==================== block 1
**config.mk**
```make
export PLATFORM = sky130hd
export DESIGN_NAME = seg7_scan_ctrl
export DESIGN_NICKNAME = d
export VERILOG_FILES = /design/src/rtl/seg7_scan_ctrl.sv
export SDC_FILE = /design/constraint.sdc
export NUM_CORES = 1
export LEC_CHECK = 0
export ABC_AREA = 1
export CAP_MARGIN = 20
export CORE_MARGIN = 4
export CORE_UTILIZATION = 40
export CTS_BUF_LIST = sky130_fd_sc_hd__clkbuf_2 sky130_fd_sc_hd__clkbuf_4 sky130_fd_sc_hd__clkbuf_8
export CTS_CLUSTER_DIAMETER = 120
export DETAILED_ROUTE_END_ITERATION = 10
export DONT_BUFFER_PORTS = 1
export PLACE_DENSITY_LB_ADDON = 0.2
export SLEW_MARGIN = 20
export SYNTH_ARGS = -nofsm -noshare
export SYNTH_HDL_FRONTEND = slang
export SYNTH_SLANG_ARGS = --single-unit
```
**constraint.sdc**
```tcl
create_clock -name iCLK -period 2.6 [get_ports iCLK]
set_clock_uncertainty 0.2 [all_clocks]
set_input_delay 0.26 -clock iCLK [delete_from_list [all_inputs] [get_ports iCLK]]
set_output_delay 0.26 -clock iCLK [all_outputs]
set_load 0.05 [all_outputs]
```
**src/rtl/seg7_scan_ctrl.sv**
```systemverilog
// Purpose : time-multiplexed scan of DIGITS common-anode 7-seg digits with a double-buffered image.
// Latency : outputs are registered, 1 cycle behind slot state; a load takes effect at the next frame wrap.
// Backpressure: none; iLOAD is always accepted, last value before a wrap wins, one oLOAD_ACK per wrap.
//
// Ports:
//   iCLK, iRST_N          clock, asynchronous active-low reset
//   iDIG[4*DIGITS-1:0]    nibble per digit (digit k = iDIG[4k+3:4k])
//   iDP, iBLANK           per-digit decimal point request / dark mask
//   iLOAD                 capture strobe for iDIG/iDP/iBLANK
//   oLOAD_ACK             pulse when a captured image becomes active (with oFRAME)
//   oDIG_SEL              active-low one-hot digit enable, all ones when dark
//   oSEG, oSEG_DP         active-low segments (bit0 top .. bit6 middle) and decimal point
//   oFRAME                pulse in the cycle after the scan wraps from digit DIGITS-1 to 0
// Optional: define SEG7_SCAN_DIM_EN to add iBRIGHT[3:0] (duty = iBRIGHT/16 of the drive time).
module seg7_scan_ctrl #(
  parameter int DIGITS       = 4,
  parameter int DWELL_CYCLES = 50000,
  parameter int GAP_CYCLES   = 500
) (
  input  logic                  iCLK,
  input  logic                  iRST_N,
  input  logic [4*DIGITS-1:0]   iDIG,
  input  logic [DIGITS-1:0]     iDP,
  input  logic [DIGITS-1:0]     iBLANK,
  input  logic                  iLOAD,
`ifdef SEG7_SCAN_DIM_EN
  input  logic [3:0]            iBRIGHT,
`endif
  output logic                  oLOAD_ACK,
  output logic [DIGITS-1:0]     oDIG_SEL,
  output logic [6:0]            oSEG,
  output logic                  oSEG_DP,
  output logic                  oFRAME
);

  localparam int CW = $clog2(DWELL_CYCLES);
  localparam int IW = $clog2(DIGITS);
  localparam logic [CW-1:0] CNT_LAST     = CW'(DWELL_CYCLES - 1);
  localparam logic [CW-1:0] CNT_GAP_LAST = CW'(GAP_CYCLES - 1);
  localparam logic [IW-1:0] IDX_LAST     = IW'(DIGITS - 1);

  typedef enum logic {S_GAP, S_DRIVE} state_t;

  state_t              state, state_nxt;
  logic [CW-1:0]       cnt;
  logic [IW-1:0]       idx;
  logic [4*DIGITS-1:0] act_dig, pend_dig;
  logic [DIGITS-1:0]   act_dp, act_blank, pend_dp, pend_blank;
  logic                pend_vld;

  logic                cnt_wrap, frame_wrap, dim_on;
  logic [3:0]          nibble;
  logic [DIGITS-1:0]   sel_nxt;
  logic [6:0]          seg_nxt;
  logic                dp_nxt;

  function automatic logic [6:0] decode(input logic [3:0] n);
    case (n)
      4'h0: decode = 7'h40;  4'h1: decode = 7'h79;
      4'h2: decode = 7'h24;  4'h3: decode = 7'h30;
      4'h4: decode = 7'h19;  4'h5: decode = 7'h12;
      4'h6: decode = 7'h02;  4'h7: decode = 7'h78;
      4'h8: decode = 7'h00;  4'h9: decode = 7'h18;
      4'hA: decode = 7'h08;  4'hB: decode = 7'h03;
      4'hC: decode = 7'h46;  4'hD: decode = 7'h21;
      4'hE: decode = 7'h06;  default: decode = 7'h0E;
    endcase
  endfunction

`ifdef SEG7_SCAN_DIM_EN
  // Brightness compare without a divider: floor((cnt-GAP)*16/LEN) < b  <=>  (cnt-GAP)*16 < b*LEN.
  // dim_acc steps by 16 per drive cycle; dim_thresh = b*LEN is refreshed at each frame wrap.
  localparam int DRIVE_LEN = DWELL_CYCLES - GAP_CYCLES;
  localparam int AW        = $clog2(DRIVE_LEN * 16 + 1);
  logic [AW-1:0] dim_acc, dim_thresh;

  always_ff @(posedge iCLK or negedge iRST_N) begin
    if (!iRST_N) begin
      dim_acc    <= '0;
      dim_thresh <= '0;
    end else begin
      dim_acc <= (state == S_DRIVE && state_nxt == S_DRIVE) ? dim_acc + AW'(16) : '0;
      if (frame_wrap) dim_thresh <= AW'(iBRIGHT) * AW'(DRIVE_LEN);
    end
  end

  assign dim_on = (dim_acc < dim_thresh);
`else
  assign dim_on = 1'b1;
`endif

  always_ff @(posedge iCLK or negedge iRST_N) begin
    if (!iRST_N) state <= S_GAP;
    else         state <= state_nxt;
  end

  always_comb begin
    state_nxt  = state;
    cnt_wrap   = (cnt == CNT_LAST);
    frame_wrap = cnt_wrap && (idx == IDX_LAST);
    nibble     = act_dig[{idx, 2'b00} +: 4];
    sel_nxt    = '1;
    seg_nxt    = 7'h7F;
    dp_nxt     = 1'b1;

    if (cnt_wrap)                 state_nxt = S_GAP;
    else if (cnt == CNT_GAP_LAST) state_nxt = S_DRIVE;

    if (state == S_DRIVE && !act_blank[idx] && dim_on) begin
      sel_nxt[idx] = 1'b0;
      seg_nxt      = decode(nibble);
      dp_nxt       = ~act_dp[idx];
    end
  end

  always_ff @(posedge iCLK or negedge iRST_N) begin
    if (!iRST_N) begin
      cnt        <= '0;
      idx        <= '0;
      act_dig    <= '0;
      act_dp     <= '0;
      act_blank  <= '1;
      pend_dig   <= '0;
      pend_dp    <= '0;
      pend_blank <= '0;
      pend_vld   <= 1'b0;
      oDIG_SEL   <= '1;
      oSEG       <= 7'h7F;
      oSEG_DP    <= 1'b1;
      oFRAME     <= 1'b0;
      oLOAD_ACK  <= 1'b0;
    end else begin
      cnt <= cnt_wrap ? '0 : cnt + CW'(1);
      if (cnt_wrap) idx <= (idx == IDX_LAST) ? '0 : idx + IW'(1);

      oDIG_SEL  <= sel_nxt;
      oSEG      <= seg_nxt;
      oSEG_DP   <= dp_nxt;
      oFRAME    <= frame_wrap;
      oLOAD_ACK <= frame_wrap && (iLOAD || pend_vld);

      // A load on the wrap edge bypasses the pending buffer and supersedes it.
      if (frame_wrap) begin
        if (iLOAD) begin
          act_dig   <= iDIG;
          act_dp    <= iDP;
          act_blank <= iBLANK;
        end else if (pend_vld) begin
          act_dig   <= pend_dig;
          act_dp    <= pend_dp;
          act_blank <= pend_blank;
        end
        pend_vld <= 1'b0;
      end else if (iLOAD) begin
        pend_dig   <= iDIG;
        pend_dp    <= iDP;
        pend_blank <= iBLANK;
        pend_vld   <= 1'b1;
      end
    end
  end

endmodule
```
==================== block 2
--- src/rtl/store_commit_buffer_pkg.sv ---
// rtl/store_commit_buffer_pkg.sv - shared constants, state type and size helper for the store commit buffer
package store_commit_buffer_pkg;

  localparam logic [2:0] REQUIRE8  = 3'd1;
  localparam logic [2:0] REQUIRE16 = 3'd2;
  localparam logic [2:0] REQUIRE32 = 3'd4;

  // Stores whose addr[17:16] match this region target the UART and may stall.
  localparam logic [1:0] IO_REGION = 2'b11;

  localparam logic TRUE  = 1'b1;
  localparam logic FALSE = 1'b0;

  typedef enum logic {
    S_IDLE  = 1'b0,
    S_WRITE = 1'b1
  } scb_state_t;

  function automatic logic is_legal_size(input logic [2:0] size);
    return (size == REQUIRE8) || (size == REQUIRE16) || (size == REQUIRE32);
  endfunction

endpackage

--- src/rtl/scb_fifo.sv ---
// rtl/scb_fifo.sv - committed-store FIFO: storage, head/tail pointers, count and per-slot valid bits
module scb_fifo
  import store_commit_buffer_pkg::*;
#(
  parameter int DEPTH = 8,
  parameter int WIDTH = 67
) (
  input  logic                   i_clk,
  input  logic                   i_rst,
  input  logic                   i_push,
  input  logic [WIDTH-1:0]       i_push_data,
  input  logic                   i_pop,
  output logic                   o_full,
  output logic                   o_empty,
  output logic [$clog2(DEPTH):0] o_count,
  output logic [WIDTH-1:0]       o_head,
  output logic [DEPTH-1:0]       o_valid,
  output logic [DEPTH*WIDTH-1:0] o_entries
);

  localparam int AW = $clog2(DEPTH);
  localparam logic [AW:0] DEPTH_CNT = (AW+1)'(DEPTH);

  logic [WIDTH-1:0] r_mem [DEPTH];
  logic [AW-1:0]    r_head;
  logic [AW-1:0]    r_tail;
  logic [AW:0]      r_count;
  logic [DEPTH-1:0] r_valid;
  logic             w_push_ok;
  logic             w_pop_ok;

  assign o_full    = (r_count == DEPTH_CNT);
  assign o_empty   = (r_count == '0);
  assign o_count   = r_count;
  assign o_head    = r_mem[r_head];
  assign o_valid   = r_valid;
  assign w_push_ok = i_push && !o_full;
  assign w_pop_ok  = i_pop && !o_empty;

  always_ff @(posedge i_clk) begin
    if (i_rst) begin
      r_head  <= '0;
      r_tail  <= '0;
      r_count <= '0;
      r_valid <= '0;
    end else begin
      if (w_push_ok) begin
        r_tail          <= r_tail + 1'b1;
        r_valid[r_tail] <= TRUE;
      end
      if (w_pop_ok) begin
        r_head          <= r_head + 1'b1;
        r_valid[r_head] <= FALSE;
      end
      if (w_push_ok && !w_pop_ok) begin
        r_count <= r_count + 1'b1;
      end else if (!w_push_ok && w_pop_ok) begin
        r_count <= r_count - 1'b1;
      end
    end
  end

  always_ff @(posedge i_clk) begin
    if (w_push_ok) begin
      r_mem[r_tail] <= i_push_data;
    end
  end

  for (genvar g = 0; g < DEPTH; g++) begin : g_flat
    assign o_entries[g*WIDTH +: WIDTH] = r_mem[g];
  end

endmodule

--- src/rtl/store_commit_buffer.sv ---
// rtl/store_commit_buffer.sv - drains committed stores to the byte-wide memory port in commit order
// Optional STORE_QUERY_EN adds a word-granular load/store alias compare on query_addr.
module store_commit_buffer
  import store_commit_buffer_pkg::*;
#(
  parameter int DEPTH  = 8,
  parameter int ADDR_W = 32,
  parameter int DATA_W = 32
) (
  input  logic              i_clk,
  input  logic              i_rst,
  input  logic              i_rdy,
  input  logic              i_commit_en,
  input  logic [2:0]        i_commit_size,
  input  logic [ADDR_W-1:0] i_commit_addr,
  input  logic [DATA_W-1:0] i_commit_value,
  output logic              o_buf_full,
  output logic              o_buf_empty,
  output logic              o_store_pending,
  output logic              o_mem_req,
  input  logic              i_mem_grant,
  output logic [ADDR_W-1:0] o_mem_a,
  output logic [7:0]        o_mem_dout,
  output logic              o_mem_wr,
  input  logic              i_io_buffer_full,
  input  logic [ADDR_W-1:0] i_query_addr,
  output logic              o_query_conflict
);

  localparam int AW = $clog2(DEPTH);
  localparam int EW = 3 + ADDR_W + DATA_W;
  localparam logic [AW:0] FULL_THR = (AW+1)'(DEPTH - 1);
  localparam logic [AW:0] CNT_ONE  = (AW+1)'(1);

  scb_state_t        r_state;
  scb_state_t        w_next_state;
  logic [2:0]        r_k;
  logic              r_mem_wr;
  logic [ADDR_W-1:0] r_mem_a;
  logic [7:0]        r_mem_dout;

  logic              w_push;
  logic              w_fifo_full;
  logic              w_fifo_empty;
  logic [AW:0]       w_count;
  logic [EW-1:0]     w_head;
  logic [DEPTH-1:0]  w_valid;
  logic [DEPTH*EW-1:0] w_entries;
  logic [2:0]        w_head_size;
  logic [ADDR_W-1:0] w_head_addr;
  logic [DATA_W-1:0] w_head_value;
  logic [ADDR_W-1:0] w_byte_addr;
  logic [7:0]        w_byte;
  logic              w_io_stall;
  logic              w_issue;
  logic              w_last;
  logic              w_pop;
  logic              w_more;
  logic              w_unused_q;

  assign w_push = i_commit_en && i_rdy;

  scb_fifo #(
    .DEPTH (DEPTH),
    .WIDTH (EW)
  ) u_fifo (
    .i_clk       (i_clk),
    .i_rst       (i_rst),
    .i_push      (w_push),
    .i_push_data ({i_commit_size, i_commit_addr, i_commit_value}),
    .i_pop       (w_pop),
    .o_full      (w_fifo_full),
    .o_empty     (w_fifo_empty),
    .o_count     (w_count),
    .o_head      (w_head),
    .o_valid     (w_valid),
    .o_entries   (w_entries)
  );

  assign w_head_size  = w_head[EW-1 -: 3];
  assign w_head_addr  = w_head[DATA_W +: ADDR_W];
  assign w_head_value = w_head[DATA_W-1:0];
  assign w_byte_addr  = w_head_addr + ADDR_W'(r_k);

  always_comb begin
    w_byte = '0;
    for (int b = 0; b < DATA_W / 8; b++) begin
      if (r_k == 3'(b)) begin
        w_byte = w_head_value[8*b +: 8];
      end
    end
  end

  // UART back-pressure only applies to stores aimed at the IO region.
  assign w_io_stall = (w_head_addr[17:16] == IO_REGION) && i_io_buffer_full;
  assign w_issue    = (r_state == S_WRITE) && i_mem_grant && i_rdy && !w_io_stall;
  assign w_last     = (r_k == (w_head_size - 3'd1));
  assign w_pop      = w_issue && w_last;
  assign w_more     = (w_count > CNT_ONE) || w_push;

  always_ff @(posedge i_clk) begin
    if (i_rst) begin
      r_state <= S_IDLE;
    end else if (i_rdy) begin
      r_state <= w_next_state;
    end
  end

  always_comb begin
    w_next_state = r_state;
    case (r_state)
      S_IDLE:  if (!w_fifo_empty) w_next_state = S_WRITE;
      S_WRITE: if (w_pop && !w_more) w_next_state = S_IDLE;
    endcase
  end

  always_comb begin
    o_mem_req = FALSE;
    if (r_state == S_WRITE) begin
      o_mem_req = TRUE;
    end
  end

  always_ff @(posedge i_clk) begin
    if (i_rst) begin
      r_k        <= '0;
      r_mem_wr   <= FALSE;
      r_mem_a    <= '0;
      r_mem_dout <= '0;
    end else if (i_rdy) begin
      r_mem_wr <= w_issue;
      if (w_issue) begin
        r_mem_a    <= w_byte_addr;
        r_mem_dout <= w_byte;
      end
      if ((r_state == S_IDLE) || w_pop) begin
        r_k <= '0;
      end else if (w_issue) begin
        r_k <= r_k + 1'b1;
      end
    end
  end

  always @(posedge i_clk) begin
    if (!i_rst && w_push) begin
      assert (!w_fifo_full);
      assert (is_legal_size(i_commit_size));
    end
  end

  // The write strobe is suppressed while the core is frozen so a held strobe is not seen twice.
  assign o_mem_wr        = r_mem_wr && i_rdy;
  assign o_mem_a         = r_mem_a;
  assign o_mem_dout      = r_mem_dout;
  assign o_buf_full      = (w_count >= FULL_THR);
  assign o_buf_empty     = w_fifo_empty && (r_state == S_IDLE);
  assign o_store_pending = !o_buf_empty;

`ifdef STORE_QUERY_EN
  logic w_hit;

  always_comb begin
    w_hit = FALSE;
    for (int i = 0; i < DEPTH; i++) begin
      if (w_valid[i] &&
          (w_entries[i*EW + DATA_W + 2 +: ADDR_W-2] == i_query_addr[ADDR_W-1:2])) begin
        w_hit = TRUE;
      end
    end
  end

  assign o_query_conflict = w_hit;
  assign w_unused_q       = ^{i_query_addr[1:0], w_entries};
`else
  assign o_query_conflict = o_store_pending;
  assign w_unused_q       = ^{i_query_addr, w_entries, w_valid};
`endif

endmodule

--- config.mk ---
export PLATFORM = sky130hd
export DESIGN_NAME = store_commit_buffer
export DESIGN_NICKNAME = d
export VERILOG_FILES = /design/src/rtl/store_commit_buffer_pkg.sv /design/src/rtl/scb_fifo.sv /design/src/rtl/store_commit_buffer.sv
export SDC_FILE = /design/constraint.sdc
export NUM_CORES = 1
export LEC_CHECK = 0
export CORE_UTILIZATION = 59
export DETAILED_ROUTE_END_ITERATION = 12
export HOLD_SLACK_MARGIN = 0.03
export PLACE_DENSITY = 0.8
export SLEW_MARGIN = 20
export SYNTH_ARGS = -nofsm -noshare
export SYNTH_HDL_FRONTEND = slang
export SYNTH_SLANG_ARGS = --single-unit
--- constraint.sdc ---
create_clock -name i_clk -period 8.1 [get_ports i_clk]
set_input_delay 1.62 -clock i_clk [delete_from_list [all_inputs] [get_ports i_clk]]
set_output_delay 1.62 -clock i_clk [all_outputs]
set_load 0.1 [all_outputs]
block_2/clocks.png
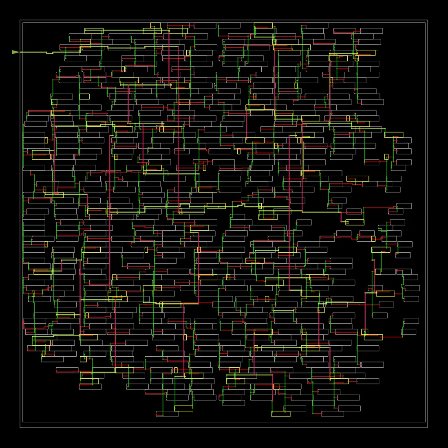
clock network power: 2.52 mW
CTS Buf Count: 58
clock buffers: 82
Late-Pin Clk Latency: 0.60 ns

block_2/clk_routes.png
Bar = 50 um.
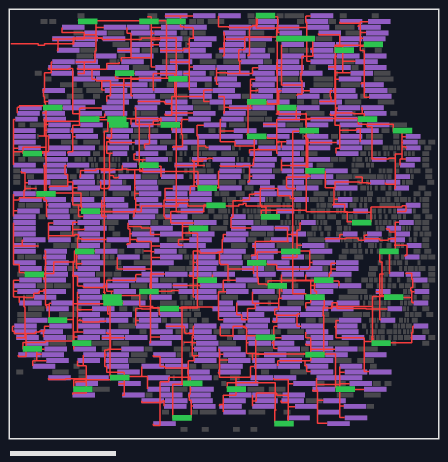
[green] clock drivers | count: 58
[purple] flip-flops | count: 594
[red] clock wires | length: 6030 um
flops lie	all over the die
routed clock nets	59

==> summary.rpt, block 2 <==
==== FLOW RESULTS ====
----------------------------------------------------
[Timing]
  Post-route fraction of the period consumed by the critical path ........................ 0.6381
  Final worst clock skew ........................ 0.01932 ns
  Worst relative slew slack ........................ 0.2479
  Fmax ........................ 0.1935 GHz
  Setup violators final ........................ 0

[Finish]
  Multi-input combinational gate total ........................ 548
  Signal buffers share of area ........................ 0.04975
  Count of placed standard cells in the final layout, fillers left out ........................ 1930
  Register cell area after layout ........................ 17270 um^2
  Combinational share of cell area ........................ 0.2236
  Clock buf/inv share ........................ 0.06598

[Global route]
  GRT busiest layer ........................ met2
  Maximum number of pins on one net before global-route repair ........................ 97
  Initial antenna violation count ........................ 2
  Global route overflow ........................ 0

[Worst hold path]
  Startpoint of the tightest hold check path ........................ o_mem_a[7]
  Worst Hold Path Cells ........................ 2
  Worst hold path class ........................ flop to flop

[Critical path]
  Worst Setup End Kind ........................ output pin
  Critical Path AT ........................ 3.55 ns
  Slack of the worst reg-to-reg path ........................ 3.39 ns
  Critical path's most frequent cell ........................ sky130_fd_sc_hd__clkdlybuf4s50_1
  Total number of cells along the worst setup path ........................ 3

[Logic synthesis]
  Share of synthesized area occupied by flip-flops and latches ........................ 0.7266
  Top area contributor share ........................ 0.6777
  Post-Syn Nets ........................ 1343
  Mean area per synthesized cell ........................ 19.44 um^2
  Number of distinct library cells after synthesis ........................ 59
  Total standard cell area after synthesis ........................ 23750 um^2
  Commonest cells post-synth ........................ sky130_fd_sc_hd__edfxtp_1, sky130_fd_sc_hd__mux4_2, sky130_fd_sc_hd__dfxtp_1

[Die]
  Core Region ........................ 39730 um^2
  Number of tap cells inserted ........................ 525
  Number of standard-cell rows in the floorplan ........................ 73

[Drt]
  Number of vias per cell after detailed routing ........................ 6.345
  Detail Route met2 WL ........................ 24230 um
  WL met3 ........................ 3081 um

[Power]
  Combinational-cell power consumption ........................ 339 uW
  Final total power ........................ 6.254 mW
  Internal power contribution ........................ 4.920 mW
  Cell area power density ........................ 229.8 nW/um^2

[CTS]
  Count of H-tree levels built during CTS ........................ 2
  Number of hold buffers added after CTS ........................ 0
  Root Driver ........................ sky130_fd_sc_hd__clkbuf_16

[Placed design]
  Worst slack after detailed placement ........................ 2.660 ns

[Outcome]
  Outcome ........................ complete, no violations

----------------------------------------------------
block_1/clocks.png
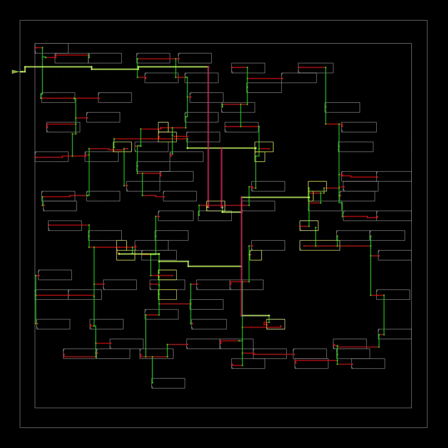
CTS Buf Count: 9
FFs & Latches: 82
clock network power: 953 uW
Late-Pin Clk Latency: 0.36 ns

==> summary.rpt, block 1 <==
==== FLOW RESULTS ====
----------------------------------------------------
[CTS]
  TritonCTS clock tree ........................ built
  Number of sinks driven by the clock tree ........................ 82

[Logic synthesis]
  Gate count of the mapped netlist ........................ 558
  Post-Syn Nets ........................ 596
  Top area contributor share ........................ 0.3785
  Post-synthesis compound-gate area fraction ........................ 0.04130
  Area reported by Yosys stat ........................ 4363 um^2
  Cell accounting for the most synthesized area ........................ sky130_fd_sc_hd__dfrtp_1
  Synthesized-area fraction occupied by and/or/nand/nor cells ........................ 0.3636
  MUX share of area ........................ 0

[Drt]
  Max layer used ........................ met4
  WL met3 ........................ 421 um
  Final ANT Viol Nets ........................ 0
  Overall routed net length ........................ 9906 um
  Vias after detailed routing ........................ 3646

[Finish]
  Final standard cell area without fillers ........................ 5174 um^2
  Count of placed standard cells in the final layout, fillers left out ........................ 743
  Number of nets in the layout ........................ 640
  Commonest Layout Cell ........................ sky130_fd_sc_hd__nand2_1
  Register cell area after layout ........................ 2072 um^2
  Cell group occupying the most layout area ........................ flip-flops and latches
  Largest registers ........................ act_dig (16), cnt (16), pend_dig (16)
  Non-Clock Inverter Count ........................ 51
  Comb. cell area ........................ 1957 um^2
  Combinational share of cell area ........................ 0.3782
  # fillers ........................ 1049

[Critical path]
  Critical Path Max Stage Delay ........................ 0.65 ns
  Total number of cells along the worst setup path ........................ 6
  Reg2Reg Capture Point ........................ pend_blank[1]
  Cell count of the worst reg-to-reg path ........................ 6

[Power]
  Combinational-cell power consumption ........................ 187 uW
  Max VDD drop ........................ 0.2406 mV
  Top power group ........................ sequential cells

[Die]
  Floorplan-stage core utilization ........................ 0.4170
  Core Region ........................ 10460 um^2
  Count of boundary I/O pins ........................ 41

[Worst hold path]
  Startpoint of the tightest hold check path ........................ iDP[3]
  Worst hold path class ........................ input port to flop

[Placed design]
  Worst slack after detailed placement ........................ 0.4464 ns
  Cells after DPL ........................ 674
  RD Place Congestion ........................ 0.8344

[Timing]
  Hold_ws ........................ 0.005440 ns

[Job]
  Total of max-cap violations ........................ 0

[Outcome]
  Outcome ........................ complete, no violations

----------------------------------------------------

==================== block 3
block_3/clk_routes.png
Bar = 20 um.
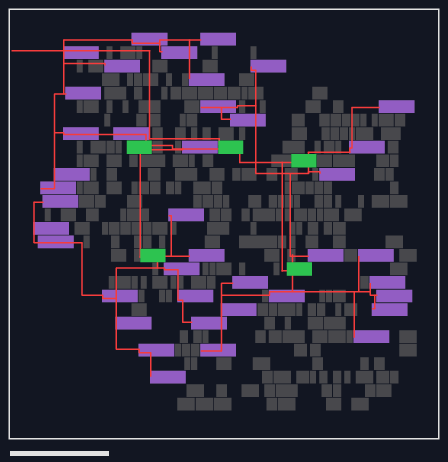

<file path="src/rtl/pwm_duty_ctrl.sv">
// Push-button duty-cycle controller: debounces up/down buttons, steps a saturating
// duty register once per press and auto-repeats while a button stays held.
module pwm_duty_ctrl #(
  parameter int unsigned DUTY_W          = 8,
  parameter int unsigned DUTY_INIT       = 128,
  parameter int unsigned DUTY_STEP       = 16,
  parameter int unsigned DUTY_MAX        = 255,
  parameter int unsigned DEBOUNCE_CYCLES = 50000,
  parameter int unsigned REPEAT_DELAY    = 25000000,
  parameter int unsigned REPEAT_RATE     = 5000000
) (
  input  logic              clk,
  input  logic              rst,
  input  logic              btn_up,
  input  logic              btn_dn,
  output logic [DUTY_W-1:0] duty,
  output logic              step_up,
  output logic              step_dn,
  output logic              at_limit
);

  localparam int unsigned CNT_MAX =
    (DEBOUNCE_CYCLES > REPEAT_DELAY)
      ? ((DEBOUNCE_CYCLES > REPEAT_RATE) ? DEBOUNCE_CYCLES : REPEAT_RATE)
      : ((REPEAT_DELAY > REPEAT_RATE) ? REPEAT_DELAY : REPEAT_RATE);
  localparam int unsigned CNT_W = (CNT_MAX > 1) ? $clog2(CNT_MAX) : 1;

  localparam logic [CNT_W-1:0]  DB_LAST = CNT_W'(DEBOUNCE_CYCLES - 1);
  localparam logic [CNT_W-1:0]  RD_LAST = CNT_W'(REPEAT_DELAY - 1);
  localparam logic [CNT_W-1:0]  RR_LAST = CNT_W'(REPEAT_RATE - 1);
  localparam logic [DUTY_W-1:0] MAX_V   = DUTY_W'(DUTY_MAX);
  localparam logic [DUTY_W-1:0] STEP_V  = DUTY_W'(DUTY_STEP);
  localparam logic [DUTY_W-1:0] UP_LIM  = DUTY_W'(DUTY_MAX - DUTY_STEP);
  localparam logic [DUTY_W-1:0] INIT_V  = DUTY_W'(DUTY_INIT);
  localparam logic              INIT_LIM = (DUTY_INIT == 0) || (DUTY_INIT == DUTY_MAX);

  typedef enum logic [2:0] {
    S_IDLE     = 3'd0,
    S_PRESS_DB = 3'd1,
    S_HOLD     = 3'd2,
    S_REPEAT   = 3'd3,
    S_REL_DB   = 3'd4
  } state_t;

  state_t             r_state;
  logic [CNT_W-1:0]   r_cnt;
  logic               r_dir;
  logic [DUTY_W-1:0]  r_duty;
  logic               r_step_up;
  logic               r_step_dn;
  logic               r_at_limit;

  logic               w_sel;
  logic               w_other;
  logic               w_fire;
  logic [DUTY_W-1:0]  w_duty_up;
  logic [DUTY_W-1:0]  w_duty_dn;
  logic [DUTY_W-1:0]  w_duty_nxt;

  // r_dir: 1 = up button latched, 0 = down button latched
  always_comb begin
    w_sel   = r_dir ? btn_up : btn_dn;
    w_other = r_dir ? btn_dn : btn_up;
    w_fire  = 1'b0;
    case (r_state)
      S_PRESS_DB: w_fire = w_sel && !w_other && (r_cnt == DB_LAST);
      S_HOLD:     w_fire = w_sel && (r_cnt == RD_LAST);
      S_REPEAT:   w_fire = w_sel && (r_cnt == RR_LAST);
      default:    w_fire = 1'b0;
    endcase
  end

  // Saturation is tested before the add/subtract so the result never wraps at DUTY_W bits
  always_comb begin
    w_duty_up  = (r_duty > UP_LIM) ? MAX_V : r_duty + STEP_V;
    w_duty_dn  = (r_duty < STEP_V) ? '0 : r_duty - STEP_V;
    w_duty_nxt = r_dir ? w_duty_up : w_duty_dn;
  end

  always_ff @(posedge clk) begin
    if (rst) begin
      r_state    <= S_IDLE;
      r_cnt      <= '0;
      r_dir      <= 1'b0;
      r_duty     <= INIT_V;
      r_step_up  <= 1'b0;
      r_step_dn  <= 1'b0;
      r_at_limit <= INIT_LIM;
    end else begin
      r_step_up <= w_fire & r_dir;
      r_step_dn <= w_fire & ~r_dir;
      if (w_fire) begin
        r_duty     <= w_duty_nxt;
        r_at_limit <= (w_duty_nxt == '0) || (w_duty_nxt == MAX_V);
      end

      case (r_state)
        S_IDLE: begin
          if (btn_up ^ btn_dn) begin
            r_dir   <= btn_up;
            r_cnt   <= '0;
            r_state <= S_PRESS_DB;
          end
        end
        S_PRESS_DB: begin
          if (!w_sel || w_other) begin
            r_state <= S_IDLE;
          end else if (r_cnt == DB_LAST) begin
            r_cnt   <= '0;
            r_state <= S_HOLD;
          end else begin
            r_cnt <= r_cnt + CNT_W'(1);
          end
        end
        S_HOLD: begin
          if (!w_sel) begin
            r_cnt   <= '0;
            r_state <= S_REL_DB;
          end else if (r_cnt == RD_LAST) begin
            r_cnt   <= '0;
            r_state <= S_REPEAT;
          end else begin
            r_cnt <= r_cnt + CNT_W'(1);
          end
        end
        S_REPEAT: begin
          if (!w_sel) begin
            r_cnt   <= '0;
            r_state <= S_REL_DB;
          end else if (r_cnt == RR_LAST) begin
            r_cnt <= '0;
          end else begin
            r_cnt <= r_cnt + CNT_W'(1);
          end
        end
        S_REL_DB: begin
          if (w_sel) begin
            r_cnt <= '0;
          end else if (r_cnt == DB_LAST) begin
            r_state <= S_IDLE;
          end else begin
            r_cnt <= r_cnt + CNT_W'(1);
          end
        end
        default: begin
          r_state <= S_IDLE;
          r_cnt   <= '0;
        end
      endcase
    end
  end

  assign duty     = r_duty;
  assign step_up  = r_step_up;
  assign step_dn  = r_step_dn;
  assign at_limit = r_at_limit;

endmodule
</file>
<file path="config.mk">
export PLATFORM = sky130hd
export DESIGN_NAME = pwm_duty_ctrl
export DESIGN_NICKNAME = d
export VERILOG_FILES = /design/src/rtl/pwm_duty_ctrl.sv
export SDC_FILE = /design/constraint.sdc
export NUM_CORES = 1
export LEC_CHECK = 0
export CORE_MARGIN = 4
export CORE_UTILIZATION = 40
export DETAILED_ROUTE_END_ITERATION = 16
export GPL_TIMING_DRIVEN = 1
export SETUP_SLACK_MARGIN = 0.2
export SYNTH_ARGS = -nofsm -noshare
export SYNTH_HDL_FRONTEND = slang
export SYNTH_SLANG_ARGS = --single-unit
</file>
<file path="constraint.sdc">
create_clock -name clk -period 3.1 [get_ports clk]
set_input_delay 0.465 -clock clk [delete_from_list [all_inputs] [get_ports clk]]
set_output_delay 0.465 -clock clk [all_outputs]
set_load 0.02 [all_outputs]
</file>
==================== block 4
===== src/rtl/fetch_pkg.sv =====
// fetch_pkg: constants and types shared by the instruction-fetch stage.
//   DEF_ADDR_W / DEF_INSTR_W : default address and instruction widths
//   fetch_state_t            : fetch control FSM encoding
//   NOP_INSTR                : canonical no-op word (addi x0,x0,0) for ROM filling
package fetch_pkg;

    localparam int DEF_ADDR_W  = 4;
    localparam int DEF_INSTR_W = 32;

    localparam logic [31:0] NOP_INSTR = 32'h0000_0013;

    typedef enum logic [1:0] {
        IDLE  = 2'd0,
        FETCH = 2'd1,
        HOLD  = 2'd2
    } fetch_state_t;

endpackage


===== src/rtl/fetch_if.sv =====
// fetch_if: signals between the fetch stage and its neighbours
// (PC register, instruction ROM, decode, execute redirect).
//   master : the fetch stage
//   slave  : the surrounding pipeline / environment
//   pc, next_pc                        PC register feedback
//   imem_addr, imem_en, imem_rdata     ROM read port (1-cycle latency)
//   instr_valid, instr, instr_pc,
//   instr_ready                        decode handshake
//   redir_valid, redir_pc              branch/jump redirect from execute
interface fetch_if
    import fetch_pkg::*;
#(
    parameter int ADDR_W  = DEF_ADDR_W,
    parameter int INSTR_W = DEF_INSTR_W
);

    logic [ADDR_W-1:0]  pc;
    logic [ADDR_W-1:0]  next_pc;
    logic [ADDR_W-1:0]  imem_addr;
    logic               imem_en;
    logic [INSTR_W-1:0] imem_rdata;
    logic               instr_valid;
    logic [INSTR_W-1:0] instr;
    logic [ADDR_W-1:0]  instr_pc;
    logic               instr_ready;
    logic               redir_valid;
    logic [ADDR_W-1:0]  redir_pc;

    modport master (
        input  pc, imem_rdata, instr_ready, redir_valid, redir_pc,
        output next_pc, imem_addr, imem_en, instr_valid, instr, instr_pc
    );

    modport slave (
        output pc, imem_rdata, instr_ready, redir_valid, redir_pc,
        input  next_pc, imem_addr, imem_en, instr_valid, instr, instr_pc
    );

endinterface


===== src/rtl/fetch_buf.sv =====
// fetch_buf: small synchronous FIFO of {instruction, pc} pairs.
//   clk, reset            clock, synchronous active-high reset
//   push, push_instr,
//   push_pc               write one entry
//   pop                   remove the head entry
//   flush                 drop every entry; wins over push
//   count                 number of stored entries
//   head_valid, head_instr,
//   head_pc               oldest entry (zero when empty)
module fetch_buf #(
    parameter int DEPTH   = 2,
    parameter int ADDR_W  = 4,
    parameter int INSTR_W = 32
) (
    input  logic                   clk,
    input  logic                   reset,
    input  logic                   push,
    input  logic [INSTR_W-1:0]     push_instr,
    input  logic [ADDR_W-1:0]      push_pc,
    input  logic                   pop,
    input  logic                   flush,
    output logic [$clog2(DEPTH):0] count,
    output logic                   head_valid,
    output logic [INSTR_W-1:0]     head_instr,
    output logic [ADDR_W-1:0]      head_pc
);

    localparam int PTR_W = $clog2(DEPTH);
    localparam int CNT_W = PTR_W + 1;

    logic [INSTR_W-1:0] instr_mem [DEPTH];
    logic [ADDR_W-1:0]  pc_mem    [DEPTH];
    logic [PTR_W-1:0]   rd_ptr;
    logic [PTR_W-1:0]   wr_ptr;
    logic               do_pop;
    logic               do_push;

    // Pop only real entries; a push into a full buffer is accepted only
    // when a pop frees a slot in the same cycle.
    assign do_pop  = pop && (count != '0);
    assign do_push = push && ((count != CNT_W'(DEPTH)) || do_pop);

    always_ff @(posedge clk) begin
        if (reset || flush) begin
            rd_ptr <= '0;
            wr_ptr <= '0;
            count  <= '0;
        end else begin
            if (do_push) wr_ptr <= wr_ptr + 1'b1;
            if (do_pop)  rd_ptr <= rd_ptr + 1'b1;
            count <= count + CNT_W'(do_push) - CNT_W'(do_pop);
        end
    end

    // Storage carries no reset so it can map onto plain registers/LUT-RAM.
    always_ff @(posedge clk) begin
        if (do_push && !flush && !reset) begin
            instr_mem[wr_ptr] <= push_instr;
            pc_mem[wr_ptr]    <= push_pc;
        end
    end

    // Head reads as zero when empty, which also gives zero outputs after reset.
    assign head_valid = (count != '0);
    assign head_instr = head_valid ? instr_mem[rd_ptr] : '0;
    assign head_pc    = head_valid ? pc_mem[rd_ptr]    : '0;

endmodule


===== src/rtl/fetch_stage.sv =====
// fetch_stage: instruction fetch around the PC register.
//   clk, reset   clock, synchronous active-high reset
//   bus          fetch_if.master:
//                  pc in / next_pc out (combinational PC register input)
//                  imem_addr = pc, imem_en = fetch issued this cycle,
//                  imem_rdata returned one cycle after imem_en
//                  instr_valid/instr/instr_pc/instr_ready toward decode
//                  redir_valid/redir_pc from execute (flushes everything)
// A fetch is only issued when the buffer is sure to have room for its
// response, so the buffer never overflows and a response is never dropped
// except by a redirect.
module fetch_stage
    import fetch_pkg::*;
#(
    parameter int ADDR_W    = DEF_ADDR_W,
    parameter int INSTR_W   = DEF_INSTR_W,
    parameter int BUF_DEPTH = 2
) (
    input  logic     clk,
    input  logic     reset,
    fetch_if.master  bus
);

    localparam int CNT_W = $clog2(BUF_DEPTH) + 1;

    fetch_state_t       state;
    fetch_state_t       state_nxt;
    logic               pend;
    logic [ADDR_W-1:0]  pend_pc;
    logic               issue;
    logic [ADDR_W-1:0]  next_pc;
    logic               credit_ok;
    logic [CNT_W-1:0]   occ;
    logic [CNT_W-1:0]   count;
    logic               head_valid;
    logic [INSTR_W-1:0] head_instr;
    logic [ADDR_W-1:0]  head_pc;
    logic               pop;
    logic               push;
    logic               flush;

    assign pop   = head_valid && bus.instr_ready;
    assign flush = bus.redir_valid;
    // A response landing in a redirect cycle belongs to the squashed path.
    assign push  = pend && !bus.redir_valid;

    // Entries the buffer will hold once the in-flight response lands and
    // this cycle's pop retires; a new fetch needs one more free slot.
    assign occ       = count + CNT_W'(pend) - CNT_W'(pop);
    assign credit_ok = (occ < CNT_W'(BUF_DEPTH));

    always_ff @(posedge clk) begin
        if (reset) state <= IDLE;
        else       state <= state_nxt;
    end

    always_comb begin
        state_nxt = state;
        issue     = 1'b0;
        next_pc   = bus.pc;
        if (reset) begin
            state_nxt = IDLE;
            next_pc   = '0;
        end else if (bus.redir_valid) begin
            state_nxt = FETCH;
            next_pc   = bus.redir_pc;
        end else begin
            case (state)
                IDLE: state_nxt = FETCH;
                FETCH, HOLD: begin
                    if (credit_ok) begin
                        issue     = 1'b1;
                        next_pc   = bus.pc + ADDR_W'(1);
                        state_nxt = FETCH;
                    end else begin
                        state_nxt = HOLD;
                    end
                end
                default: state_nxt = IDLE;
            endcase
        end
    end

    // pend marks a ROM response arriving next cycle; pend_pc is its address.
    always_ff @(posedge clk) begin
        if (reset) begin
            pend    <= 1'b0;
            pend_pc <= '0;
        end else begin
            pend <= issue;
            if (issue) pend_pc <= bus.pc;
        end
    end

    fetch_buf #(
        .DEPTH   (BUF_DEPTH),
        .ADDR_W  (ADDR_W),
        .INSTR_W (INSTR_W)
    ) u_buf (
        .clk        (clk),
        .reset      (reset),
        .push       (push),
        .push_instr (bus.imem_rdata),
        .push_pc    (pend_pc),
        .pop        (pop),
        .flush      (flush),
        .count      (count),
        .head_valid (head_valid),
        .head_instr (head_instr),
        .head_pc    (head_pc)
    );

    assign bus.next_pc     = next_pc;
    assign bus.imem_addr   = bus.pc;
    assign bus.imem_en     = issue;
    assign bus.instr_valid = head_valid;
    assign bus.instr       = head_instr;
    assign bus.instr_pc    = head_pc;

endmodule


===== src/flat_wrapper.sv =====
// flat-port wrapper written by rule: the top's interface ports become plain ports
module fetch_stage_flat import fetch_pkg::*;
#(
    parameter int ADDR_W    = DEF_ADDR_W,
    parameter int INSTR_W   = DEF_INSTR_W,
    parameter int BUF_DEPTH = 2
)
  (clk, reset, bus_pc, bus_imem_rdata, bus_instr_ready, bus_redir_valid, bus_redir_pc, bus_next_pc, bus_imem_addr, bus_imem_en, bus_instr_valid, bus_instr, bus_instr_pc);
  fetch_if #(.ADDR_W(ADDR_W), .INSTR_W(INSTR_W)) bus_i ();
  input  logic clk;
  input  logic reset;
  input wire logic [$bits(bus_i.pc)-1:0] bus_pc;
  input wire logic [$bits(bus_i.imem_rdata)-1:0] bus_imem_rdata;
  input wire logic [$bits(bus_i.instr_ready)-1:0] bus_instr_ready;
  input wire logic [$bits(bus_i.redir_valid)-1:0] bus_redir_valid;
  input wire logic [$bits(bus_i.redir_pc)-1:0] bus_redir_pc;
  output wire logic [$bits(bus_i.next_pc)-1:0] bus_next_pc;
  output wire logic [$bits(bus_i.imem_addr)-1:0] bus_imem_addr;
  output wire logic [$bits(bus_i.imem_en)-1:0] bus_imem_en;
  output wire logic [$bits(bus_i.instr_valid)-1:0] bus_instr_valid;
  output wire logic [$bits(bus_i.instr)-1:0] bus_instr;
  output wire logic [$bits(bus_i.instr_pc)-1:0] bus_instr_pc;
  assign bus_i.pc = bus_pc;
  assign bus_i.imem_rdata = bus_imem_rdata;
  assign bus_i.instr_ready = bus_instr_ready;
  assign bus_i.redir_valid = bus_redir_valid;
  assign bus_i.redir_pc = bus_redir_pc;
  assign bus_next_pc = bus_i.next_pc;
  assign bus_imem_addr = bus_i.imem_addr;
  assign bus_imem_en = bus_i.imem_en;
  assign bus_instr_valid = bus_i.instr_valid;
  assign bus_instr = bus_i.instr;
  assign bus_instr_pc = bus_i.instr_pc;
  fetch_stage #(.ADDR_W(ADDR_W), .INSTR_W(INSTR_W), .BUF_DEPTH(BUF_DEPTH)) u_core (.clk(clk), .reset(reset), .bus(bus_i));
endmodule

===== config.mk =====
export PLATFORM = sky130hd
export DESIGN_NAME = fetch_stage_flat
export DESIGN_NICKNAME = d
export VERILOG_FILES = /design/src/rtl/fetch_pkg.sv /design/src/rtl/fetch_if.sv /design/src/rtl/fetch_buf.sv /design/src/rtl/fetch_stage.sv /design/src/flat_wrapper.sv
export SDC_FILE = /design/constraint.sdc
export NUM_CORES = 1
export LEC_CHECK = 0
export ABC_AREA = 1
export CAP_MARGIN = 10
export CORE_MARGIN = 2
export CORE_UTILIZATION = 63
export CTS_BUF_LIST = sky130_fd_sc_hd__clkbuf_16
export DETAILED_ROUTE_END_ITERATION = 10
export DONT_BUFFER_PORTS = 1
export GPL_TIMING_DRIVEN = 1
export PLACE_DENSITY = 0.79
export SETUP_SLACK_MARGIN = 0.15
export SLEW_MARGIN = 20
export SYNTH_ARGS = -nofsm -noshare
export SYNTH_HDL_FRONTEND = slang
export SYNTH_SLANG_ARGS = --single-unit
export TNS_END_PERCENT = 100

===== constraint.sdc =====
create_clock -name clk -period 8.9 [get_ports clk]
set_input_delay 0.89 -clock clk [delete_from_list [all_inputs] [get_ports clk]]
set_output_delay 0.89 -clock clk [all_outputs]
set_load 0.1 [all_outputs]


==> screenshots <==
Wiring by layer.
Bar = 20 um.
(a)
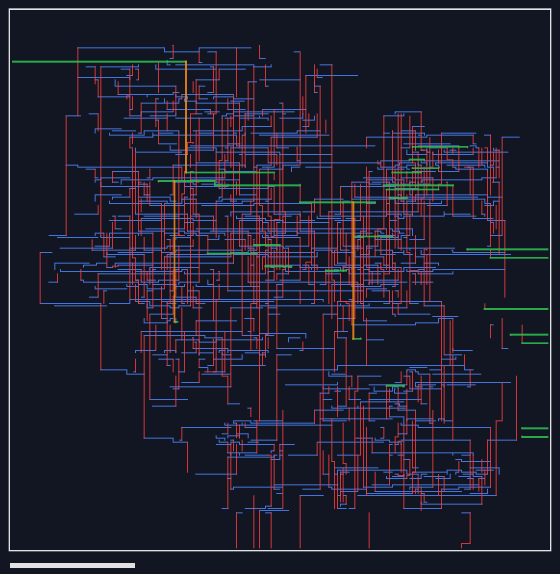
(b)
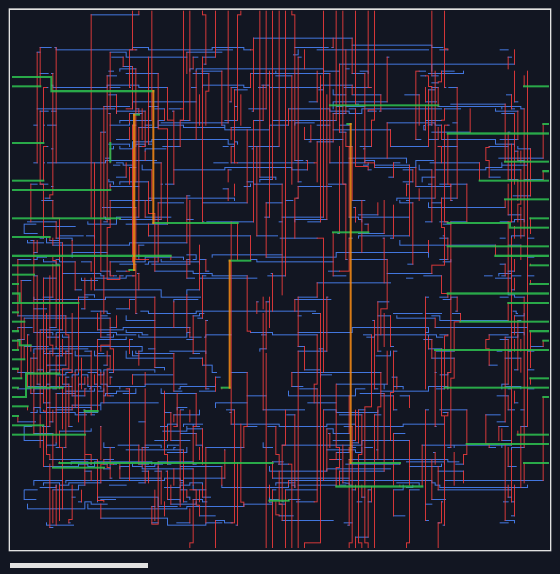
| picture | from |
|---|---|
| (b) | block 4 |
| (a) | block 3 |
- largest die: (a)

Key to (a):
colour	layer	wire length
blue	metal 1	2860 um
orange	metal 4	61.9 um
green	metal 3	198 um
red	metal 2	2510 um

block_3/placement_by_type.png
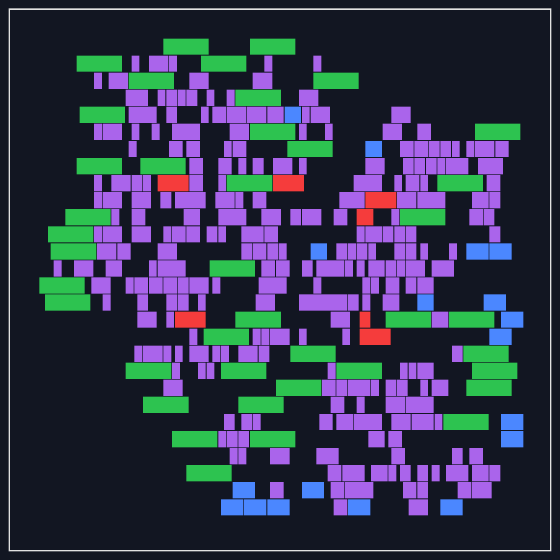
colour	class	cells	share of their area
purple	combinational and other logic	250	60%
blue	remaining buffers and delay cells	18	6.5%
green	sequential cells	40	31%
red	clock drivers and dummy loads	7	3.1%

block_3/power_grid.png
Bar = 20 um. Pins as bars on the die edge.
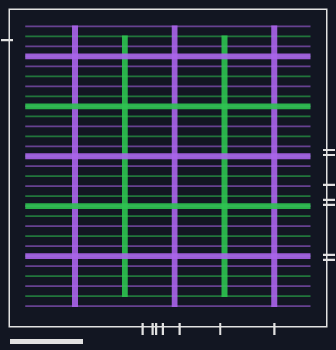
colour	net
purple	VSS
green	VDD
met4 straps	5
signal pins	15

## Picture notes: block_3/clk_routes.png
[red] clock wires | length: 552 um
[green] clock drivers | count: 5
[purple] flip-flops | count: 40
routed clock nets	6

==> summary.rpt, block 3 <==
==== FLOW RESULTS ====
----------------------------------------------------
[Placed design]
  RD Place Congestion ........................ 0.8879
  Number of port buffers ........................ 14
  Dpl hpwl ........................ 3933 um

[Logic synthesis]
  XOR-XNOR Cells, Area Fraction ........................ 0.09338
  MUX share of area ........................ 0.02052
  Commonest cells post-synth ........................ sky130_fd_sc_hd__nor2_1, sky130_fd_sc_hd__dfxtp_1, sky130_fd_sc_hd__nand2_1
  Total standard cell area after synthesis ........................ 2439 um^2
  Dominant flop cell ........................ sky130_fd_sc_hd__dfxtp_1
  Cell count listed in synth_stat.txt ........................ 302
  Yosys warning total ........................ 0

[Critical path]
  Critical Path Max Stage Delay ........................ 0.84 ns
  Startpoint kind of the worst setup timing path ........................ flop
  Cell count of the worst reg-to-reg path ........................ 7
  Critical Path AT ........................ 2.84 ns
  Beginning of the critical path ........................ r_cnt[0]
  Family with the most delay on the worst path ........................ AND-OR/OR-AND gates
  Worst Setup End Kind ........................ flop
  Type of the setup path with the least slack ........................ flop to flop

[Global route]
  Global route overflow ........................ 0
  Maximum number of pins on one net before global-route repair ........................ 26
  Vias in the first global route ........................ 2063

[Power]
  Internal power contribution ........................ 866.2 uW
  Switching power share of the total ........................ 0.3772
  Static leakage power ........................ 0.8932 nW
  Top power group ........................ sequential cells
  Final total power ........................ 1.391 mW
  Max VDD drop ........................ 0.3514 mV
  Relative contribution of sequential cells to total power ........................ 0.440

[Finish]
  Number of diodes added for antenna fixing ........................ 0
  FFs & Latches ........................ 40
  Count of placed standard cells in the final layout, fillers left out ........................ 390
  # fillers ........................ 576

[Drt]
  Met1 WL ........................ 2859 um
  DRC viols ........................ 0
  Vias after detailed routing ........................ 2179
  Final ANT Viol Nets ........................ 0

[CTS]
  Count of H-tree levels built during CTS ........................ 2
  CTS Buf Count ........................ 5

[Timing]
  Final critical delay including setup and external delays ........................ 2.688 ns
  Setup violators final ........................ 0
  Least setup slack across all paths after layout ........................ 0.4116 ns
  Post-route fraction of the period consumed by the critical path ........................ 0.8672
  Final worst clock skew ........................ 0.005731 ns

[Outcome]
  Outcome ........................ complete, no violations

[Die]
  Count of boundary I/O pins ........................ 15
  Floorplan-stage core utilization ........................ 0.4119

----------------------------------------------------
block_4/clocks.png
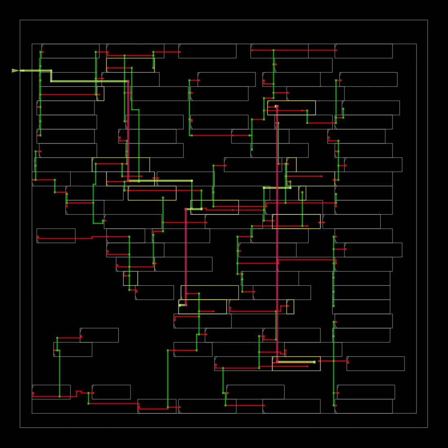
clock buffers: 9
FFs & Latches: 84

==> summary.rpt, block 4 <==
==== FLOW RESULTS ====
----------------------------------------------------
[Die]
  Number of standard-cell rows in the floorplan ........................ 26
  Core Region ........................ 5205 um^2

[Timing]
  Worst relative slew slack ........................ 0.2070
  Least setup slack across all paths after layout ........................ 4.879 ns
  Final worst clock skew ........................ 0.004153 ns
  Setup repair after global routing missed its margin ........................ false
  Max-slew violation total from the final report ........................ 0
  Total negative slack for setup checks ........................ 0 ns

[Finish]
  Top library cells by usage in the layout, fill and taps aside ........................ sky130_fd_sc_hd__nand2_1, sky130_fd_sc_hd__edfxtp_1, sky130_fd_sc_hd__a21oi_2, sky130_fd_sc_hd__inv_1, sky130_fd_sc_hd__buf_4
  Count of placed standard cells in the final layout, fillers left out ........................ 391
  Comb. cell area ........................ 1142 um^2
  Clock buf/inv share ........................ 0.07485
  Sequential share of cell area ........................ 0.5818

[Logic synthesis]
  Commonest cells post-synth ........................ sky130_fd_sc_hd__nand2_1, sky130_fd_sc_hd__edfxtp_1, sky130_fd_sc_hd__a21oi_1
  Top area contributor share ........................ 0.6263
  Number of distinct library cells after synthesis ........................ 24
  Dominant combinational cell family by area after synthesis ........................ simple AND/OR/NAND/NOR gates
  Post-synthesis compound-gate area fraction ........................ 0.07611

[Placed design]
  Dpl hpwl ........................ 3911 um
  Cells after DPL ........................ 375

[Power]
  Combinational-cell power consumption ........................ 55.6 uW
  Proportion of power drawn by the clock network ........................ 0.436

[Global route]
  Maximum number of pins on one net before global-route repair ........................ 39

[Outcome]
  Outcome ........................ complete, no violations

[CTS]
  Root Driver ........................ sky130_fd_sc_hd__clkbuf_16
  Number of sinks driven by the clock tree ........................ 84
  Number of hold buffers added after CTS ........................ 0

[Job]
  Total of max-cap violations ........................ 0

----------------------------------------------------

==================== block 5
block_5/wires.png
Bar = 50 um.
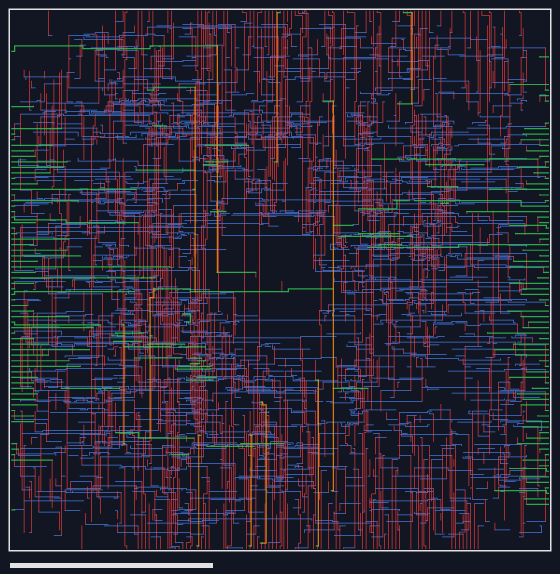

`config.mk`:
```
export PLATFORM = sky130hd
export DESIGN_NAME = fetch
export DESIGN_NICKNAME = d
export VERILOG_FILES = /design/src/rtl/fetch_pkg.sv /design/src/rtl/fetch.sv
export SDC_FILE = /design/constraint.sdc
export NUM_CORES = 1
export LEC_CHECK = 0
export CAP_MARGIN = 20
export CORE_MARGIN = 2
export CORE_UTILIZATION = 45
export DETAILED_ROUTE_END_ITERATION = 7
export GPL_TIMING_DRIVEN = 1
export PLACE_DENSITY_LB_ADDON = 0.05
export SKIP_LAST_GASP = 1
export SYNTH_ARGS = -nofsm -noshare
export SYNTH_HDL_FRONTEND = slang
export SYNTH_SLANG_ARGS = --single-unit
```
`constraint.sdc`:
```
create_clock -name clk -period 10.33 [get_ports clk]
set_input_delay 2.066 -clock clk [delete_from_list [all_inputs] [get_ports clk]]
set_output_delay 2.066 -clock clk [all_outputs]
set_load 0.02 [all_outputs]
```
`src/rtl/fetch_pkg.sv`:
```
// Shared types for the front end: fixed-width word aliases, the fetch
// sequencer state encoding and the PC helpers used by the fetch stage.
package fetch_pkg;

    typedef logic [31:0] u32;
    typedef logic [63:0] u64;

    typedef enum logic [1:0] {
        REQ     = 2'd0,
        WAIT    = 2'd1,
        DISCARD = 2'd2
    } fetch_state_t;

    localparam u64 FETCH_RESET_PC = 64'h0000_0000_8000_0000;
    localparam u64 INSTR_BYTES    = 64'd4;

    // Instructions are word aligned; the low two address bits are dropped.
    function automatic u64 align_pc(input u64 pc);
        return pc & ~64'd3;
    endfunction

    function automatic u64 next_pc(input u64 pc);
        return pc + INSTR_BYTES;
    endfunction

endpackage

```
`src/rtl/fetch.sv`:
```
// Instruction fetch stage: one outstanding 32-bit read at a time, a single
// output slot drained by decode, and a redirect that reloads the PC.
//
//   state   | meaning
//   --------+-----------------------------------------------------------
//   REQ     | request for pc is offered while the output slot is empty
//   WAIT    | request accepted, the next response fills the slot
//   DISCARD | request accepted before a redirect, its response is dropped
module fetch
    import fetch_pkg::*;
#(
    parameter u64 RESET_PC = FETCH_RESET_PC
) (
    input  logic        clk,
    input  logic        reset,

    output logic        imem_req_valid,
    output logic [63:0] imem_req_addr,
    input  logic        imem_req_ready,
    input  logic        imem_resp_valid,
    input  logic [31:0] imem_resp_data,

    input  logic        redirect_valid,
    input  logic [63:0] redirect_pc,

    output logic        instr_valid,
    output logic [31:0] instr,
    output logic [63:0] instr_pc,
    input  logic        decode_ready
);

    fetch_state_t state_q, state_d;
    u64           pc_q, pc_d;
    logic         slot_valid_q, slot_valid_d;
    u32           slot_instr_q, slot_instr_d;
    u64           slot_pc_q, slot_pc_d;

    logic         req_fire;
    logic         drain;

    // Request side is a pure function of registers, so it cannot glitch
    // with memory handshake inputs and holds steady until accepted.
    assign imem_req_valid = (state_q == REQ) && !slot_valid_q;
    assign imem_req_addr  = pc_q;

    assign instr_valid = slot_valid_q;
    assign instr       = slot_instr_q;
    assign instr_pc    = slot_pc_q;

    assign req_fire = imem_req_valid && imem_req_ready;
    assign drain    = slot_valid_q && decode_ready;

    always_comb begin
        state_d      = state_q;
        pc_d         = pc_q;
        slot_valid_d = slot_valid_q;
        slot_instr_d = slot_instr_q;
        slot_pc_d    = slot_pc_q;

        if (redirect_valid) begin
            pc_d         = align_pc(redirect_pc);
            slot_valid_d = 1'b0;
            case (state_q)
                REQ:     state_d = req_fire ? DISCARD : REQ;
                WAIT:    state_d = imem_resp_valid ? REQ : DISCARD;
                DISCARD: state_d = imem_resp_valid ? REQ : DISCARD;
                default: state_d = REQ;
            endcase
        end else begin
            if (drain) begin
                slot_valid_d = 1'b0;
            end
            // A response only ever lands with the slot empty, so the fill
            // below never collides with a drain in the same cycle.
            case (state_q)
                REQ: begin
                    if (req_fire) begin
                        state_d = WAIT;
                    end
                end
                WAIT: begin
                    if (imem_resp_valid) begin
                        slot_valid_d = 1'b1;
                        slot_instr_d = imem_resp_data;
                        slot_pc_d    = pc_q;
                        pc_d         = next_pc(pc_q);
                        state_d      = REQ;
                    end
                end
                DISCARD: begin
                    if (imem_resp_valid) begin
                        state_d = REQ;
                    end
                end
                default: state_d = REQ;
            endcase
        end
    end

    always_ff @(posedge clk or posedge reset) begin
        if (reset) begin
            state_q      <= REQ;
            pc_q         <= RESET_PC;
            slot_valid_q <= 1'b0;
            slot_instr_q <= '0;
            slot_pc_q    <= '0;
        end else begin
            state_q      <= state_d;
            pc_q         <= pc_d;
            slot_valid_q <= slot_valid_d;
            slot_instr_q <= slot_instr_d;
            slot_pc_q    <= slot_pc_d;
        end
    end

endmodule

```
==================== block 6
<file path="src/rtl/ghash_stage4_accum.sv">
// ---------------------------------------------------------------------------
// ghash_stage4_accum
//
// Final GHASH pipeline stage. Each valid beat XORs the reduced product from
// stage 3 with the aligned feedback (or with zero on the first beat of a
// message). The result becomes the running hash state, which is returned
// upstream as the next feedback. On the last beat the result becomes the tag.
// A two-state framing FSM (IDLE / ACCUM) tracks sop/eop and flags framing
// errors.
//
// Optional feature macro: GHASH_STAGE4_BEAT_CNT_EN
//   Defined   -> o_beat_cnt is present and counts accepted beats per message.
//   Undefined -> o_beat_cnt and the counter logic are absent.
//
// Ports
//   i_clock        clock, rising edge
//   i_reset        synchronous active-high reset
//   i_mod_prod     reduced product from stage 3
//   i_feedback     aligned hash feedback from stage 3
//   i_valid        qualifies i_mod_prod / i_feedback / i_sop / i_eop
//   i_sop          first beat of a message
//   i_eop          last beat of a message
//   o_hash_state   running hash (feedback path to stages 1/2)
//   o_ghash        final tag, held until the next tag
//   o_ghash_valid  one-cycle pulse when o_ghash is updated
//   o_busy         high while a message is open (FSM in ACCUM)
//   o_beat_cnt     accepted beats in current/last message (macro-gated)
//   o_err_framing  one-cycle pulse on a framing violation
// ---------------------------------------------------------------------------
module ghash_stage4_accum #(
    parameter int unsigned NB_BLOCK = 128,
    parameter int unsigned N_BLOCKS = 2,
    parameter int unsigned NB_DATA  = N_BLOCKS * NB_BLOCK,
    parameter int unsigned NB_CNT   = 32
) (
    input  logic                i_clock,
    input  logic                i_reset,
    input  logic [NB_BLOCK-1:0] i_mod_prod,
    input  logic [NB_BLOCK-1:0] i_feedback,
    input  logic                i_valid,
    input  logic                i_sop,
    input  logic                i_eop,
    output logic [NB_BLOCK-1:0] o_hash_state,
    output logic [NB_BLOCK-1:0] o_ghash,
    output logic                o_ghash_valid,
    output logic                o_busy,
`ifdef GHASH_STAGE4_BEAT_CNT_EN
    output logic [NB_CNT-1:0]   o_beat_cnt,
`endif
    output logic                o_err_framing
);

    // NB_DATA only sizes the upstream datapath; it is checked here so that a
    // mismatched instance is caught at elaboration.
    if (NB_DATA != N_BLOCKS * NB_BLOCK || NB_CNT == 0) begin : g_param_check
        $error("ghash_stage4_accum: inconsistent NB_DATA or zero NB_CNT");
    end

    typedef enum logic [0:0] {
        StIdle,
        StAccum
    } fsm_e;

    fsm_e                fsm_q, fsm_d;
    logic [NB_BLOCK-1:0] state_q, state_d;
    logic [NB_BLOCK-1:0] ghash_q, ghash_d;
    logic                ghash_valid_q, ghash_valid_d;
    logic                err_q, err_d;

    // Beat result: the first beat of a message ignores the feedback.
    logic [NB_BLOCK-1:0] beat_r;
    // Beat is part of a message (sop starts one, or a message is open).
    logic                beat_accepted;

    assign beat_r        = i_mod_prod ^ (i_sop ? '0 : i_feedback);
    assign beat_accepted = i_valid && (i_sop || (fsm_q == StAccum));

    // -----------------------------------------------------------------------
    // State register
    // -----------------------------------------------------------------------
    always_ff @(posedge i_clock) begin
        if (i_reset) begin
            fsm_q         <= StIdle;
            state_q       <= '0;
            ghash_q       <= '0;
            ghash_valid_q <= 1'b0;
            err_q         <= 1'b0;
        end else begin
            fsm_q         <= fsm_d;
            state_q       <= state_d;
            ghash_q       <= ghash_d;
            ghash_valid_q <= ghash_valid_d;
            err_q         <= err_d;
        end
    end

    // -----------------------------------------------------------------------
    // Next-state logic
    // -----------------------------------------------------------------------
    always_comb begin
        fsm_d         = fsm_q;
        state_d       = state_q;
        ghash_d       = ghash_q;
        ghash_valid_d = 1'b0;
        err_d         = 1'b0;

        if (i_valid) begin
            if (i_sop) begin
                // A sop while a message is open abandons it without a tag;
                // the beat then starts a fresh message exactly as from IDLE.
                err_d = (fsm_q == StAccum);
                if (i_eop) begin
                    ghash_d       = beat_r;
                    ghash_valid_d = 1'b1;
                    state_d       = '0;
                    fsm_d         = StIdle;
                end else begin
                    state_d = beat_r;
                    fsm_d   = StAccum;
                end
            end else begin
                unique case (fsm_q)
                    StIdle: begin
                        // Continuation beat with no open message: drop it.
                        err_d = 1'b1;
                    end
                    StAccum: begin
                        if (i_eop) begin
                            ghash_d       = beat_r;
                            ghash_valid_d = 1'b1;
                            state_d       = '0;
                            fsm_d         = StIdle;
                        end else begin
                            state_d = beat_r;
                        end
                    end
                    default: begin
                        fsm_d = StIdle;
                    end
                endcase
            end
        end
    end

    // -----------------------------------------------------------------------
    // Outputs
    // -----------------------------------------------------------------------
    always_comb begin
        o_hash_state  = state_q;
        o_ghash       = ghash_q;
        o_ghash_valid = ghash_valid_q;
        o_err_framing = err_q;
        o_busy        = (fsm_q == StAccum);
    end

`ifdef GHASH_STAGE4_BEAT_CNT_EN
    // -----------------------------------------------------------------------
    // Beat counter: restarts at 1 on each accepted sop, saturates at all-ones,
    // holds after eop and ignores dropped beats.
    // -----------------------------------------------------------------------
    logic [NB_CNT-1:0] cnt_q, cnt_d;

    always_comb begin
        cnt_d = cnt_q;
        if (beat_accepted) begin
            if (i_sop) begin
                cnt_d = NB_CNT'(1);
            end else if (cnt_q != '1) begin
                cnt_d = cnt_q + NB_CNT'(1);
            end
        end
    end

    always_ff @(posedge i_clock) begin
        if (i_reset) begin
            cnt_q <= '0;
        end else begin
            cnt_q <= cnt_d;
        end
    end

    assign o_beat_cnt = cnt_q;
`else
    // Without the counter the acceptance decode has no consumer.
    logic unused_beat_accepted;
    assign unused_beat_accepted = beat_accepted;
`endif

endmodule

</file>
<file path="config.mk">
export PLATFORM = sky130hd
export DESIGN_NAME = ghash_stage4_accum
export DESIGN_NICKNAME = d
export VERILOG_FILES = /design/src/rtl/ghash_stage4_accum.sv
export SDC_FILE = /design/constraint.sdc
export NUM_CORES = 1
export LEC_CHECK = 0
export ABC_AREA = 1
export CORE_MARGIN = 2
export CORE_UTILIZATION = 30
export CTS_CLUSTER_DIAMETER = 100
export DETAILED_ROUTE_END_ITERATION = 10
export PLACE_DENSITY = 0.58
export REMOVE_ABC_BUFFERS = 1
export SLEW_MARGIN = 15
export SYNTH_ARGS = -nofsm -noshare
export SYNTH_HDL_FRONTEND = slang
export SYNTH_SLANG_ARGS = --single-unit
export TNS_END_PERCENT = 50
</file>
<file path="constraint.sdc">
create_clock -name i_clock -period 2.5 [get_ports i_clock]
set_input_delay 0.75 -clock i_clock [delete_from_list [all_inputs] [get_ports i_clock]]
set_output_delay 0.75 -clock i_clock [all_outputs]
set_load 0.01 [all_outputs]
</file>
==================== block 7
===== src/rtl/instruction_cache.sv =====
// Direct-mapped read-only instruction cache with 4-word lines and a zero-latency hit path.
// Optional hit/miss statistics counters are enabled by defining ICACHE_STATS_EN.
module instruction_cache #(
    parameter int unsigned INDEX_BITS = 3,
    parameter logic [31:0] NOP_INSTR  = 32'h00000013
) (
    input  logic          CLK,
    input  logic          RESET,
    input  logic [31:0]   PC,
    output logic [31:0]   instruction,
    output logic          instruction_mem_busywait,
    output logic          mem_read,
    output logic [27:0]   mem_address,
    input  logic [127:0]  mem_readdata,
    input  logic          mem_busywait
`ifdef ICACHE_STATS_EN
    ,
    output logic [31:0]   hit_count,
    output logic [31:0]   miss_count
`endif
);

    localparam int unsigned LINES    = 1 << INDEX_BITS;
    localparam int unsigned TAG_BITS = 28 - INDEX_BITS;
    localparam logic [31:0] SENTINEL = 32'hFFFFFFFC;

    typedef enum logic [1:0] {StIdle, StMemRead, StUpdate} state_t;

    state_t                state_q, state_d;
    logic [LINES-1:0]      valid_q;
    logic [TAG_BITS-1:0]   tag_q  [LINES];
    logic [127:0]          data_q [LINES];
    logic [INDEX_BITS-1:0] miss_index_q;
    logic [TAG_BITS-1:0]   miss_tag_q;
    logic [127:0]          line_buf_q;

    logic [1:0]            offset;
    logic [INDEX_BITS-1:0] index;
    logic [TAG_BITS-1:0]   tag;
    logic                  sentinel;
    logic                  hit;
    logic                  start_miss;
    logic [31:0]           hit_word;

    assign offset   = PC[3:2];
    assign index    = PC[4 +: INDEX_BITS];
    assign tag      = PC[31:4+INDEX_BITS];
    assign sentinel = (PC == SENTINEL);
    assign hit      = valid_q[index] && (tag_q[index] == tag);
    assign hit_word = data_q[index][{offset, 5'b00000} +: 32];

    always_comb begin
        state_d                  = state_q;
        instruction              = NOP_INSTR;
        instruction_mem_busywait = 1'b0;
        mem_read                 = 1'b0;
        mem_address              = '0;
        start_miss               = 1'b0;
        case (state_q)
            StIdle: begin
                if (!sentinel) begin
                    if (hit) begin
                        instruction = hit_word;
                    end else begin
                        instruction_mem_busywait = 1'b1;
                        start_miss               = 1'b1;
                        state_d                  = StMemRead;
                    end
                end
            end
            StMemRead: begin
                mem_read                 = 1'b1;
                mem_address              = {miss_tag_q, miss_index_q};
                instruction_mem_busywait = 1'b1;
                if (!mem_busywait) begin
                    state_d = StUpdate;
                end
            end
            StUpdate: begin
                instruction_mem_busywait = 1'b1;
                state_d                  = StIdle;
            end
            default: state_d = StIdle;
        endcase
        // While reset is held the cleared valid bits would otherwise look like a miss.
        if (RESET) begin
            instruction              = NOP_INSTR;
            instruction_mem_busywait = 1'b0;
            mem_read                 = 1'b0;
            mem_address              = '0;
        end
    end

    always_ff @(posedge CLK or posedge RESET) begin
        if (RESET) begin
            state_q      <= StIdle;
            valid_q      <= '0;
            miss_index_q <= '0;
            miss_tag_q   <= '0;
        end else begin
            state_q <= state_d;
            if (start_miss) begin
                miss_index_q <= index;
                miss_tag_q   <= tag;
            end
            if (state_q == StUpdate) begin
                valid_q[miss_index_q] <= 1'b1;
            end
        end
    end

    // Tag and data storage carry no reset; the valid bits alone qualify them.
    always_ff @(posedge CLK) begin
        if (state_q == StMemRead && !mem_busywait) begin
            line_buf_q <= mem_readdata;
        end
        if (state_q == StUpdate) begin
            tag_q[miss_index_q]  <= miss_tag_q;
            data_q[miss_index_q] <= line_buf_q;
        end
    end

`ifdef ICACHE_STATS_EN
    logic        count_hit;
    logic [31:0] hit_q, miss_q;

    assign count_hit  = (state_q == StIdle) && hit && !sentinel;
    assign hit_count  = hit_q;
    assign miss_count = miss_q;

    always_ff @(posedge CLK or posedge RESET) begin
        if (RESET) begin
            hit_q  <= '0;
            miss_q <= '0;
        end else begin
            if (count_hit) begin
                hit_q <= hit_q + 32'd1;
            end
            if (start_miss) begin
                miss_q <= miss_q + 32'd1;
            end
        end
    end
`endif

endmodule


===== config.mk =====
export PLATFORM = sky130hd
export DESIGN_NAME = instruction_cache
export DESIGN_NICKNAME = d
export VERILOG_FILES = /design/src/rtl/instruction_cache.sv
export SDC_FILE = /design/constraint.sdc
export NUM_CORES = 1
export LEC_CHECK = 0
export ABC_AREA = 1
export CORE_MARGIN = 1.5
export CORE_UTILIZATION = 46
export CTS_BUF_LIST = sky130_fd_sc_hd__clkbuf_4 sky130_fd_sc_hd__clkbuf_8 sky130_fd_sc_hd__clkbuf_16
export CTS_CLUSTER_SIZE = 14
export DETAILED_ROUTE_END_ITERATION = 6
export PLACE_DENSITY_LB_ADDON = 0.3
export REMOVE_ABC_BUFFERS = 1
export SYNTH_ARGS = -nofsm -noshare
export SYNTH_HDL_FRONTEND = slang
export SYNTH_SLANG_ARGS = --single-unit
export TNS_END_PERCENT = 50

===== constraint.sdc =====
create_clock -name CLK -period 8.9 [get_ports CLK]
set_clock_uncertainty 0.05 [all_clocks]
set_input_delay 1.78 -clock CLK [delete_from_list [all_inputs] [get_ports CLK]]
set_output_delay 1.78 -clock CLK [all_outputs]
set_load 0.05 [all_outputs]

==================== block 8
**config.mk**
```make
export PLATFORM = sky130hd
export DESIGN_NAME = sensor_conditioner
export DESIGN_NICKNAME = d
export VERILOG_FILES = /design/src/rtl/sensor_conditioner_pkg.sv /design/src/rtl/sensor_conditioner_filtro_debounce.sv /design/src/rtl/sensor_conditioner.sv
export SDC_FILE = /design/constraint.sdc
export NUM_CORES = 1
export LEC_CHECK = 0
export CAP_MARGIN = 20
export CORE_ASPECT_RATIO = 1.2
export CORE_MARGIN = 2
export CORE_UTILIZATION = 45
export DETAILED_ROUTE_END_ITERATION = 7
export GPL_TIMING_DRIVEN = 0
export PLACE_DENSITY_LB_ADDON = 0.05
export SETUP_SLACK_MARGIN = 0.02
export SLEW_MARGIN = 10
export SYNTH_ARGS = -nofsm -noshare
export SYNTH_HDL_FRONTEND = slang
export SYNTH_SLANG_ARGS = --single-unit
```
**constraint.sdc**
```tcl
create_clock -name clk -period 2.35 [get_ports clk]
set_input_delay 0.3525 -clock clk [delete_from_list [all_inputs] [get_ports clk]]
set_output_delay 0.3525 -clock clk [all_outputs]
set_load 0.02 [all_outputs]
```
**src/rtl/sensor_conditioner_pkg.sv**
```systemverilog
// -----------------------------------------------------------------------------
// sensor_conditioner_pkg
// Shared definitions for the tank-level front end:
//   - Nivel level codes (empty / low / mid / high)
//   - error cause codes reported on err_code
//   - helpers that classify and encode a filtered (L,M,H) probe combination
// -----------------------------------------------------------------------------
package sensor_conditioner_pkg;

    // Level codes presented on nivel
    localparam logic [1:0] NIVEL_VAZIO = 2'd0;
    localparam logic [1:0] NIVEL_BAIXO = 2'd1;
    localparam logic [1:0] NIVEL_MEDIO = 2'd2;
    localparam logic [1:0] NIVEL_ALTO  = 2'd3;

    // Error causes latched into err_code
    typedef enum logic [1:0] {
        ERR_NONE    = 2'd0,
        ERR_INCONS  = 2'd1,
        ERR_TIMEOUT = 2'd2
    } err_code_t;

    // Probes sit at increasing heights, so water can only wet them bottom-up.
    // A higher probe wet while a lower one is dry is physically impossible.
    function automatic logic combo_valid(input logic l, input logic m, input logic h);
        logic [2:0] lmh;
        lmh = {l, m, h};
        return (lmh == 3'b000) || (lmh == 3'b100) ||
               (lmh == 3'b110) || (lmh == 3'b111);
    endfunction

    // Level code for a combination; only meaningful when combo_valid() is true.
    function automatic logic [1:0] nivel_encode(input logic l, input logic m, input logic h);
        logic [1:0] code;
        code = NIVEL_VAZIO;
        if (h)      code = NIVEL_ALTO;
        else if (m) code = NIVEL_MEDIO;
        else if (l) code = NIVEL_BAIXO;
        return code;
    endfunction

endpackage

```
**src/rtl/sensor_conditioner_filtro_debounce.sv**
```systemverilog
// -----------------------------------------------------------------------------
// filtro_debounce
// One probe channel: a 2-FF synchroniser for the asynchronous raw probe
// followed by a debounce counter. The filtered level only flips after the
// synchronised value has disagreed with it for DEBOUNCE_CYCLES consecutive
// samples, so a raw edge sampled at edge k shows up at edge k+2+DEBOUNCE_CYCLES.
//
// Ports:
//   clk       in   system clock, rising edge
//   rst_n     in   asynchronous active-low reset
//   raw       in   raw probe, asynchronous to clk (1 = water present)
//   filtered  out  debounced probe level
// -----------------------------------------------------------------------------
module filtro_debounce
    import sensor_conditioner_pkg::*;
#(
    parameter int DEBOUNCE_CYCLES = 4
) (
    input  logic clk,
    input  logic rst_n,
    input  logic raw,
    output logic filtered
);

    localparam int CW = $clog2(DEBOUNCE_CYCLES + 1);
    localparam logic [CW-1:0] CNT_MAX = CW'(DEBOUNCE_CYCLES);

    logic          sync_a;
    logic          sync_b;
    logic [CW-1:0] cnt;

    // Synchroniser chain plus debounce counter. Once the counter has
    // accumulated a full run of disagreeing samples the flip happens on the
    // following edge regardless of the current sample, which is what gives
    // the fixed k+2+DEBOUNCE_CYCLES latency.
    always_ff @(posedge clk or negedge rst_n) begin
        if (!rst_n) begin
            sync_a   <= 1'b0;
            sync_b   <= 1'b0;
            cnt      <= '0;
            filtered <= 1'b0;
        end else begin
            sync_a <= raw;
            sync_b <= sync_a;
            if (cnt == CNT_MAX) begin
                filtered <= ~filtered;
                cnt      <= '0;
            end else if (sync_b != filtered) begin
                cnt <= cnt + 1'b1;
            end else begin
                cnt <= '0;
            end
        end
    end

endmodule

```
**src/rtl/sensor_conditioner.sv**
```systemverilog
// -----------------------------------------------------------------------------
// sensor_conditioner
// Front end for the irrigation controller: debounces the three tank probes,
// checks that they form a possible combination, encodes the level and runs a
// fill watchdog on the inlet valve. Any problem is latched into e / err_code
// until the controller clears it while no cause is active.
//
// Ports:
//   clk          in   system clock, rising edge
//   rst_n        in   asynchronous active-low reset
//   h_raw        in   raw high probe (asynchronous)
//   m_raw        in   raw mid probe (asynchronous)
//   l_raw        in   raw low probe (asynchronous)
//   ve           in   inlet valve open status
//   err_clear    in   single-cycle request to clear the latched error
//   h, m, l      out  debounced probe levels
//   nivel  [1:0] out  level code (0 empty .. 3 high), holds while inconsistent
//   e            out  latched error
//   err_code [1:0] out first error cause (0 none, 1 inconsistent, 2 timeout)
// -----------------------------------------------------------------------------
module sensor_conditioner
    import sensor_conditioner_pkg::*;
#(
    parameter int DEBOUNCE_CYCLES = 4,
    parameter int FILL_TIMEOUT    = 1000,
    parameter int CNT_W           = 16
) (
    input  logic       clk,
    input  logic       rst_n,
    input  logic       h_raw,
    input  logic       m_raw,
    input  logic       l_raw,
    input  logic       ve,
    input  logic       err_clear,
    output logic       h,
    output logic       m,
    output logic       l,
    output logic [1:0] nivel,
    output logic       e,
    output logic [1:0] err_code
);

    localparam logic [CNT_W-1:0] WD_MAX = CNT_W'(FILL_TIMEOUT);

    logic             h_prev;
    logic             m_prev;
    logic             l_prev;
    logic [CNT_W-1:0] wd;
    err_code_t        err_q;

    logic combo_ok;
    logic cause_incons;
    logic cause_timeout;
    logic any_rise;
    logic wd_clear;

    filtro_debounce #(.DEBOUNCE_CYCLES(DEBOUNCE_CYCLES)) u_filt_h (
        .clk      (clk),
        .rst_n    (rst_n),
        .raw      (h_raw),
        .filtered (h)
    );

    filtro_debounce #(.DEBOUNCE_CYCLES(DEBOUNCE_CYCLES)) u_filt_m (
        .clk      (clk),
        .rst_n    (rst_n),
        .raw      (m_raw),
        .filtered (m)
    );

    filtro_debounce #(.DEBOUNCE_CYCLES(DEBOUNCE_CYCLES)) u_filt_l (
        .clk      (clk),
        .rst_n    (rst_n),
        .raw      (l_raw),
        .filtered (l)
    );

    // Error causes and watchdog clear conditions, all derived from the
    // filtered levels. A rise is seen by comparing against last cycle's
    // filtered value: any rising water proves the fill is progressing.
    always_comb begin
        combo_ok      = combo_valid(l, m, h);
        cause_incons  = !combo_ok;
        cause_timeout = (wd == WD_MAX);
        any_rise      = (h & ~h_prev) | (m & ~m_prev) | (l & ~l_prev);
        wd_clear      = !ve || h || any_rise;
    end

    // Previous filtered levels for rise detection, and the level code that
    // only follows combinations that can physically exist.
    always_ff @(posedge clk or negedge rst_n) begin
        if (!rst_n) begin
            h_prev <= 1'b0;
            m_prev <= 1'b0;
            l_prev <= 1'b0;
            nivel  <= NIVEL_VAZIO;
        end else begin
            h_prev <= h;
            m_prev <= m;
            l_prev <= l;
            if (combo_ok) begin
                nivel <= nivel_encode(l, m, h);
            end
        end
    end

    // Fill watchdog: counts valve-open cycles without progress and parks at
    // FILL_TIMEOUT so the timeout cause stays asserted until something clears it.
    always_ff @(posedge clk or negedge rst_n) begin
        if (!rst_n) begin
            wd <= '0;
        end else if (wd_clear) begin
            wd <= '0;
        end else if (wd != WD_MAX) begin
            wd <= wd + 1'b1;
        end
    end

    // Error latch: the first cause wins and sticks. A clear request is only
    // honoured when no cause is active in that same cycle; otherwise it is
    // simply dropped. Inconsistency takes priority over a simultaneous timeout.
    always_ff @(posedge clk or negedge rst_n) begin
        if (!rst_n) begin
            e     <= 1'b0;
            err_q <= ERR_NONE;
        end else if (err_clear && !cause_incons && !cause_timeout) begin
            e     <= 1'b0;
            err_q <= ERR_NONE;
        end else if (!e && (cause_incons || cause_timeout)) begin
            e     <= 1'b1;
            err_q <= cause_incons ? ERR_INCONS : ERR_TIMEOUT;
        end
    end

    assign err_code = err_q;

endmodule

```
==================== block 9
**config.mk**
```make
export PLATFORM = sky130hd
export DESIGN_NAME = lth_8bit_core
export DESIGN_NICKNAME = d
export VERILOG_FILES = /design/src/rtl/lth_8bit_core.sv
export SDC_FILE = /design/constraint.sdc
export NUM_CORES = 1
export LEC_CHECK = 0
export ABC_AREA = 1
export ABC_CLOCK_PERIOD_IN_PS = 800
export CAP_MARGIN = 20
export CORE_AREA = 10 10 47 49
export DETAILED_ROUTE_END_ITERATION = 8
export DIE_AREA = 0 0 57 59
export HOLD_SLACK_MARGIN = 0.15
export PLACE_DENSITY = 0.55
export SLEW_MARGIN = 40
export SYNTH_ARGS = -nofsm -noshare
export SYNTH_HDL_FRONTEND = slang
export SYNTH_SLANG_ARGS = --single-unit
```
**constraint.sdc**
```tcl
create_clock -name clk -period 0.8 [get_ports clk]
set_input_delay 0.12 -clock clk [delete_from_list [all_inputs] [get_ports clk]]
set_output_delay 0.12 -clock clk [all_outputs]
set_load 0.02 [all_outputs]
```
**src/rtl/lth_8bit_core.sv**
```systemverilog
// Registered signed 8-bit less-than compare (r = x < y), optional eq/gt flags (macro LTH_8BIT_FLAGS_EN).
// Latency 1 cycle from an in_valid edge; one compare accepted every cycle.
// No backpressure: in_valid is a pure strobe. Idle cycles drop out_valid and hold r/eq/gt.
module lth_8bit_core (
    input  logic       clk,
    input  logic       rst_n,
    input  logic [7:0] x,
    input  logic [7:0] y,
    input  logic       in_valid,
    output logic       r,
    output logic       out_valid
`ifdef LTH_8BIT_FLAGS_EN
    ,
    output logic       eq,
    output logic       gt
`endif
);

    // Operands sign-extended to 9 bits so the difference can never wrap.
    logic [8:0] a_ext;
    logic [8:0] b_inv;
    logic [8:0] carry;
    logic [8:0] diff;

    // Compare terms derived from the low byte of the difference.
    logic       n_flag;
    logic       v_flag;
    logic       lt;
    logic       eq_c;
    logic       gt_c;

    // Output registers and their next-state values.
    logic       r_q,   r_d;
    logic       out_valid_q;
`ifdef LTH_8BIT_FLAGS_EN
    logic       eq_q,  eq_d;
    logic       gt_q,  gt_d;
`endif

    assign a_ext = {x[7], x};
    assign b_inv = ~{y[7], y};

    // Ripple subtractor: diff = x + ~y + 1, borrow carried bit by bit.
    always_comb begin
        carry    = '0;
        diff     = '0;
        carry[0] = 1'b1;
        for (int i = 0; i < 8; i++) begin
            diff[i]      = a_ext[i] ^ b_inv[i] ^ carry[i];
            carry[i + 1] = (a_ext[i] & b_inv[i]) |
                           (a_ext[i] & carry[i]) |
                           (b_inv[i] & carry[i]);
        end
        diff[8] = a_ext[8] ^ b_inv[8] ^ carry[8];
    end

    // Signed ordering from the 8-bit result: N xor V recovers the true sign
    // even when the 8-bit difference overflows (e.g. -128 - 127).
    always_comb begin
        n_flag = diff[7];
        v_flag = (x[7] != y[7]) && (diff[7] != x[7]);
        lt     = n_flag ^ v_flag;
        eq_c   = (diff[7:0] == 8'd0);
        gt_c   = !lt && !eq_c;
    end

    // The 9-bit sign never overflows, so it must always agree with N xor V.
    always_comb begin
        if (in_valid && rst_n) begin
            assert (lt == diff[8]);
        end
    end

    // Load a fresh compare on a valid strobe, otherwise hold the last result.
    always_comb begin
        r_d = in_valid ? lt : r_q;
`ifdef LTH_8BIT_FLAGS_EN
        eq_d = in_valid ? eq_c : eq_q;
        gt_d = in_valid ? gt_c : gt_q;
`endif
    end

`ifndef LTH_8BIT_FLAGS_EN
    // Flag terms only feed registers in the flags build.
    logic unused_flags;
    assign unused_flags = eq_c ^ gt_c;
`endif

    // Output registers; async reset clears everything and discards any pair in flight.
    always_ff @(posedge clk or negedge rst_n) begin
        if (!rst_n) begin
            r_q         <= 1'b0;
            out_valid_q <= 1'b0;
`ifdef LTH_8BIT_FLAGS_EN
            eq_q        <= 1'b0;
            gt_q        <= 1'b0;
`endif
        end else begin
            r_q         <= r_d;
            out_valid_q <= in_valid;
`ifdef LTH_8BIT_FLAGS_EN
            eq_q        <= eq_d;
            gt_q        <= gt_d;
`endif
        end
    end

    assign r         = r_q;
    assign out_valid = out_valid_q;
`ifdef LTH_8BIT_FLAGS_EN
    assign eq        = eq_q;
    assign gt        = gt_q;
`endif

endmodule

```

==> notes/layouts.md <==
Pictures saved along the way, in no particular order.

Wiring by layer.
picture 1
Bar = 20 um.
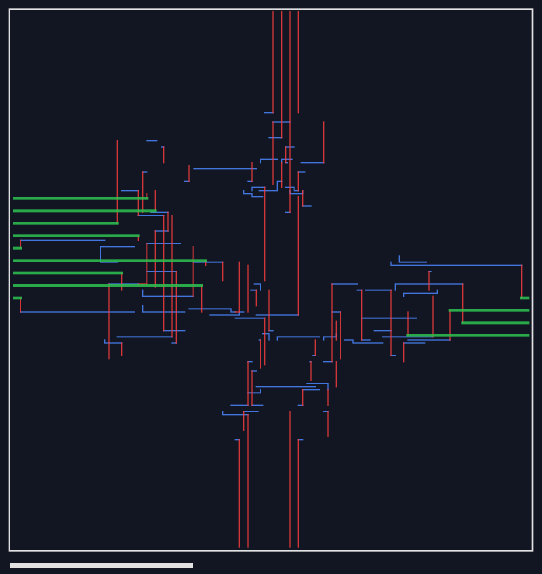
picture 2
Bar = 20 um.
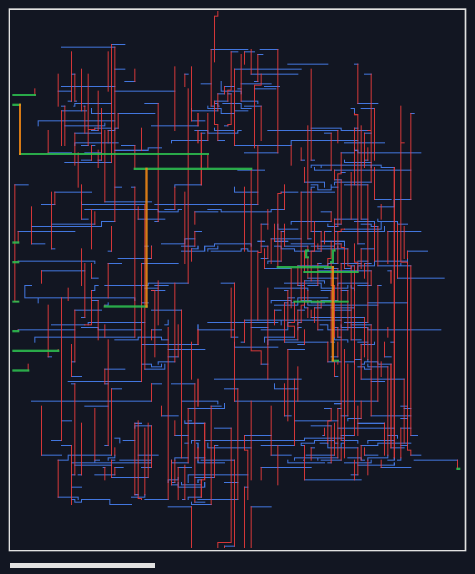
picture 3
Bar = 50 um.
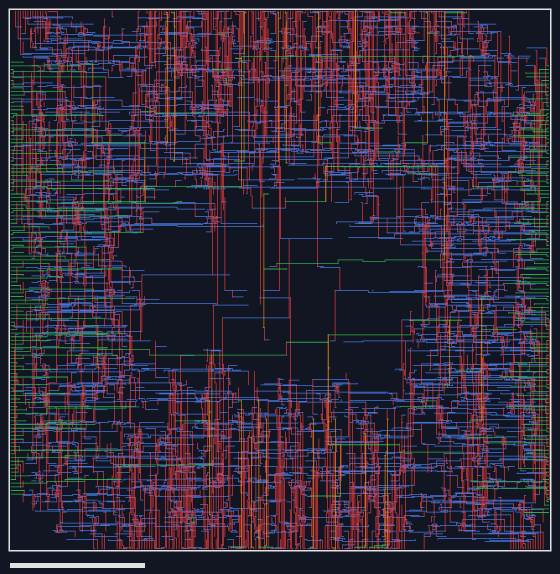
picture 4
Bar = 100 um.
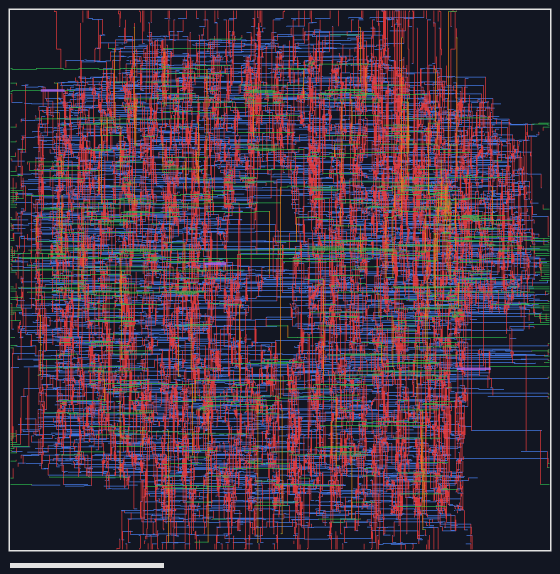
| from | picture |
|---|---|
| block 6 | picture 3 |
| block 7 | picture 4 |
| block 9 | picture 1 |
| block 8 | picture 2 |

block_5/placement_by_type.png
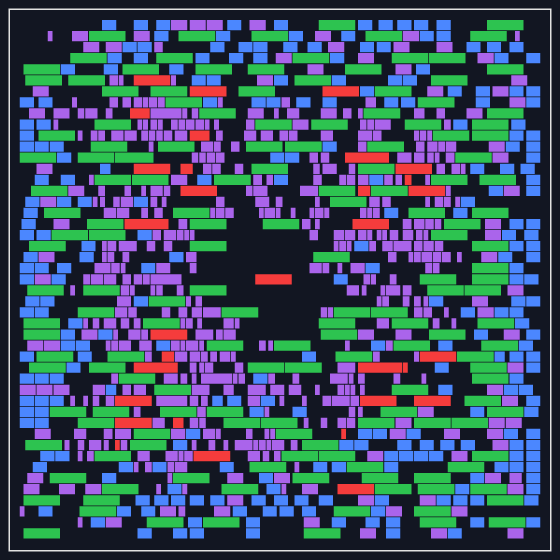
colour	class	cells	share of their area
red	clock drivers and dummy loads	31	5.9%
blue	remaining buffers and delay cells	260	25%
purple	combinational and other logic	477	32%
green	sequential cells	159	38%

Notes on block_5/wires.png above:
colour	layer	wire length
blue	metal 1	8540 um
red	metal 2	10300 um
orange	metal 4	460 um
green	metal 3	1470 um

==> summary.rpt, block 5 <==
==== FLOW RESULTS ====
----------------------------------------------------
[Logic synthesis]
  Total standard cell area after synthesis ........................ 7478 um^2
  Share of synthesized area occupied by flip-flops and latches ........................ 0.5322
  Area reported by Yosys stat ........................ 7478 um^2
  Most popular library cell in the synthesized design by count ........................ sky130_fd_sc_hd__dfrtp_1
  Leading cell types by total area after synthesis ........................ sky130_fd_sc_hd__dfrtp_1, sky130_fd_sc_hd__mux2_2, sky130_fd_sc_hd__nand2_1
  Dominant flop cell ........................ sky130_fd_sc_hd__dfrtp_1
  Cell accounting for the most synthesized area ........................ sky130_fd_sc_hd__dfrtp_1

[Power]
  Relative contribution of sequential cells to total power ........................ 0.361
  Top power group ........................ combinational logic
  Internal power contribution ........................ 1.814 mW
  Proportion of power drawn by the clock network ........................ 0.248
  Combinational share of power ........................ 0.391
  Switching power summed over all nets ........................ 889.5 uW

[Drt]
  Detail-routed net length per standard cell ........................ 18.08 um
  DRC viols ........................ 0
  Detail Route met2 WL ........................ 10270 um
  Final ANT Viol Nets ........................ 0

[Die]
  Horizontal die size ........................ 132.9 um
  Total die area ........................ 17670 um^2

[Finish]
  Final core utilization ........................ 0.6591
  Sequential share of cell area ........................ 0.3680
  Comb. cell area ........................ 3301 um^2
  Clock buf/inv share ........................ 0.05762
  Count of placed standard cells in the final layout, fillers left out ........................ 1147
  Signal buffers share of area ........................ 0.2397
  Proportion of layout cells with a drive suffix above 1 ........................ 0.1510

[Outcome]
  Outcome ........................ complete, no violations

[Critical path]
  Combined buffer and inverter count along the critical path ........................ 3
  Startpoint kind of the worst setup timing path ........................ input port
  CP Cell Sequence ........................ buf_4 > nand3b_1 > buf_4 > buf_4 > mux2_2
  Type of the setup path with the least slack ........................ input port to flop

[Global route]
  Vias in the first global route ........................ 6399
  Met3 track utilization from global routing ........................ 0.06092
  First-pass GRT wire length ........................ 33530 um
  GRT busiest layer ........................ met2

[CTS]
  Maximum buffer depth of the clock tree ........................ 2
  CTS Buf Count ........................ 17
  Root Driver ........................ sky130_fd_sc_hd__clkbuf_16

[Placed design]
  RD Place Congestion ........................ 0.8012

[Timing]
  Setup violators final ........................ 0
  Actual transition at the worst max-transition pin ........................ 1.047 ns
  Final worst clock skew ........................ 0.007847 ns
  Hold violation count in the final report ........................ 0

----------------------------------------------------
block_9/clk_routes.png
Bar = 20 um.
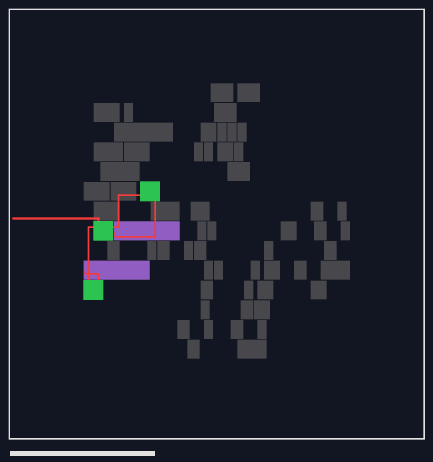
[purple] flip-flops | count: 2
[green] clock drivers | count: 3
[red] clock wires | length: 49.2 um
routed clock nets	4

==> summary.rpt, block 9 <==
==== FLOW RESULTS ====
----------------------------------------------------
[Drt]
  Vias after detailed routing ........................ 283
  Overall routed net length ........................ 710 um

[Timing]
  Least setup slack across all paths after layout ........................ -0.3730 ns
  Setup violators final ........................ 3
  Hold_ws ........................ 0.4066 ns
  Final worst clock skew ........................ 0 ns
  Setup repair after global routing missed its margin ........................ true
  Final critical delay including setup and external delays ........................ 1.173 ns

[Finish]
  Number of nets in the layout ........................ 83
  Top library cells by usage in the layout, fill and taps aside ........................ sky130_fd_sc_hd__inv_1, sky130_fd_sc_hd__nand2_1, sky130_fd_sc_hd__buf_2, sky130_fd_sc_hd__nand2_2
  FFs & Latches ........................ 2

[CTS]
  Number of setup buffers added after CTS ........................ 1
  Count of H-tree levels built during CTS ........................ 1

[Outcome]
  Failing checks ........................ setup timing
  Outcome ........................ complete, but fails checks

[Logic synthesis]
  Synthesized-area fraction occupied by and/or/nand/nor cells ........................ 0.2604
  Post-synthesis compound-gate area fraction ........................ 0.1243

[Critical path]
  Critical path destination ........................ r

[Job]
  Number of OpenROAD warnings ........................ 30

[Worst hold path]
  Worst Hold Path Cells ........................ 1

----------------------------------------------------
block_8/placement_by_type.png
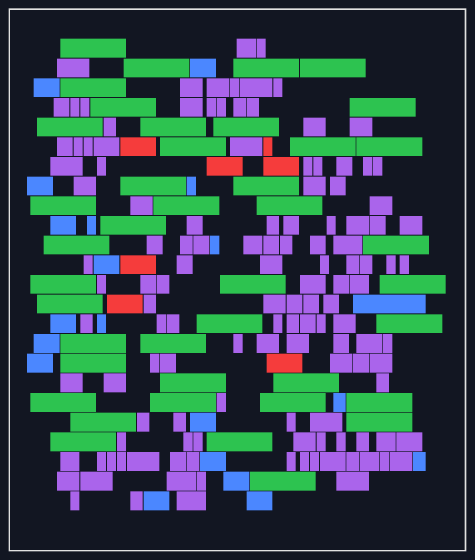
colour	class	cells	share of their area
blue	remaining buffers and delay cells	20	8.6%
purple	combinational and other logic	129	39%
green	sequential cells	41	48%
red	clock drivers and dummy loads	7	4.1%

==> summary.rpt, block 8 <==
==== FLOW RESULTS ====
----------------------------------------------------
[Placed design]
  Area after DPL ........................ 2102 um^2
  Worst slack after detailed placement ........................ 0.5020 ns
  RD Place Congestion ........................ 0.8469
  Number of port buffers ........................ 14

[Logic synthesis]
  Post-Syn Nets ........................ 190
  Cell accounting for the most synthesized area ........................ sky130_fd_sc_hd__dfrtp_1
  Most popular library cell in the synthesized design by count ........................ sky130_fd_sc_hd__dfrtp_1
  Mean area per synthesized cell ........................ 10.70 um^2
  XOR-XNOR Cells, Area Fraction ........................ 0.07955
  Number of flops mapped to enable cells by yosys ........................ 0
  Yosys warning total ........................ 0

[Power]
  Proportion of power drawn by the clock network ........................ 0.210
  Top power group ........................ sequential cells
  Switching power share of the total ........................ 0.3347

[Critical path]
  Combined buffer and inverter count along the critical path ........................ 3
  Type of the setup path with the least slack ........................ flop to flop
  Standard cell with the maximum stage delay on the critical path ........................ sky130_fd_sc_hd__dfrtp_1
  Cell count of the worst reg-to-reg path ........................ 6
  Beginning of the critical path ........................ u_filt_m.filtered
  Family with the most delay on the worst path ........................ simple AND/OR/NAND/NOR gates
  Critical path's most frequent cell ........................ sky130_fd_sc_hd__clkbuf_1
  Critical Path Max Stage Delay ........................ 0.40 ns
  Worst Setup End Kind ........................ flop
  Req. time, crit path ........................ 2.56 ns

[CTS]
  Number of sinks driven by the clock tree ........................ 41
  Number of hold buffers added after CTS ........................ 0
  Clk slew on worst S/H paths ........................ 0.07 ns
  Maximum buffer depth of the clock tree ........................ 2
  Post-cts sizing count ........................ 0

[Finish]
  Register with the most flip-flops ........................ wd
  Number of nets in the layout ........................ 212
  FFs & Latches ........................ 41
  Clock buffers ........................ 7
  Comb. cell area ........................ 780.7 um^2
  Clock buf/inv share ........................ 0.03945
  Proportion of layout cells with a drive suffix above 1 ........................ 0.08122
  Non-clk bufs ........................ 20
  Multi-input combinational gate total ........................ 117
  Signal buffers share of area ........................ 0.08348
  Synth-to-Final Area Change ........................ 16.91%

[Die]
  Core Region ........................ 3973 um^2
  Floorplan-stage core utilization ........................ 0.4712
  Number of tap cells inserted ........................ 54
  Die Y ........................ 74.65 um

[Global route]
  Met3 track utilization from global routing ........................ 0.04783
  Met1 demand-to-capacity share in global routing ........................ 0.1864
  Global route overflow ........................ 0
  Initial antenna violation count ........................ 0

[Drt]
  WL met3 ........................ 89 um
  Met1 WL ........................ 1420 um
  Detail Route met2 WL ........................ 1769 um
  Vias after detailed routing ........................ 1300

[Timing]
  Max-slew violation total from the final report ........................ 0
  Worst relative slew slack ........................ 0.6452
  Final critical delay including setup and external delays ........................ 1.734 ns

[Job]
  Number of OpenROAD warnings ........................ 30

[Outcome]
  Outcome ........................ complete, no violations

[Worst hold path]
  Worst hold path class ........................ input port to asynchronous set/reset pin

----------------------------------------------------
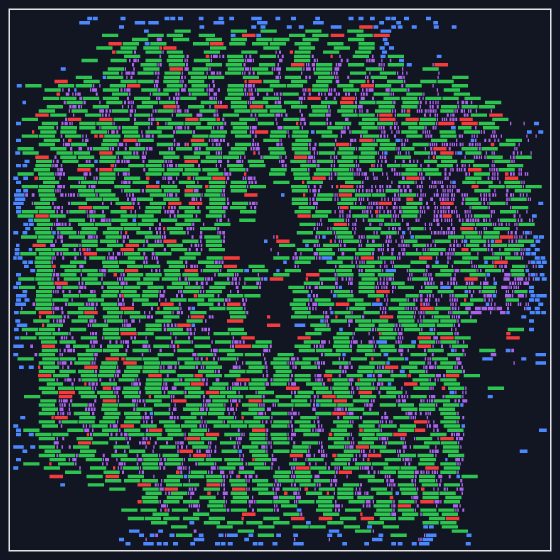
block_7/placement_by_type.png
colour	class	cells	share of their area
red	clock drivers and dummy loads	257	7.5%
purple	combinational and other logic	2644	20%
blue	remaining buffers and delay cells	282	4.9%
green	sequential cells	1390	67%

==> summary.rpt, block 7 <==
==== FLOW RESULTS ====
----------------------------------------------------
[Outcome]
  Outcome ........................ complete, no violations

[Placed design]
  Number of port buffers ........................ 224
  Dpl hpwl ........................ 72660 um

[Timing]
  Least setup slack across all paths after layout ........................ 0.9315 ns
  Hold violation count in the final report ........................ 0
  Worst relative slew slack ........................ 0.2157
  Hold_ws ........................ 0.4204 ns
  Final critical delay including setup and external delays ........................ 7.969 ns
  Setup repair after global routing missed its margin ........................ false
  Post-route fraction of the period consumed by the critical path ........................ 0.8953

[Critical path]
  Standard cell with the maximum stage delay on the critical path ........................ sky130_fd_sc_hd__o21ai_0
  Worst Setup End Kind ........................ output pin
  Type of the setup path with the least slack ........................ input port to output pin
  Cell count of the worst reg-to-reg path ........................ 6
  Beginning of the critical path ........................ PC[4]
  Slack of the worst reg-to-reg path ........................ 5.48 ns
  Critical Path AT ........................ 6.14 ns

[CTS]
  Late-Pin Clk Latency ........................ 0.76 ns
  Number of hold buffers added after CTS ........................ 0
  Root Driver ........................ sky130_fd_sc_hd__clkbuf_16
  Maximum buffer depth of the clock tree ........................ 3
  CTS Buf Count ........................ 143

[Power]
  Clock network power ........................ 5.85 mW
  Relative contribution of sequential cells to total power ........................ 0.533
  Cell area power density ........................ 253.6 nW/um^2
  Static leakage power ........................ 22.18 nW
  Switching power summed over all nets ........................ 4.144 mW
  Internal power contribution ........................ 12.02 mW

[Finish]
  Number of nets in the layout ........................ 4630
  Final core utilization ........................ 0.5378
  Count of placed standard cells in the final layout, fillers left out ........................ 6174
  Sequential share of cell area ........................ 0.6516
  Largest registers ........................ data_q (1024), tag_q (200), line_buf_q (128)
  Cell group occupying the most layout area ........................ flip-flops and latches

[Logic synthesis]
  Post-synthesis adder-cell area fraction ........................ 0.001358
  XOR-XNOR Cells, Area Fraction ........................ 0
  Cell count listed in synth_stat.txt ........................ 4305
  Area reported by Yosys stat ........................ 55260 um^2
  Gate count of the mapped netlist ........................ 4305
  Number of flops mapped to enable cells by yosys ........................ 1352
  Share of synthesized area occupied by flip-flops and latches ........................ 0.7519
  Mean area per synthesized cell ........................ 12.84 um^2
  Yosys warning total ........................ 0

[Drt]
  Detailed Routing Iterations Pass 1 ........................ 6
  Iteration-0 DRC count of the detailed router ........................ 3565
  Overall routed net length ........................ 140300 um
  DRC viols ........................ 0
  Max layer used ........................ met5
  Detail Route met2 WL ........................ 65770 um

[Global route]
  Initial antenna violation count ........................ 6
  Met2 track utilization from global routing ........................ 0.3622
  First-pass GRT wire length ........................ 210100 um
  Vias in the first global route ........................ 33764
  Met1 demand-to-capacity share in global routing ........................ 0.3266

[Worst hold path]
  Worst Hold Path Cells ........................ 1
  Worst hold path class ........................ flop to flop

[Die]
  Number of standard-cell rows in the floorplan ........................ 126
  Horizontal die size ........................ 349.6 um

----------------------------------------------------
block_6/clk_routes.png
Bar = 50 um.
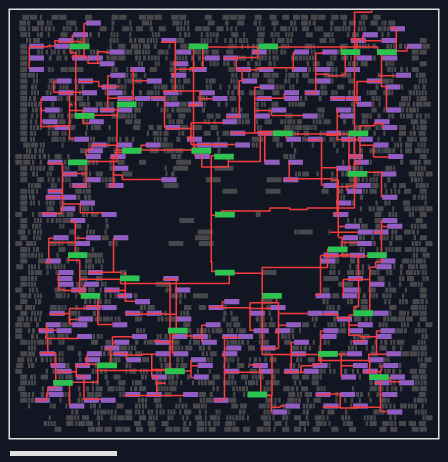
[green] clock drivers | count: 30
[red] clock wires | length: 3600 um
[purple] flip-flops | count: 259
routed clock nets	31
flops lie	all over the die

==> summary.rpt, block 6 <==
==== FLOW RESULTS ====
----------------------------------------------------
[Finish]
  Final core utilization ........................ 0.4807
  Register cell area after layout ........................ 5185 um^2
  Count of placed standard cells in the final layout, fillers left out ........................ 2819
  Number of nets in the layout ........................ 2544
  Proportion of layout cells with a drive suffix above 1 ........................ 0.04085

[CTS]
  Number of setup buffers added after CTS ........................ 0
  Late-Pin Clk Latency ........................ 0.54 ns
  Number of hold buffers added after CTS ........................ 0

[Logic synthesis]
  Total standard cell area after synthesis ........................ 11600 um^2
  Yosys warning total ........................ 0
  Gate count of the mapped netlist ........................ 1798

[Worst hold path]
  Endpoint, Worst Hold ........................ o_hash_state[88]
  Worst Hold Path Cells ........................ 2

[Outcome]
  Outcome ........................ complete, no violations

[Critical path]
  Critical Path AT ........................ 1.51 ns
  Reg2Reg Capture Point ........................ o_ghash[75]
  Startpoint kind of the worst setup timing path ........................ flop

[Drt]
  Vias after detailed routing ........................ 12770
  Detail Route met2 WL ........................ 20700 um
  Detailed Routing Iterations Pass 1 ........................ 5

[Power]
  Switching power summed over all nets ........................ 2.763 mW
  Internal power contribution ........................ 7.750 mW

[Global route]
  Vias in the first global route ........................ 12339
  First-pass GRT wire length ........................ 68230 um

[Timing]
  Setup repair after global routing missed its margin ........................ false
  Actual transition at the worst max-transition pin ........................ 0.5499 ns

[Die]
  Die Y ........................ 200.6 um

[Placed design]
  Dpl hpwl ........................ 31700 um

----------------------------------------------------

==================== block 10
block_10/clocks.png
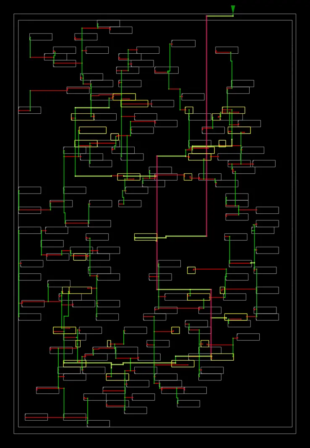

==> src/rtl/mem_responder_pkg.sv <==
// Shared definitions for the memory responder: size codes, FSM states and request checks.
package mem_resp_pkg;

    localparam logic [1:0] SZ_WORD = 2'b00;
    localparam logic [1:0] SZ_HALF = 2'b01;
    localparam logic [1:0] SZ_BYTE = 2'b10;

    typedef enum logic [2:0] {
        StIdle,
        StRdWait,
        StRmwWait,
        StWr,
        StResp,
        StErr
    } state_e;

    function automatic logic rd_lat_legal(int unsigned lat);
        return (lat >= 1) && (lat <= 3);
    endfunction

    // Size 11 is never legal; halves need an even address, words a 4-byte aligned one.
    function automatic logic req_legal(logic [1:0] size, logic [1:0] off);
        logic ok;
        case (size)
            SZ_WORD: ok = (off == 2'b00);
            SZ_HALF: ok = !off[0];
            SZ_BYTE: ok = 1'b1;
            default: ok = 1'b0;
        endcase
        return ok;
    endfunction

endpackage

==> src/rtl/mem_responder_byte_lane_merge.sv <==
// Little-endian lane extraction (loads) and lane merge (read-modify-write stores).
module byte_lane_merge
    import mem_resp_pkg::*;
(
    input  logic [31:0] word_i,
    input  logic [31:0] wdata_i,
    input  logic [1:0]  size_i,
    input  logic [1:0]  off_i,
    output logic [31:0] extract_o,
    output logic [31:0] merge_o
);

    logic [4:0]  shamt;
    logic [31:0] lane_mask;

    assign shamt = {off_i, 3'b000};

    always_comb begin
        extract_o = word_i;
        lane_mask = '1;
        case (size_i)
            SZ_HALF: begin
                extract_o = {16'h0000, word_i[{off_i[1], 4'b0000} +: 16]};
                lane_mask = 32'h0000_ffff << shamt;
            end
            SZ_BYTE: begin
                extract_o = {24'h000000, word_i[shamt +: 8]};
                lane_mask = 32'h0000_00ff << shamt;
            end
            default: ;
        endcase
        merge_o = (word_i & ~lane_mask) | ((wdata_i << shamt) & lane_mask);
    end

endmodule

==> src/rtl/mem_responder.sv <==
// Single-outstanding memory responder: sized loads/stores onto a single-port word RAM,
// sub-word stores via read-modify-write, one-cycle response pulse.
module mem_responder
    import mem_resp_pkg::*;
#(
    parameter int unsigned RD_LAT = 1
) (
    input  logic        clk,
    input  logic        reset,
    input  logic        req_valid,
    output logic        req_ready,
    input  logic        req_write,
    input  logic [1:0]  req_size,
    input  logic [31:0] req_addr,
    input  logic [31:0] req_wdata,
    output logic        rsp_valid,
    output logic [31:0] rsp_rdata,
    output logic        rsp_err,
    output logic [31:0] ram_addr,
    output logic        ram_we,
    output logic [31:0] ram_wdata,
    input  logic [31:0] ram_rdata
);

    if (!rd_lat_legal(RD_LAT)) begin : gen_bad_rd_lat
        $error("mem_responder: RD_LAT must be in 1..3");
    end

    localparam logic [1:0] LastCnt = 2'(RD_LAT - 1);

    state_e      state_q, state_d;
    logic [1:0]  cnt_q, cnt_d;
    logic [1:0]  size_q, size_d;
    logic [1:0]  off_q, off_d;
    logic [31:0] wdata_q, wdata_d;
    logic [31:0] ram_addr_q, ram_addr_d;
    logic [31:0] ram_wdata_q, ram_wdata_d;
    logic [31:0] rdata_q, rdata_d;

    logic [31:0] lane_rdata;
    logic [31:0] merged;

    byte_lane_merge u_lane (
        .word_i    (ram_rdata),
        .wdata_i   (wdata_q),
        .size_i    (size_q),
        .off_i     (off_q),
        .extract_o (lane_rdata),
        .merge_o   (merged)
    );

    always_comb begin
        state_d     = state_q;
        cnt_d       = cnt_q;
        size_d      = size_q;
        off_d       = off_q;
        wdata_d     = wdata_q;
        ram_addr_d  = ram_addr_q;
        ram_wdata_d = ram_wdata_q;
        rdata_d     = rdata_q;
        unique case (state_q)
            StIdle: begin
                if (req_valid) begin
                    size_d     = req_size;
                    off_d      = req_addr[1:0];
                    wdata_d    = req_wdata;
                    ram_addr_d = {req_addr[31:2], 2'b00};
                    cnt_d      = '0;
                    if (!req_legal(req_size, req_addr[1:0])) begin
                        state_d = StErr;
                        rdata_d = '0;
                    end else if (!req_write) begin
                        state_d = StRdWait;
                    end else if (req_size == SZ_WORD) begin
                        state_d     = StWr;
                        ram_wdata_d = req_wdata;
                    end else begin
                        state_d = StRmwWait;
                    end
                end
            end
            StRdWait: begin
                if (cnt_q == LastCnt) begin
                    rdata_d = lane_rdata;
                    state_d = StResp;
                end else begin
                    cnt_d = cnt_q + 2'd1;
                end
            end
            StRmwWait: begin
                if (cnt_q == LastCnt) begin
                    ram_wdata_d = merged;
                    state_d     = StWr;
                end else begin
                    cnt_d = cnt_q + 2'd1;
                end
            end
            StWr: begin
                // Stores respond with zero data.
                rdata_d = '0;
                state_d = StResp;
            end
            StResp, StErr: state_d = StIdle;
            default:       state_d = StIdle;
        endcase
    end

    always_ff @(posedge clk or negedge reset) begin
        if (!reset) begin
            state_q     <= StIdle;
            cnt_q       <= '0;
            size_q      <= '0;
            off_q       <= '0;
            wdata_q     <= '0;
            ram_addr_q  <= '0;
            ram_wdata_q <= '0;
            rdata_q     <= '0;
        end else begin
            state_q     <= state_d;
            cnt_q       <= cnt_d;
            size_q      <= size_d;
            off_q       <= off_d;
            wdata_q     <= wdata_d;
            ram_addr_q  <= ram_addr_d;
            ram_wdata_q <= ram_wdata_d;
            rdata_q     <= rdata_d;
        end
    end

    assign req_ready = (state_q == StIdle);
    assign ram_we    = (state_q == StWr);
    assign rsp_valid = (state_q == StResp) || (state_q == StErr);
    assign rsp_err   = (state_q == StErr);
    assign rsp_rdata = rdata_q;
    assign ram_addr  = ram_addr_q;
    assign ram_wdata = ram_wdata_q;

endmodule
==> config.mk <==
export PLATFORM = sky130hd
export DESIGN_NAME = mem_responder
export DESIGN_NICKNAME = d
export VERILOG_FILES = /design/src/rtl/mem_responder_pkg.sv /design/src/rtl/mem_responder_byte_lane_merge.sv /design/src/rtl/mem_responder.sv
export SDC_FILE = /design/constraint.sdc
export NUM_CORES = 1
export LEC_CHECK = 0
export CORE_ASPECT_RATIO = 1.5
export CORE_MARGIN = 1.5
export CORE_UTILIZATION = 38
export DETAILED_ROUTE_END_ITERATION = 10
export GPL_TIMING_DRIVEN = 0
export PLACE_DENSITY = 0.75
export SETUP_SLACK_MARGIN = 0.3
export SYNTH_ARGS = -nofsm -noshare
export SYNTH_HDL_FRONTEND = slang
export SYNTH_HIERARCHICAL = 1
export SYNTH_SLANG_ARGS = --single-unit
==> constraint.sdc <==
create_clock -name clk -period 2.1 [get_ports clk]
set_input_delay 0.63 -clock clk [delete_from_list [all_inputs] [get_ports clk]]
set_output_delay 0.63 -clock clk [all_outputs]
set_load 0.05 [all_outputs]
==================== block 11
## src/rtl/lshift_8_feeder.sv

```systemverilog
// lshift_8_feeder: FIFO-buffered, registered valid/ready wrapper around the combinational lshift_8
module lshift_8_feeder #(
  parameter int DEPTH = 4,
  parameter int CW = 3
) (
  input  logic          clk,
  input  logic          rst,
  input  logic          in_valid,
  output logic          in_ready,
  input  logic [7:0]    in_data,
  input  logic [2:0]    in_lsel,
  output logic [7:0]    shf_data,
  output logic [2:0]    shf_lsel,
  input  logic [7:0]    shf_out,
  output logic          res_valid,
  input  logic          res_ready,
  output logic [7:0]    res_data,
  output logic [2:0]    res_lsel,
  output logic [CW-1:0] count
);
  localparam int AW = CW - 1;
  logic [10:0]   mem [DEPTH];
  logic [AW-1:0] wptr, rptr;
  logic          push, pop, empty;
  always_comb begin
    empty    = count == '0;
    in_ready = count != CW'(DEPTH);
    push     = in_valid & in_ready;
    pop      = ~empty & (~res_valid | res_ready);
    shf_data = empty ? 8'h00 : mem[rptr][10:3];
    shf_lsel = empty ? 3'b000 : mem[rptr][2:0];
  end
  always_ff @(posedge clk)
    if (push) mem[wptr] <= {in_data, in_lsel};
  always_ff @(posedge clk) begin
    if (rst) begin
      wptr      <= '0;
      rptr      <= '0;
      count     <= '0;
      res_valid <= 1'b0;
      res_data  <= 8'h00;
      res_lsel  <= 3'b000;
    end else begin
      if (push) wptr <= wptr + AW'(1);
      if (pop) begin
        rptr      <= rptr + AW'(1);
        res_data  <= shf_out;
        res_lsel  <= shf_lsel;
        res_valid <= 1'b1;
      end else if (res_ready) begin
        res_valid <= 1'b0;
      end
      count <= count + CW'(push) - CW'(pop);
    end
  end
endmodule


```

## config.mk

```make
export PLATFORM = sky130hd
export DESIGN_NAME = lshift_8_feeder
export DESIGN_NICKNAME = d
export VERILOG_FILES = /design/src/rtl/lshift_8_feeder.sv
export SDC_FILE = /design/constraint.sdc
export NUM_CORES = 1
export LEC_CHECK = 0
export CAP_MARGIN = 20
export CORE_MARGIN = 2
export CORE_UTILIZATION = 40
export CTS_BUF_LIST = sky130_fd_sc_hd__clkbuf_16
export DETAILED_ROUTE_END_ITERATION = 10
export DONT_BUFFER_PORTS = 1
export GPL_TIMING_DRIVEN = 0
export PLACE_DENSITY = 0.58
export SLEW_MARGIN = 30
export SYNTH_ARGS = -nofsm -noshare
export SYNTH_HDL_FRONTEND = slang
export SYNTH_SLANG_ARGS = --single-unit
```

## constraint.sdc

```tcl
create_clock -name clk -period 3.62 [get_ports clk]
set_input_delay 0.362 -clock clk [delete_from_list [all_inputs] [get_ports clk]]
set_output_delay 0.362 -clock clk [all_outputs]
set_load 0.01 [all_outputs]
```


==> notes/layouts.md <==
Pictures saved along the way, in no particular order.

Routed clock nets over the placement.
Bar = 20 um.
shot_01.png
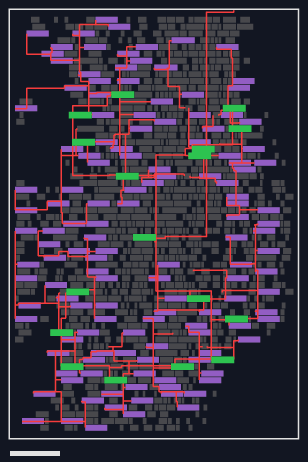
shot_02.png
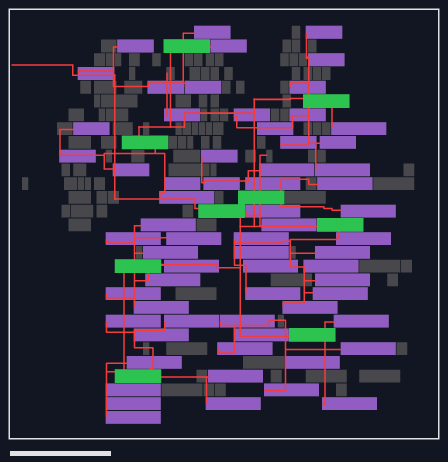
Of these, largest die: shot_01.png
- block 10 = shot_01.png
- block 11 = shot_02.png

Key to shot_01.png:
[green] clock drivers | count: 17
[red] clock wires | length: 1850 um
[purple] flip-flops | count: 135
routed clock nets	18

block_10/wires.png
Bar = 20 um.
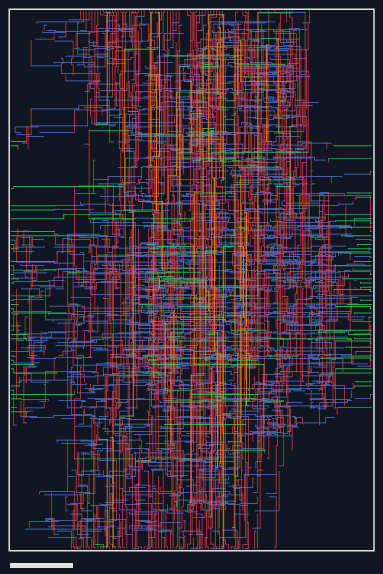
colour	layer	wire length
blue	metal 1	9640 um
orange	metal 4	1960 um
red	metal 2	13700 um
green	metal 3	1770 um

Notes on block_10/clocks.png above:
clock buffers: 19
clock network power: 2.99 mW

==> summary.rpt, block 10 <==
==== FLOW RESULTS ====
----------------------------------------------------
[Critical path]
  Critical path's most frequent cell ........................ sky130_fd_sc_hd__buf_6
  Beginning of the critical path ........................ state_q[0]
  Cell count of the worst reg-to-reg path ........................ 10
  Req. time, crit path ........................ 1.47 ns
  Critical Path AT ........................ 1.48 ns
  Top fanout value on the critical path ........................ 5
  Critical Path Max Stage Delay ........................ 0.41 ns
  Standard cell with the maximum stage delay on the critical path ........................ sky130_fd_sc_hd__dfrtp_1

[Logic synthesis]
  Total standard cell area after synthesis ........................ 7169 um^2
  Post-synthesis compound-gate area fraction ........................ 0.1583
  Share of flip-flops with an asynchronous set or reset ........................ 1.000
  Share of synthesized area occupied by flip-flops and latches ........................ 0.4712
  Dominant combinational cell family by area after synthesis ........................ multiplexers
  Commonest cells post-synth ........................ sky130_fd_sc_hd__dfrtp_1, sky130_fd_sc_hd__mux2_2, sky130_fd_sc_hd__nand2_1
  Number of flops mapped to enable cells by yosys ........................ 0
  Synthesized-area fraction occupied by and/or/nand/nor cells ........................ 0.09372
  Leading cell types by total area after synthesis ........................ sky130_fd_sc_hd__dfrtp_1, sky130_fd_sc_hd__mux2_2, sky130_fd_sc_hd__mux2i_1

[Power]
  Proportion of power drawn by the clock network ........................ 0.134
  Switching power summed over all nets ........................ 10.38 mW
  Combinational share of power ........................ 0.652
  Relative contribution of sequential cells to total power ........................ 0.214
  Static leakage power ........................ 5.256 nW

[Outcome]
  Failing checks ........................ setup timing
  Outcome ........................ complete, but fails checks

[Finish]
  Number of nets in the layout ........................ 1075
  Non-clk bufs ........................ 317
  FFs & Latches ........................ 135
  Final core utilization ........................ 0.6254
  # fillers ........................ 1368
  Non-Clock Inverter Count ........................ 39
  Register cell area after layout ........................ 3381 um^2
  Sequential share of cell area ........................ 0.2915
  Commonest Layout Cell ........................ sky130_fd_sc_hd__dfrtp_1

[Placed design]
  Dpl hpwl ........................ 17050 um
  Worst slack after detailed placement ........................ -0.7018 ns

[Timing]
  Least setup slack across all paths after layout ........................ -0.005375 ns
  Post-route fraction of the period consumed by the critical path ........................ 1.003
  Max-slew violation total from the final report ........................ 0
  Setup violators final ........................ 1

[CTS]
  Post-cts sizing count ........................ 579
  Late-Pin Clk Latency ........................ 0.43 ns
  Number of sinks driven by the clock tree ........................ 135

[Drt]
  Detail Route met2 WL ........................ 13650 um
  Final ANT Viol Nets ........................ 0

[Global route]
  GRT busiest layer ........................ met2
  Initial antenna violation count ........................ 0
  Global routing usage summed across all routing layers ........................ 0.2516

[Die]
  Die Y ........................ 171.2 um
  Floorplan-stage core utilization ........................ 0.3866

[Worst hold path]
  Worst hold path class ........................ input port to asynchronous set/reset pin

[Job]
  Number of OpenROAD warnings ........................ 30

----------------------------------------------------
block_11/placement_by_type.png
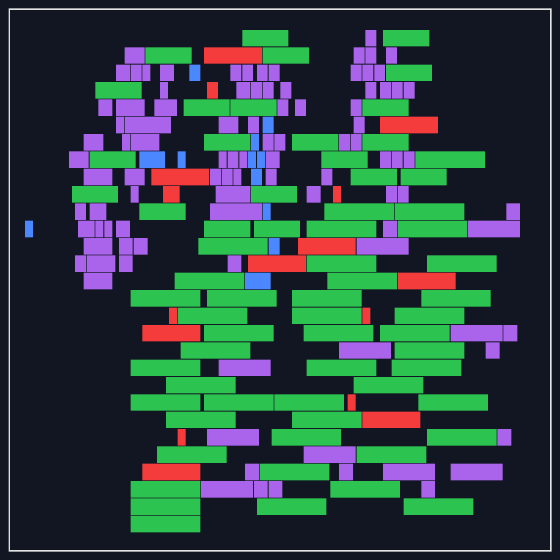
colour	class	cells	share of their area
purple	combinational and other logic	98	28%
red	clock drivers and dummy loads	16	9.0%
blue	remaining buffers and delay cells	12	2.3%
green	sequential cells	65	61%

==> summary.rpt, block 11 <==
==== FLOW RESULTS ====
----------------------------------------------------
[Outcome]
  Outcome ........................ complete, no violations

[Drt]
  Met1 WL ........................ 1861 um
  Detailed Routing Iterations Pass 1 ........................ 4
  Detail Route met2 WL ........................ 2574 um
  Iteration-0 DRC count of the detailed router ........................ 100

[Die]
  Horizontal die size ........................ 84.66 um
  Total die area ........................ 7167 um^2
  Number of standard-cell rows in the floorplan ........................ 29

[Global route]
  Maximum number of pins on one net before global-route repair ........................ 12
  First-pass GRT wire length ........................ 7803 um
  Met1 demand-to-capacity share in global routing ........................ 0.1712
  Initial antenna violation count ........................ 0

[Critical path]
  Combined buffer and inverter count along the critical path ........................ 3
  Critical path destination ........................ count[2]
  Critical Path AT ........................ 2.77 ns
  Reg2Reg Capture Point ........................ count[2]
  Type of the setup path with the least slack ........................ flop to flop

[Placed design]
  Worst slack after detailed placement ........................ 1.076 ns
  Cells after DPL ........................ 252
  Dpl hpwl ........................ 3346 um

[CTS]
  Number of sinks driven by the clock tree ........................ 65
  Post-cts sizing count ........................ 0
  Late-Pin Clk Latency ........................ 0.33 ns
  Number of setup buffers added after CTS ........................ 0
  CTS Buf Count ........................ 9
  Count of H-tree levels built during CTS ........................ 3

[Logic synthesis]
  Dominant flop cell ........................ sky130_fd_sc_hd__edfxtp_1
  Dominant combinational cell family by area after synthesis ........................ multiplexers
  XOR-XNOR Cells, Area Fraction ........................ 0.003365
  Yosys warning total ........................ 0
  Synthesized-area fraction occupied by and/or/nand/nor cells ........................ 0.09183
  Share of synthesized area occupied by flip-flops and latches ........................ 0.6692
  Gate count of the mapped netlist ........................ 175
  Most popular library cell in the synthesized design by count ........................ sky130_fd_sc_hd__edfxtp_1
  Post-Syn Nets ........................ 205
  Top area contributor share ........................ 0.5077

[Timing]
  Setup repair after global routing missed its margin ........................ false
  Actual transition at the worst max-transition pin ........................ 0.6165 ns
  Setup violators final ........................ 0
  Hold violation count in the final report ........................ 0

[Finish]
  # fillers ........................ 553
  Number of nets in the layout ........................ 216
  Register with the most flip-flops ........................ mem
  Largest registers ........................ mem (44), res_data (8)

[Power]
  Switching power summed over all nets ........................ 772.4 uW
  Static leakage power ........................ 1.028 nW
  Proportion of power drawn by the clock network ........................ 0.301
  Final total power ........................ 2.438 mW
  Internal power contribution ........................ 1.666 mW

[Worst hold path]
  Worst Hold Path Cells ........................ 0
  Worst hold path class ........................ input port to flop

[Job]
  Number of OpenROAD warnings ........................ 29

----------------------------------------------------


==> notes/layouts.md <==
Pictures saved along the way, in no particular order.

Floorplan with the power grid.
image #1
Bar = 100 um. Pins as bars on the die edge.
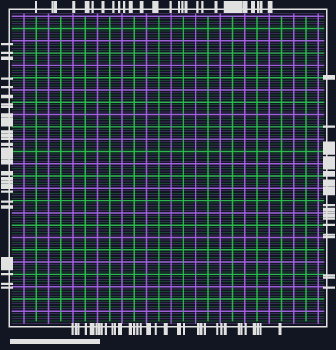
image #2
Bar = 20 um. Pins as bars on the die edge.
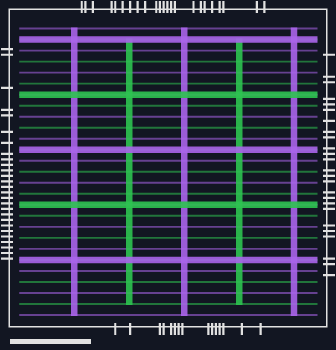
image #3
Bar = 20 um. Pins as bars on the die edge.
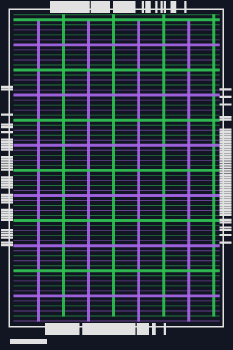
image #4
Bar = 20 um. Pins as bars on the die edge.
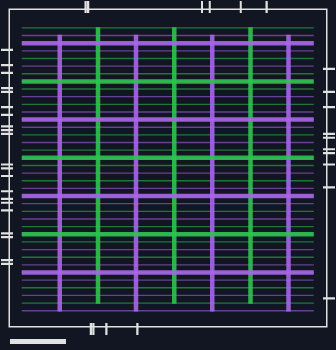
image #5
Bar = 20 um. Pins as bars on the die edge.
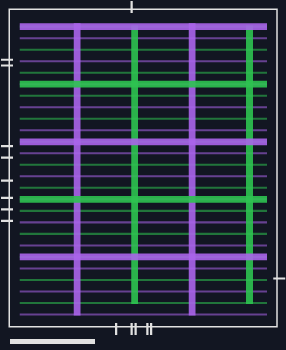
image #6
Bar = 50 um. Pins as bars on the die edge.
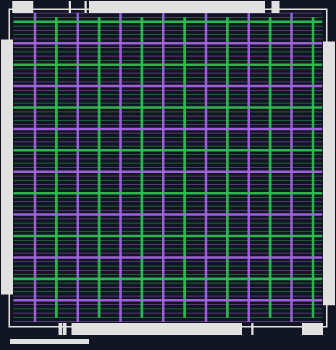
Image #1 comes from block 7.
Image #4 comes from block 1.
Image #2 comes from block 4.
Image #5 comes from block 8.
Image #6 comes from block 6.
Image #3 comes from block 10.
- largest die: image #1

Key to image #1:
colour	net
green	VDD
purple	VSS
met5 straps	25
rows	126
signal pins	225


==> gallery <==
Clock nets.
panel A
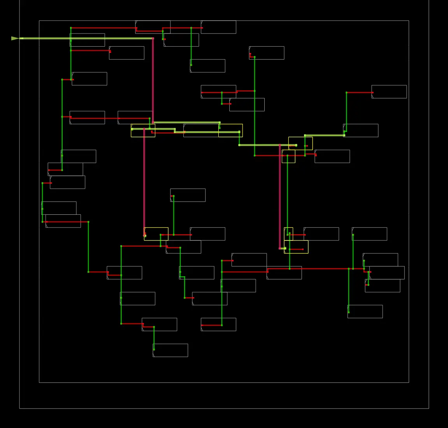
panel B
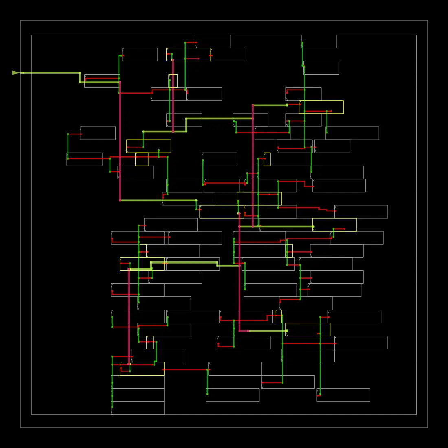
panel C
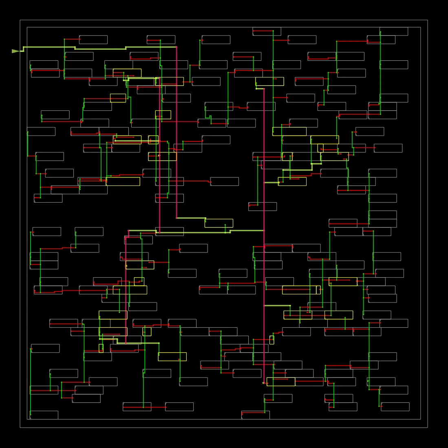
panel D
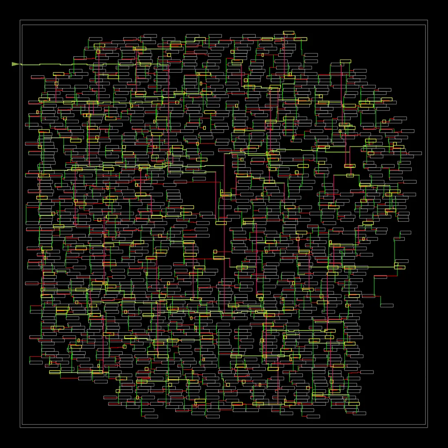
panel E
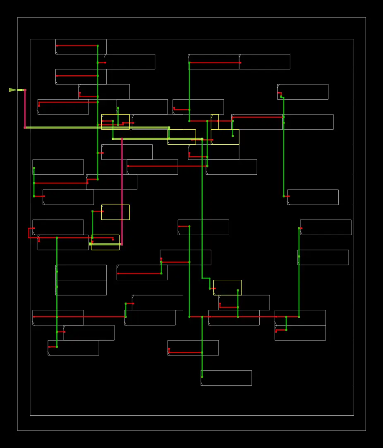
panel F
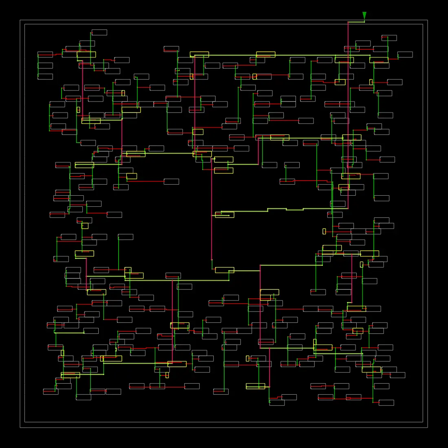
For block 7, see panel D.
For block 8, see panel E.
For block 11, see panel B.
For block 3, see panel A.
For block 6, see panel F.
For block 5, see panel C.
The one with the most sequential cells is panel D.
The one with the most clock buffers is panel D.

Power and IR drop assume default switching activity.
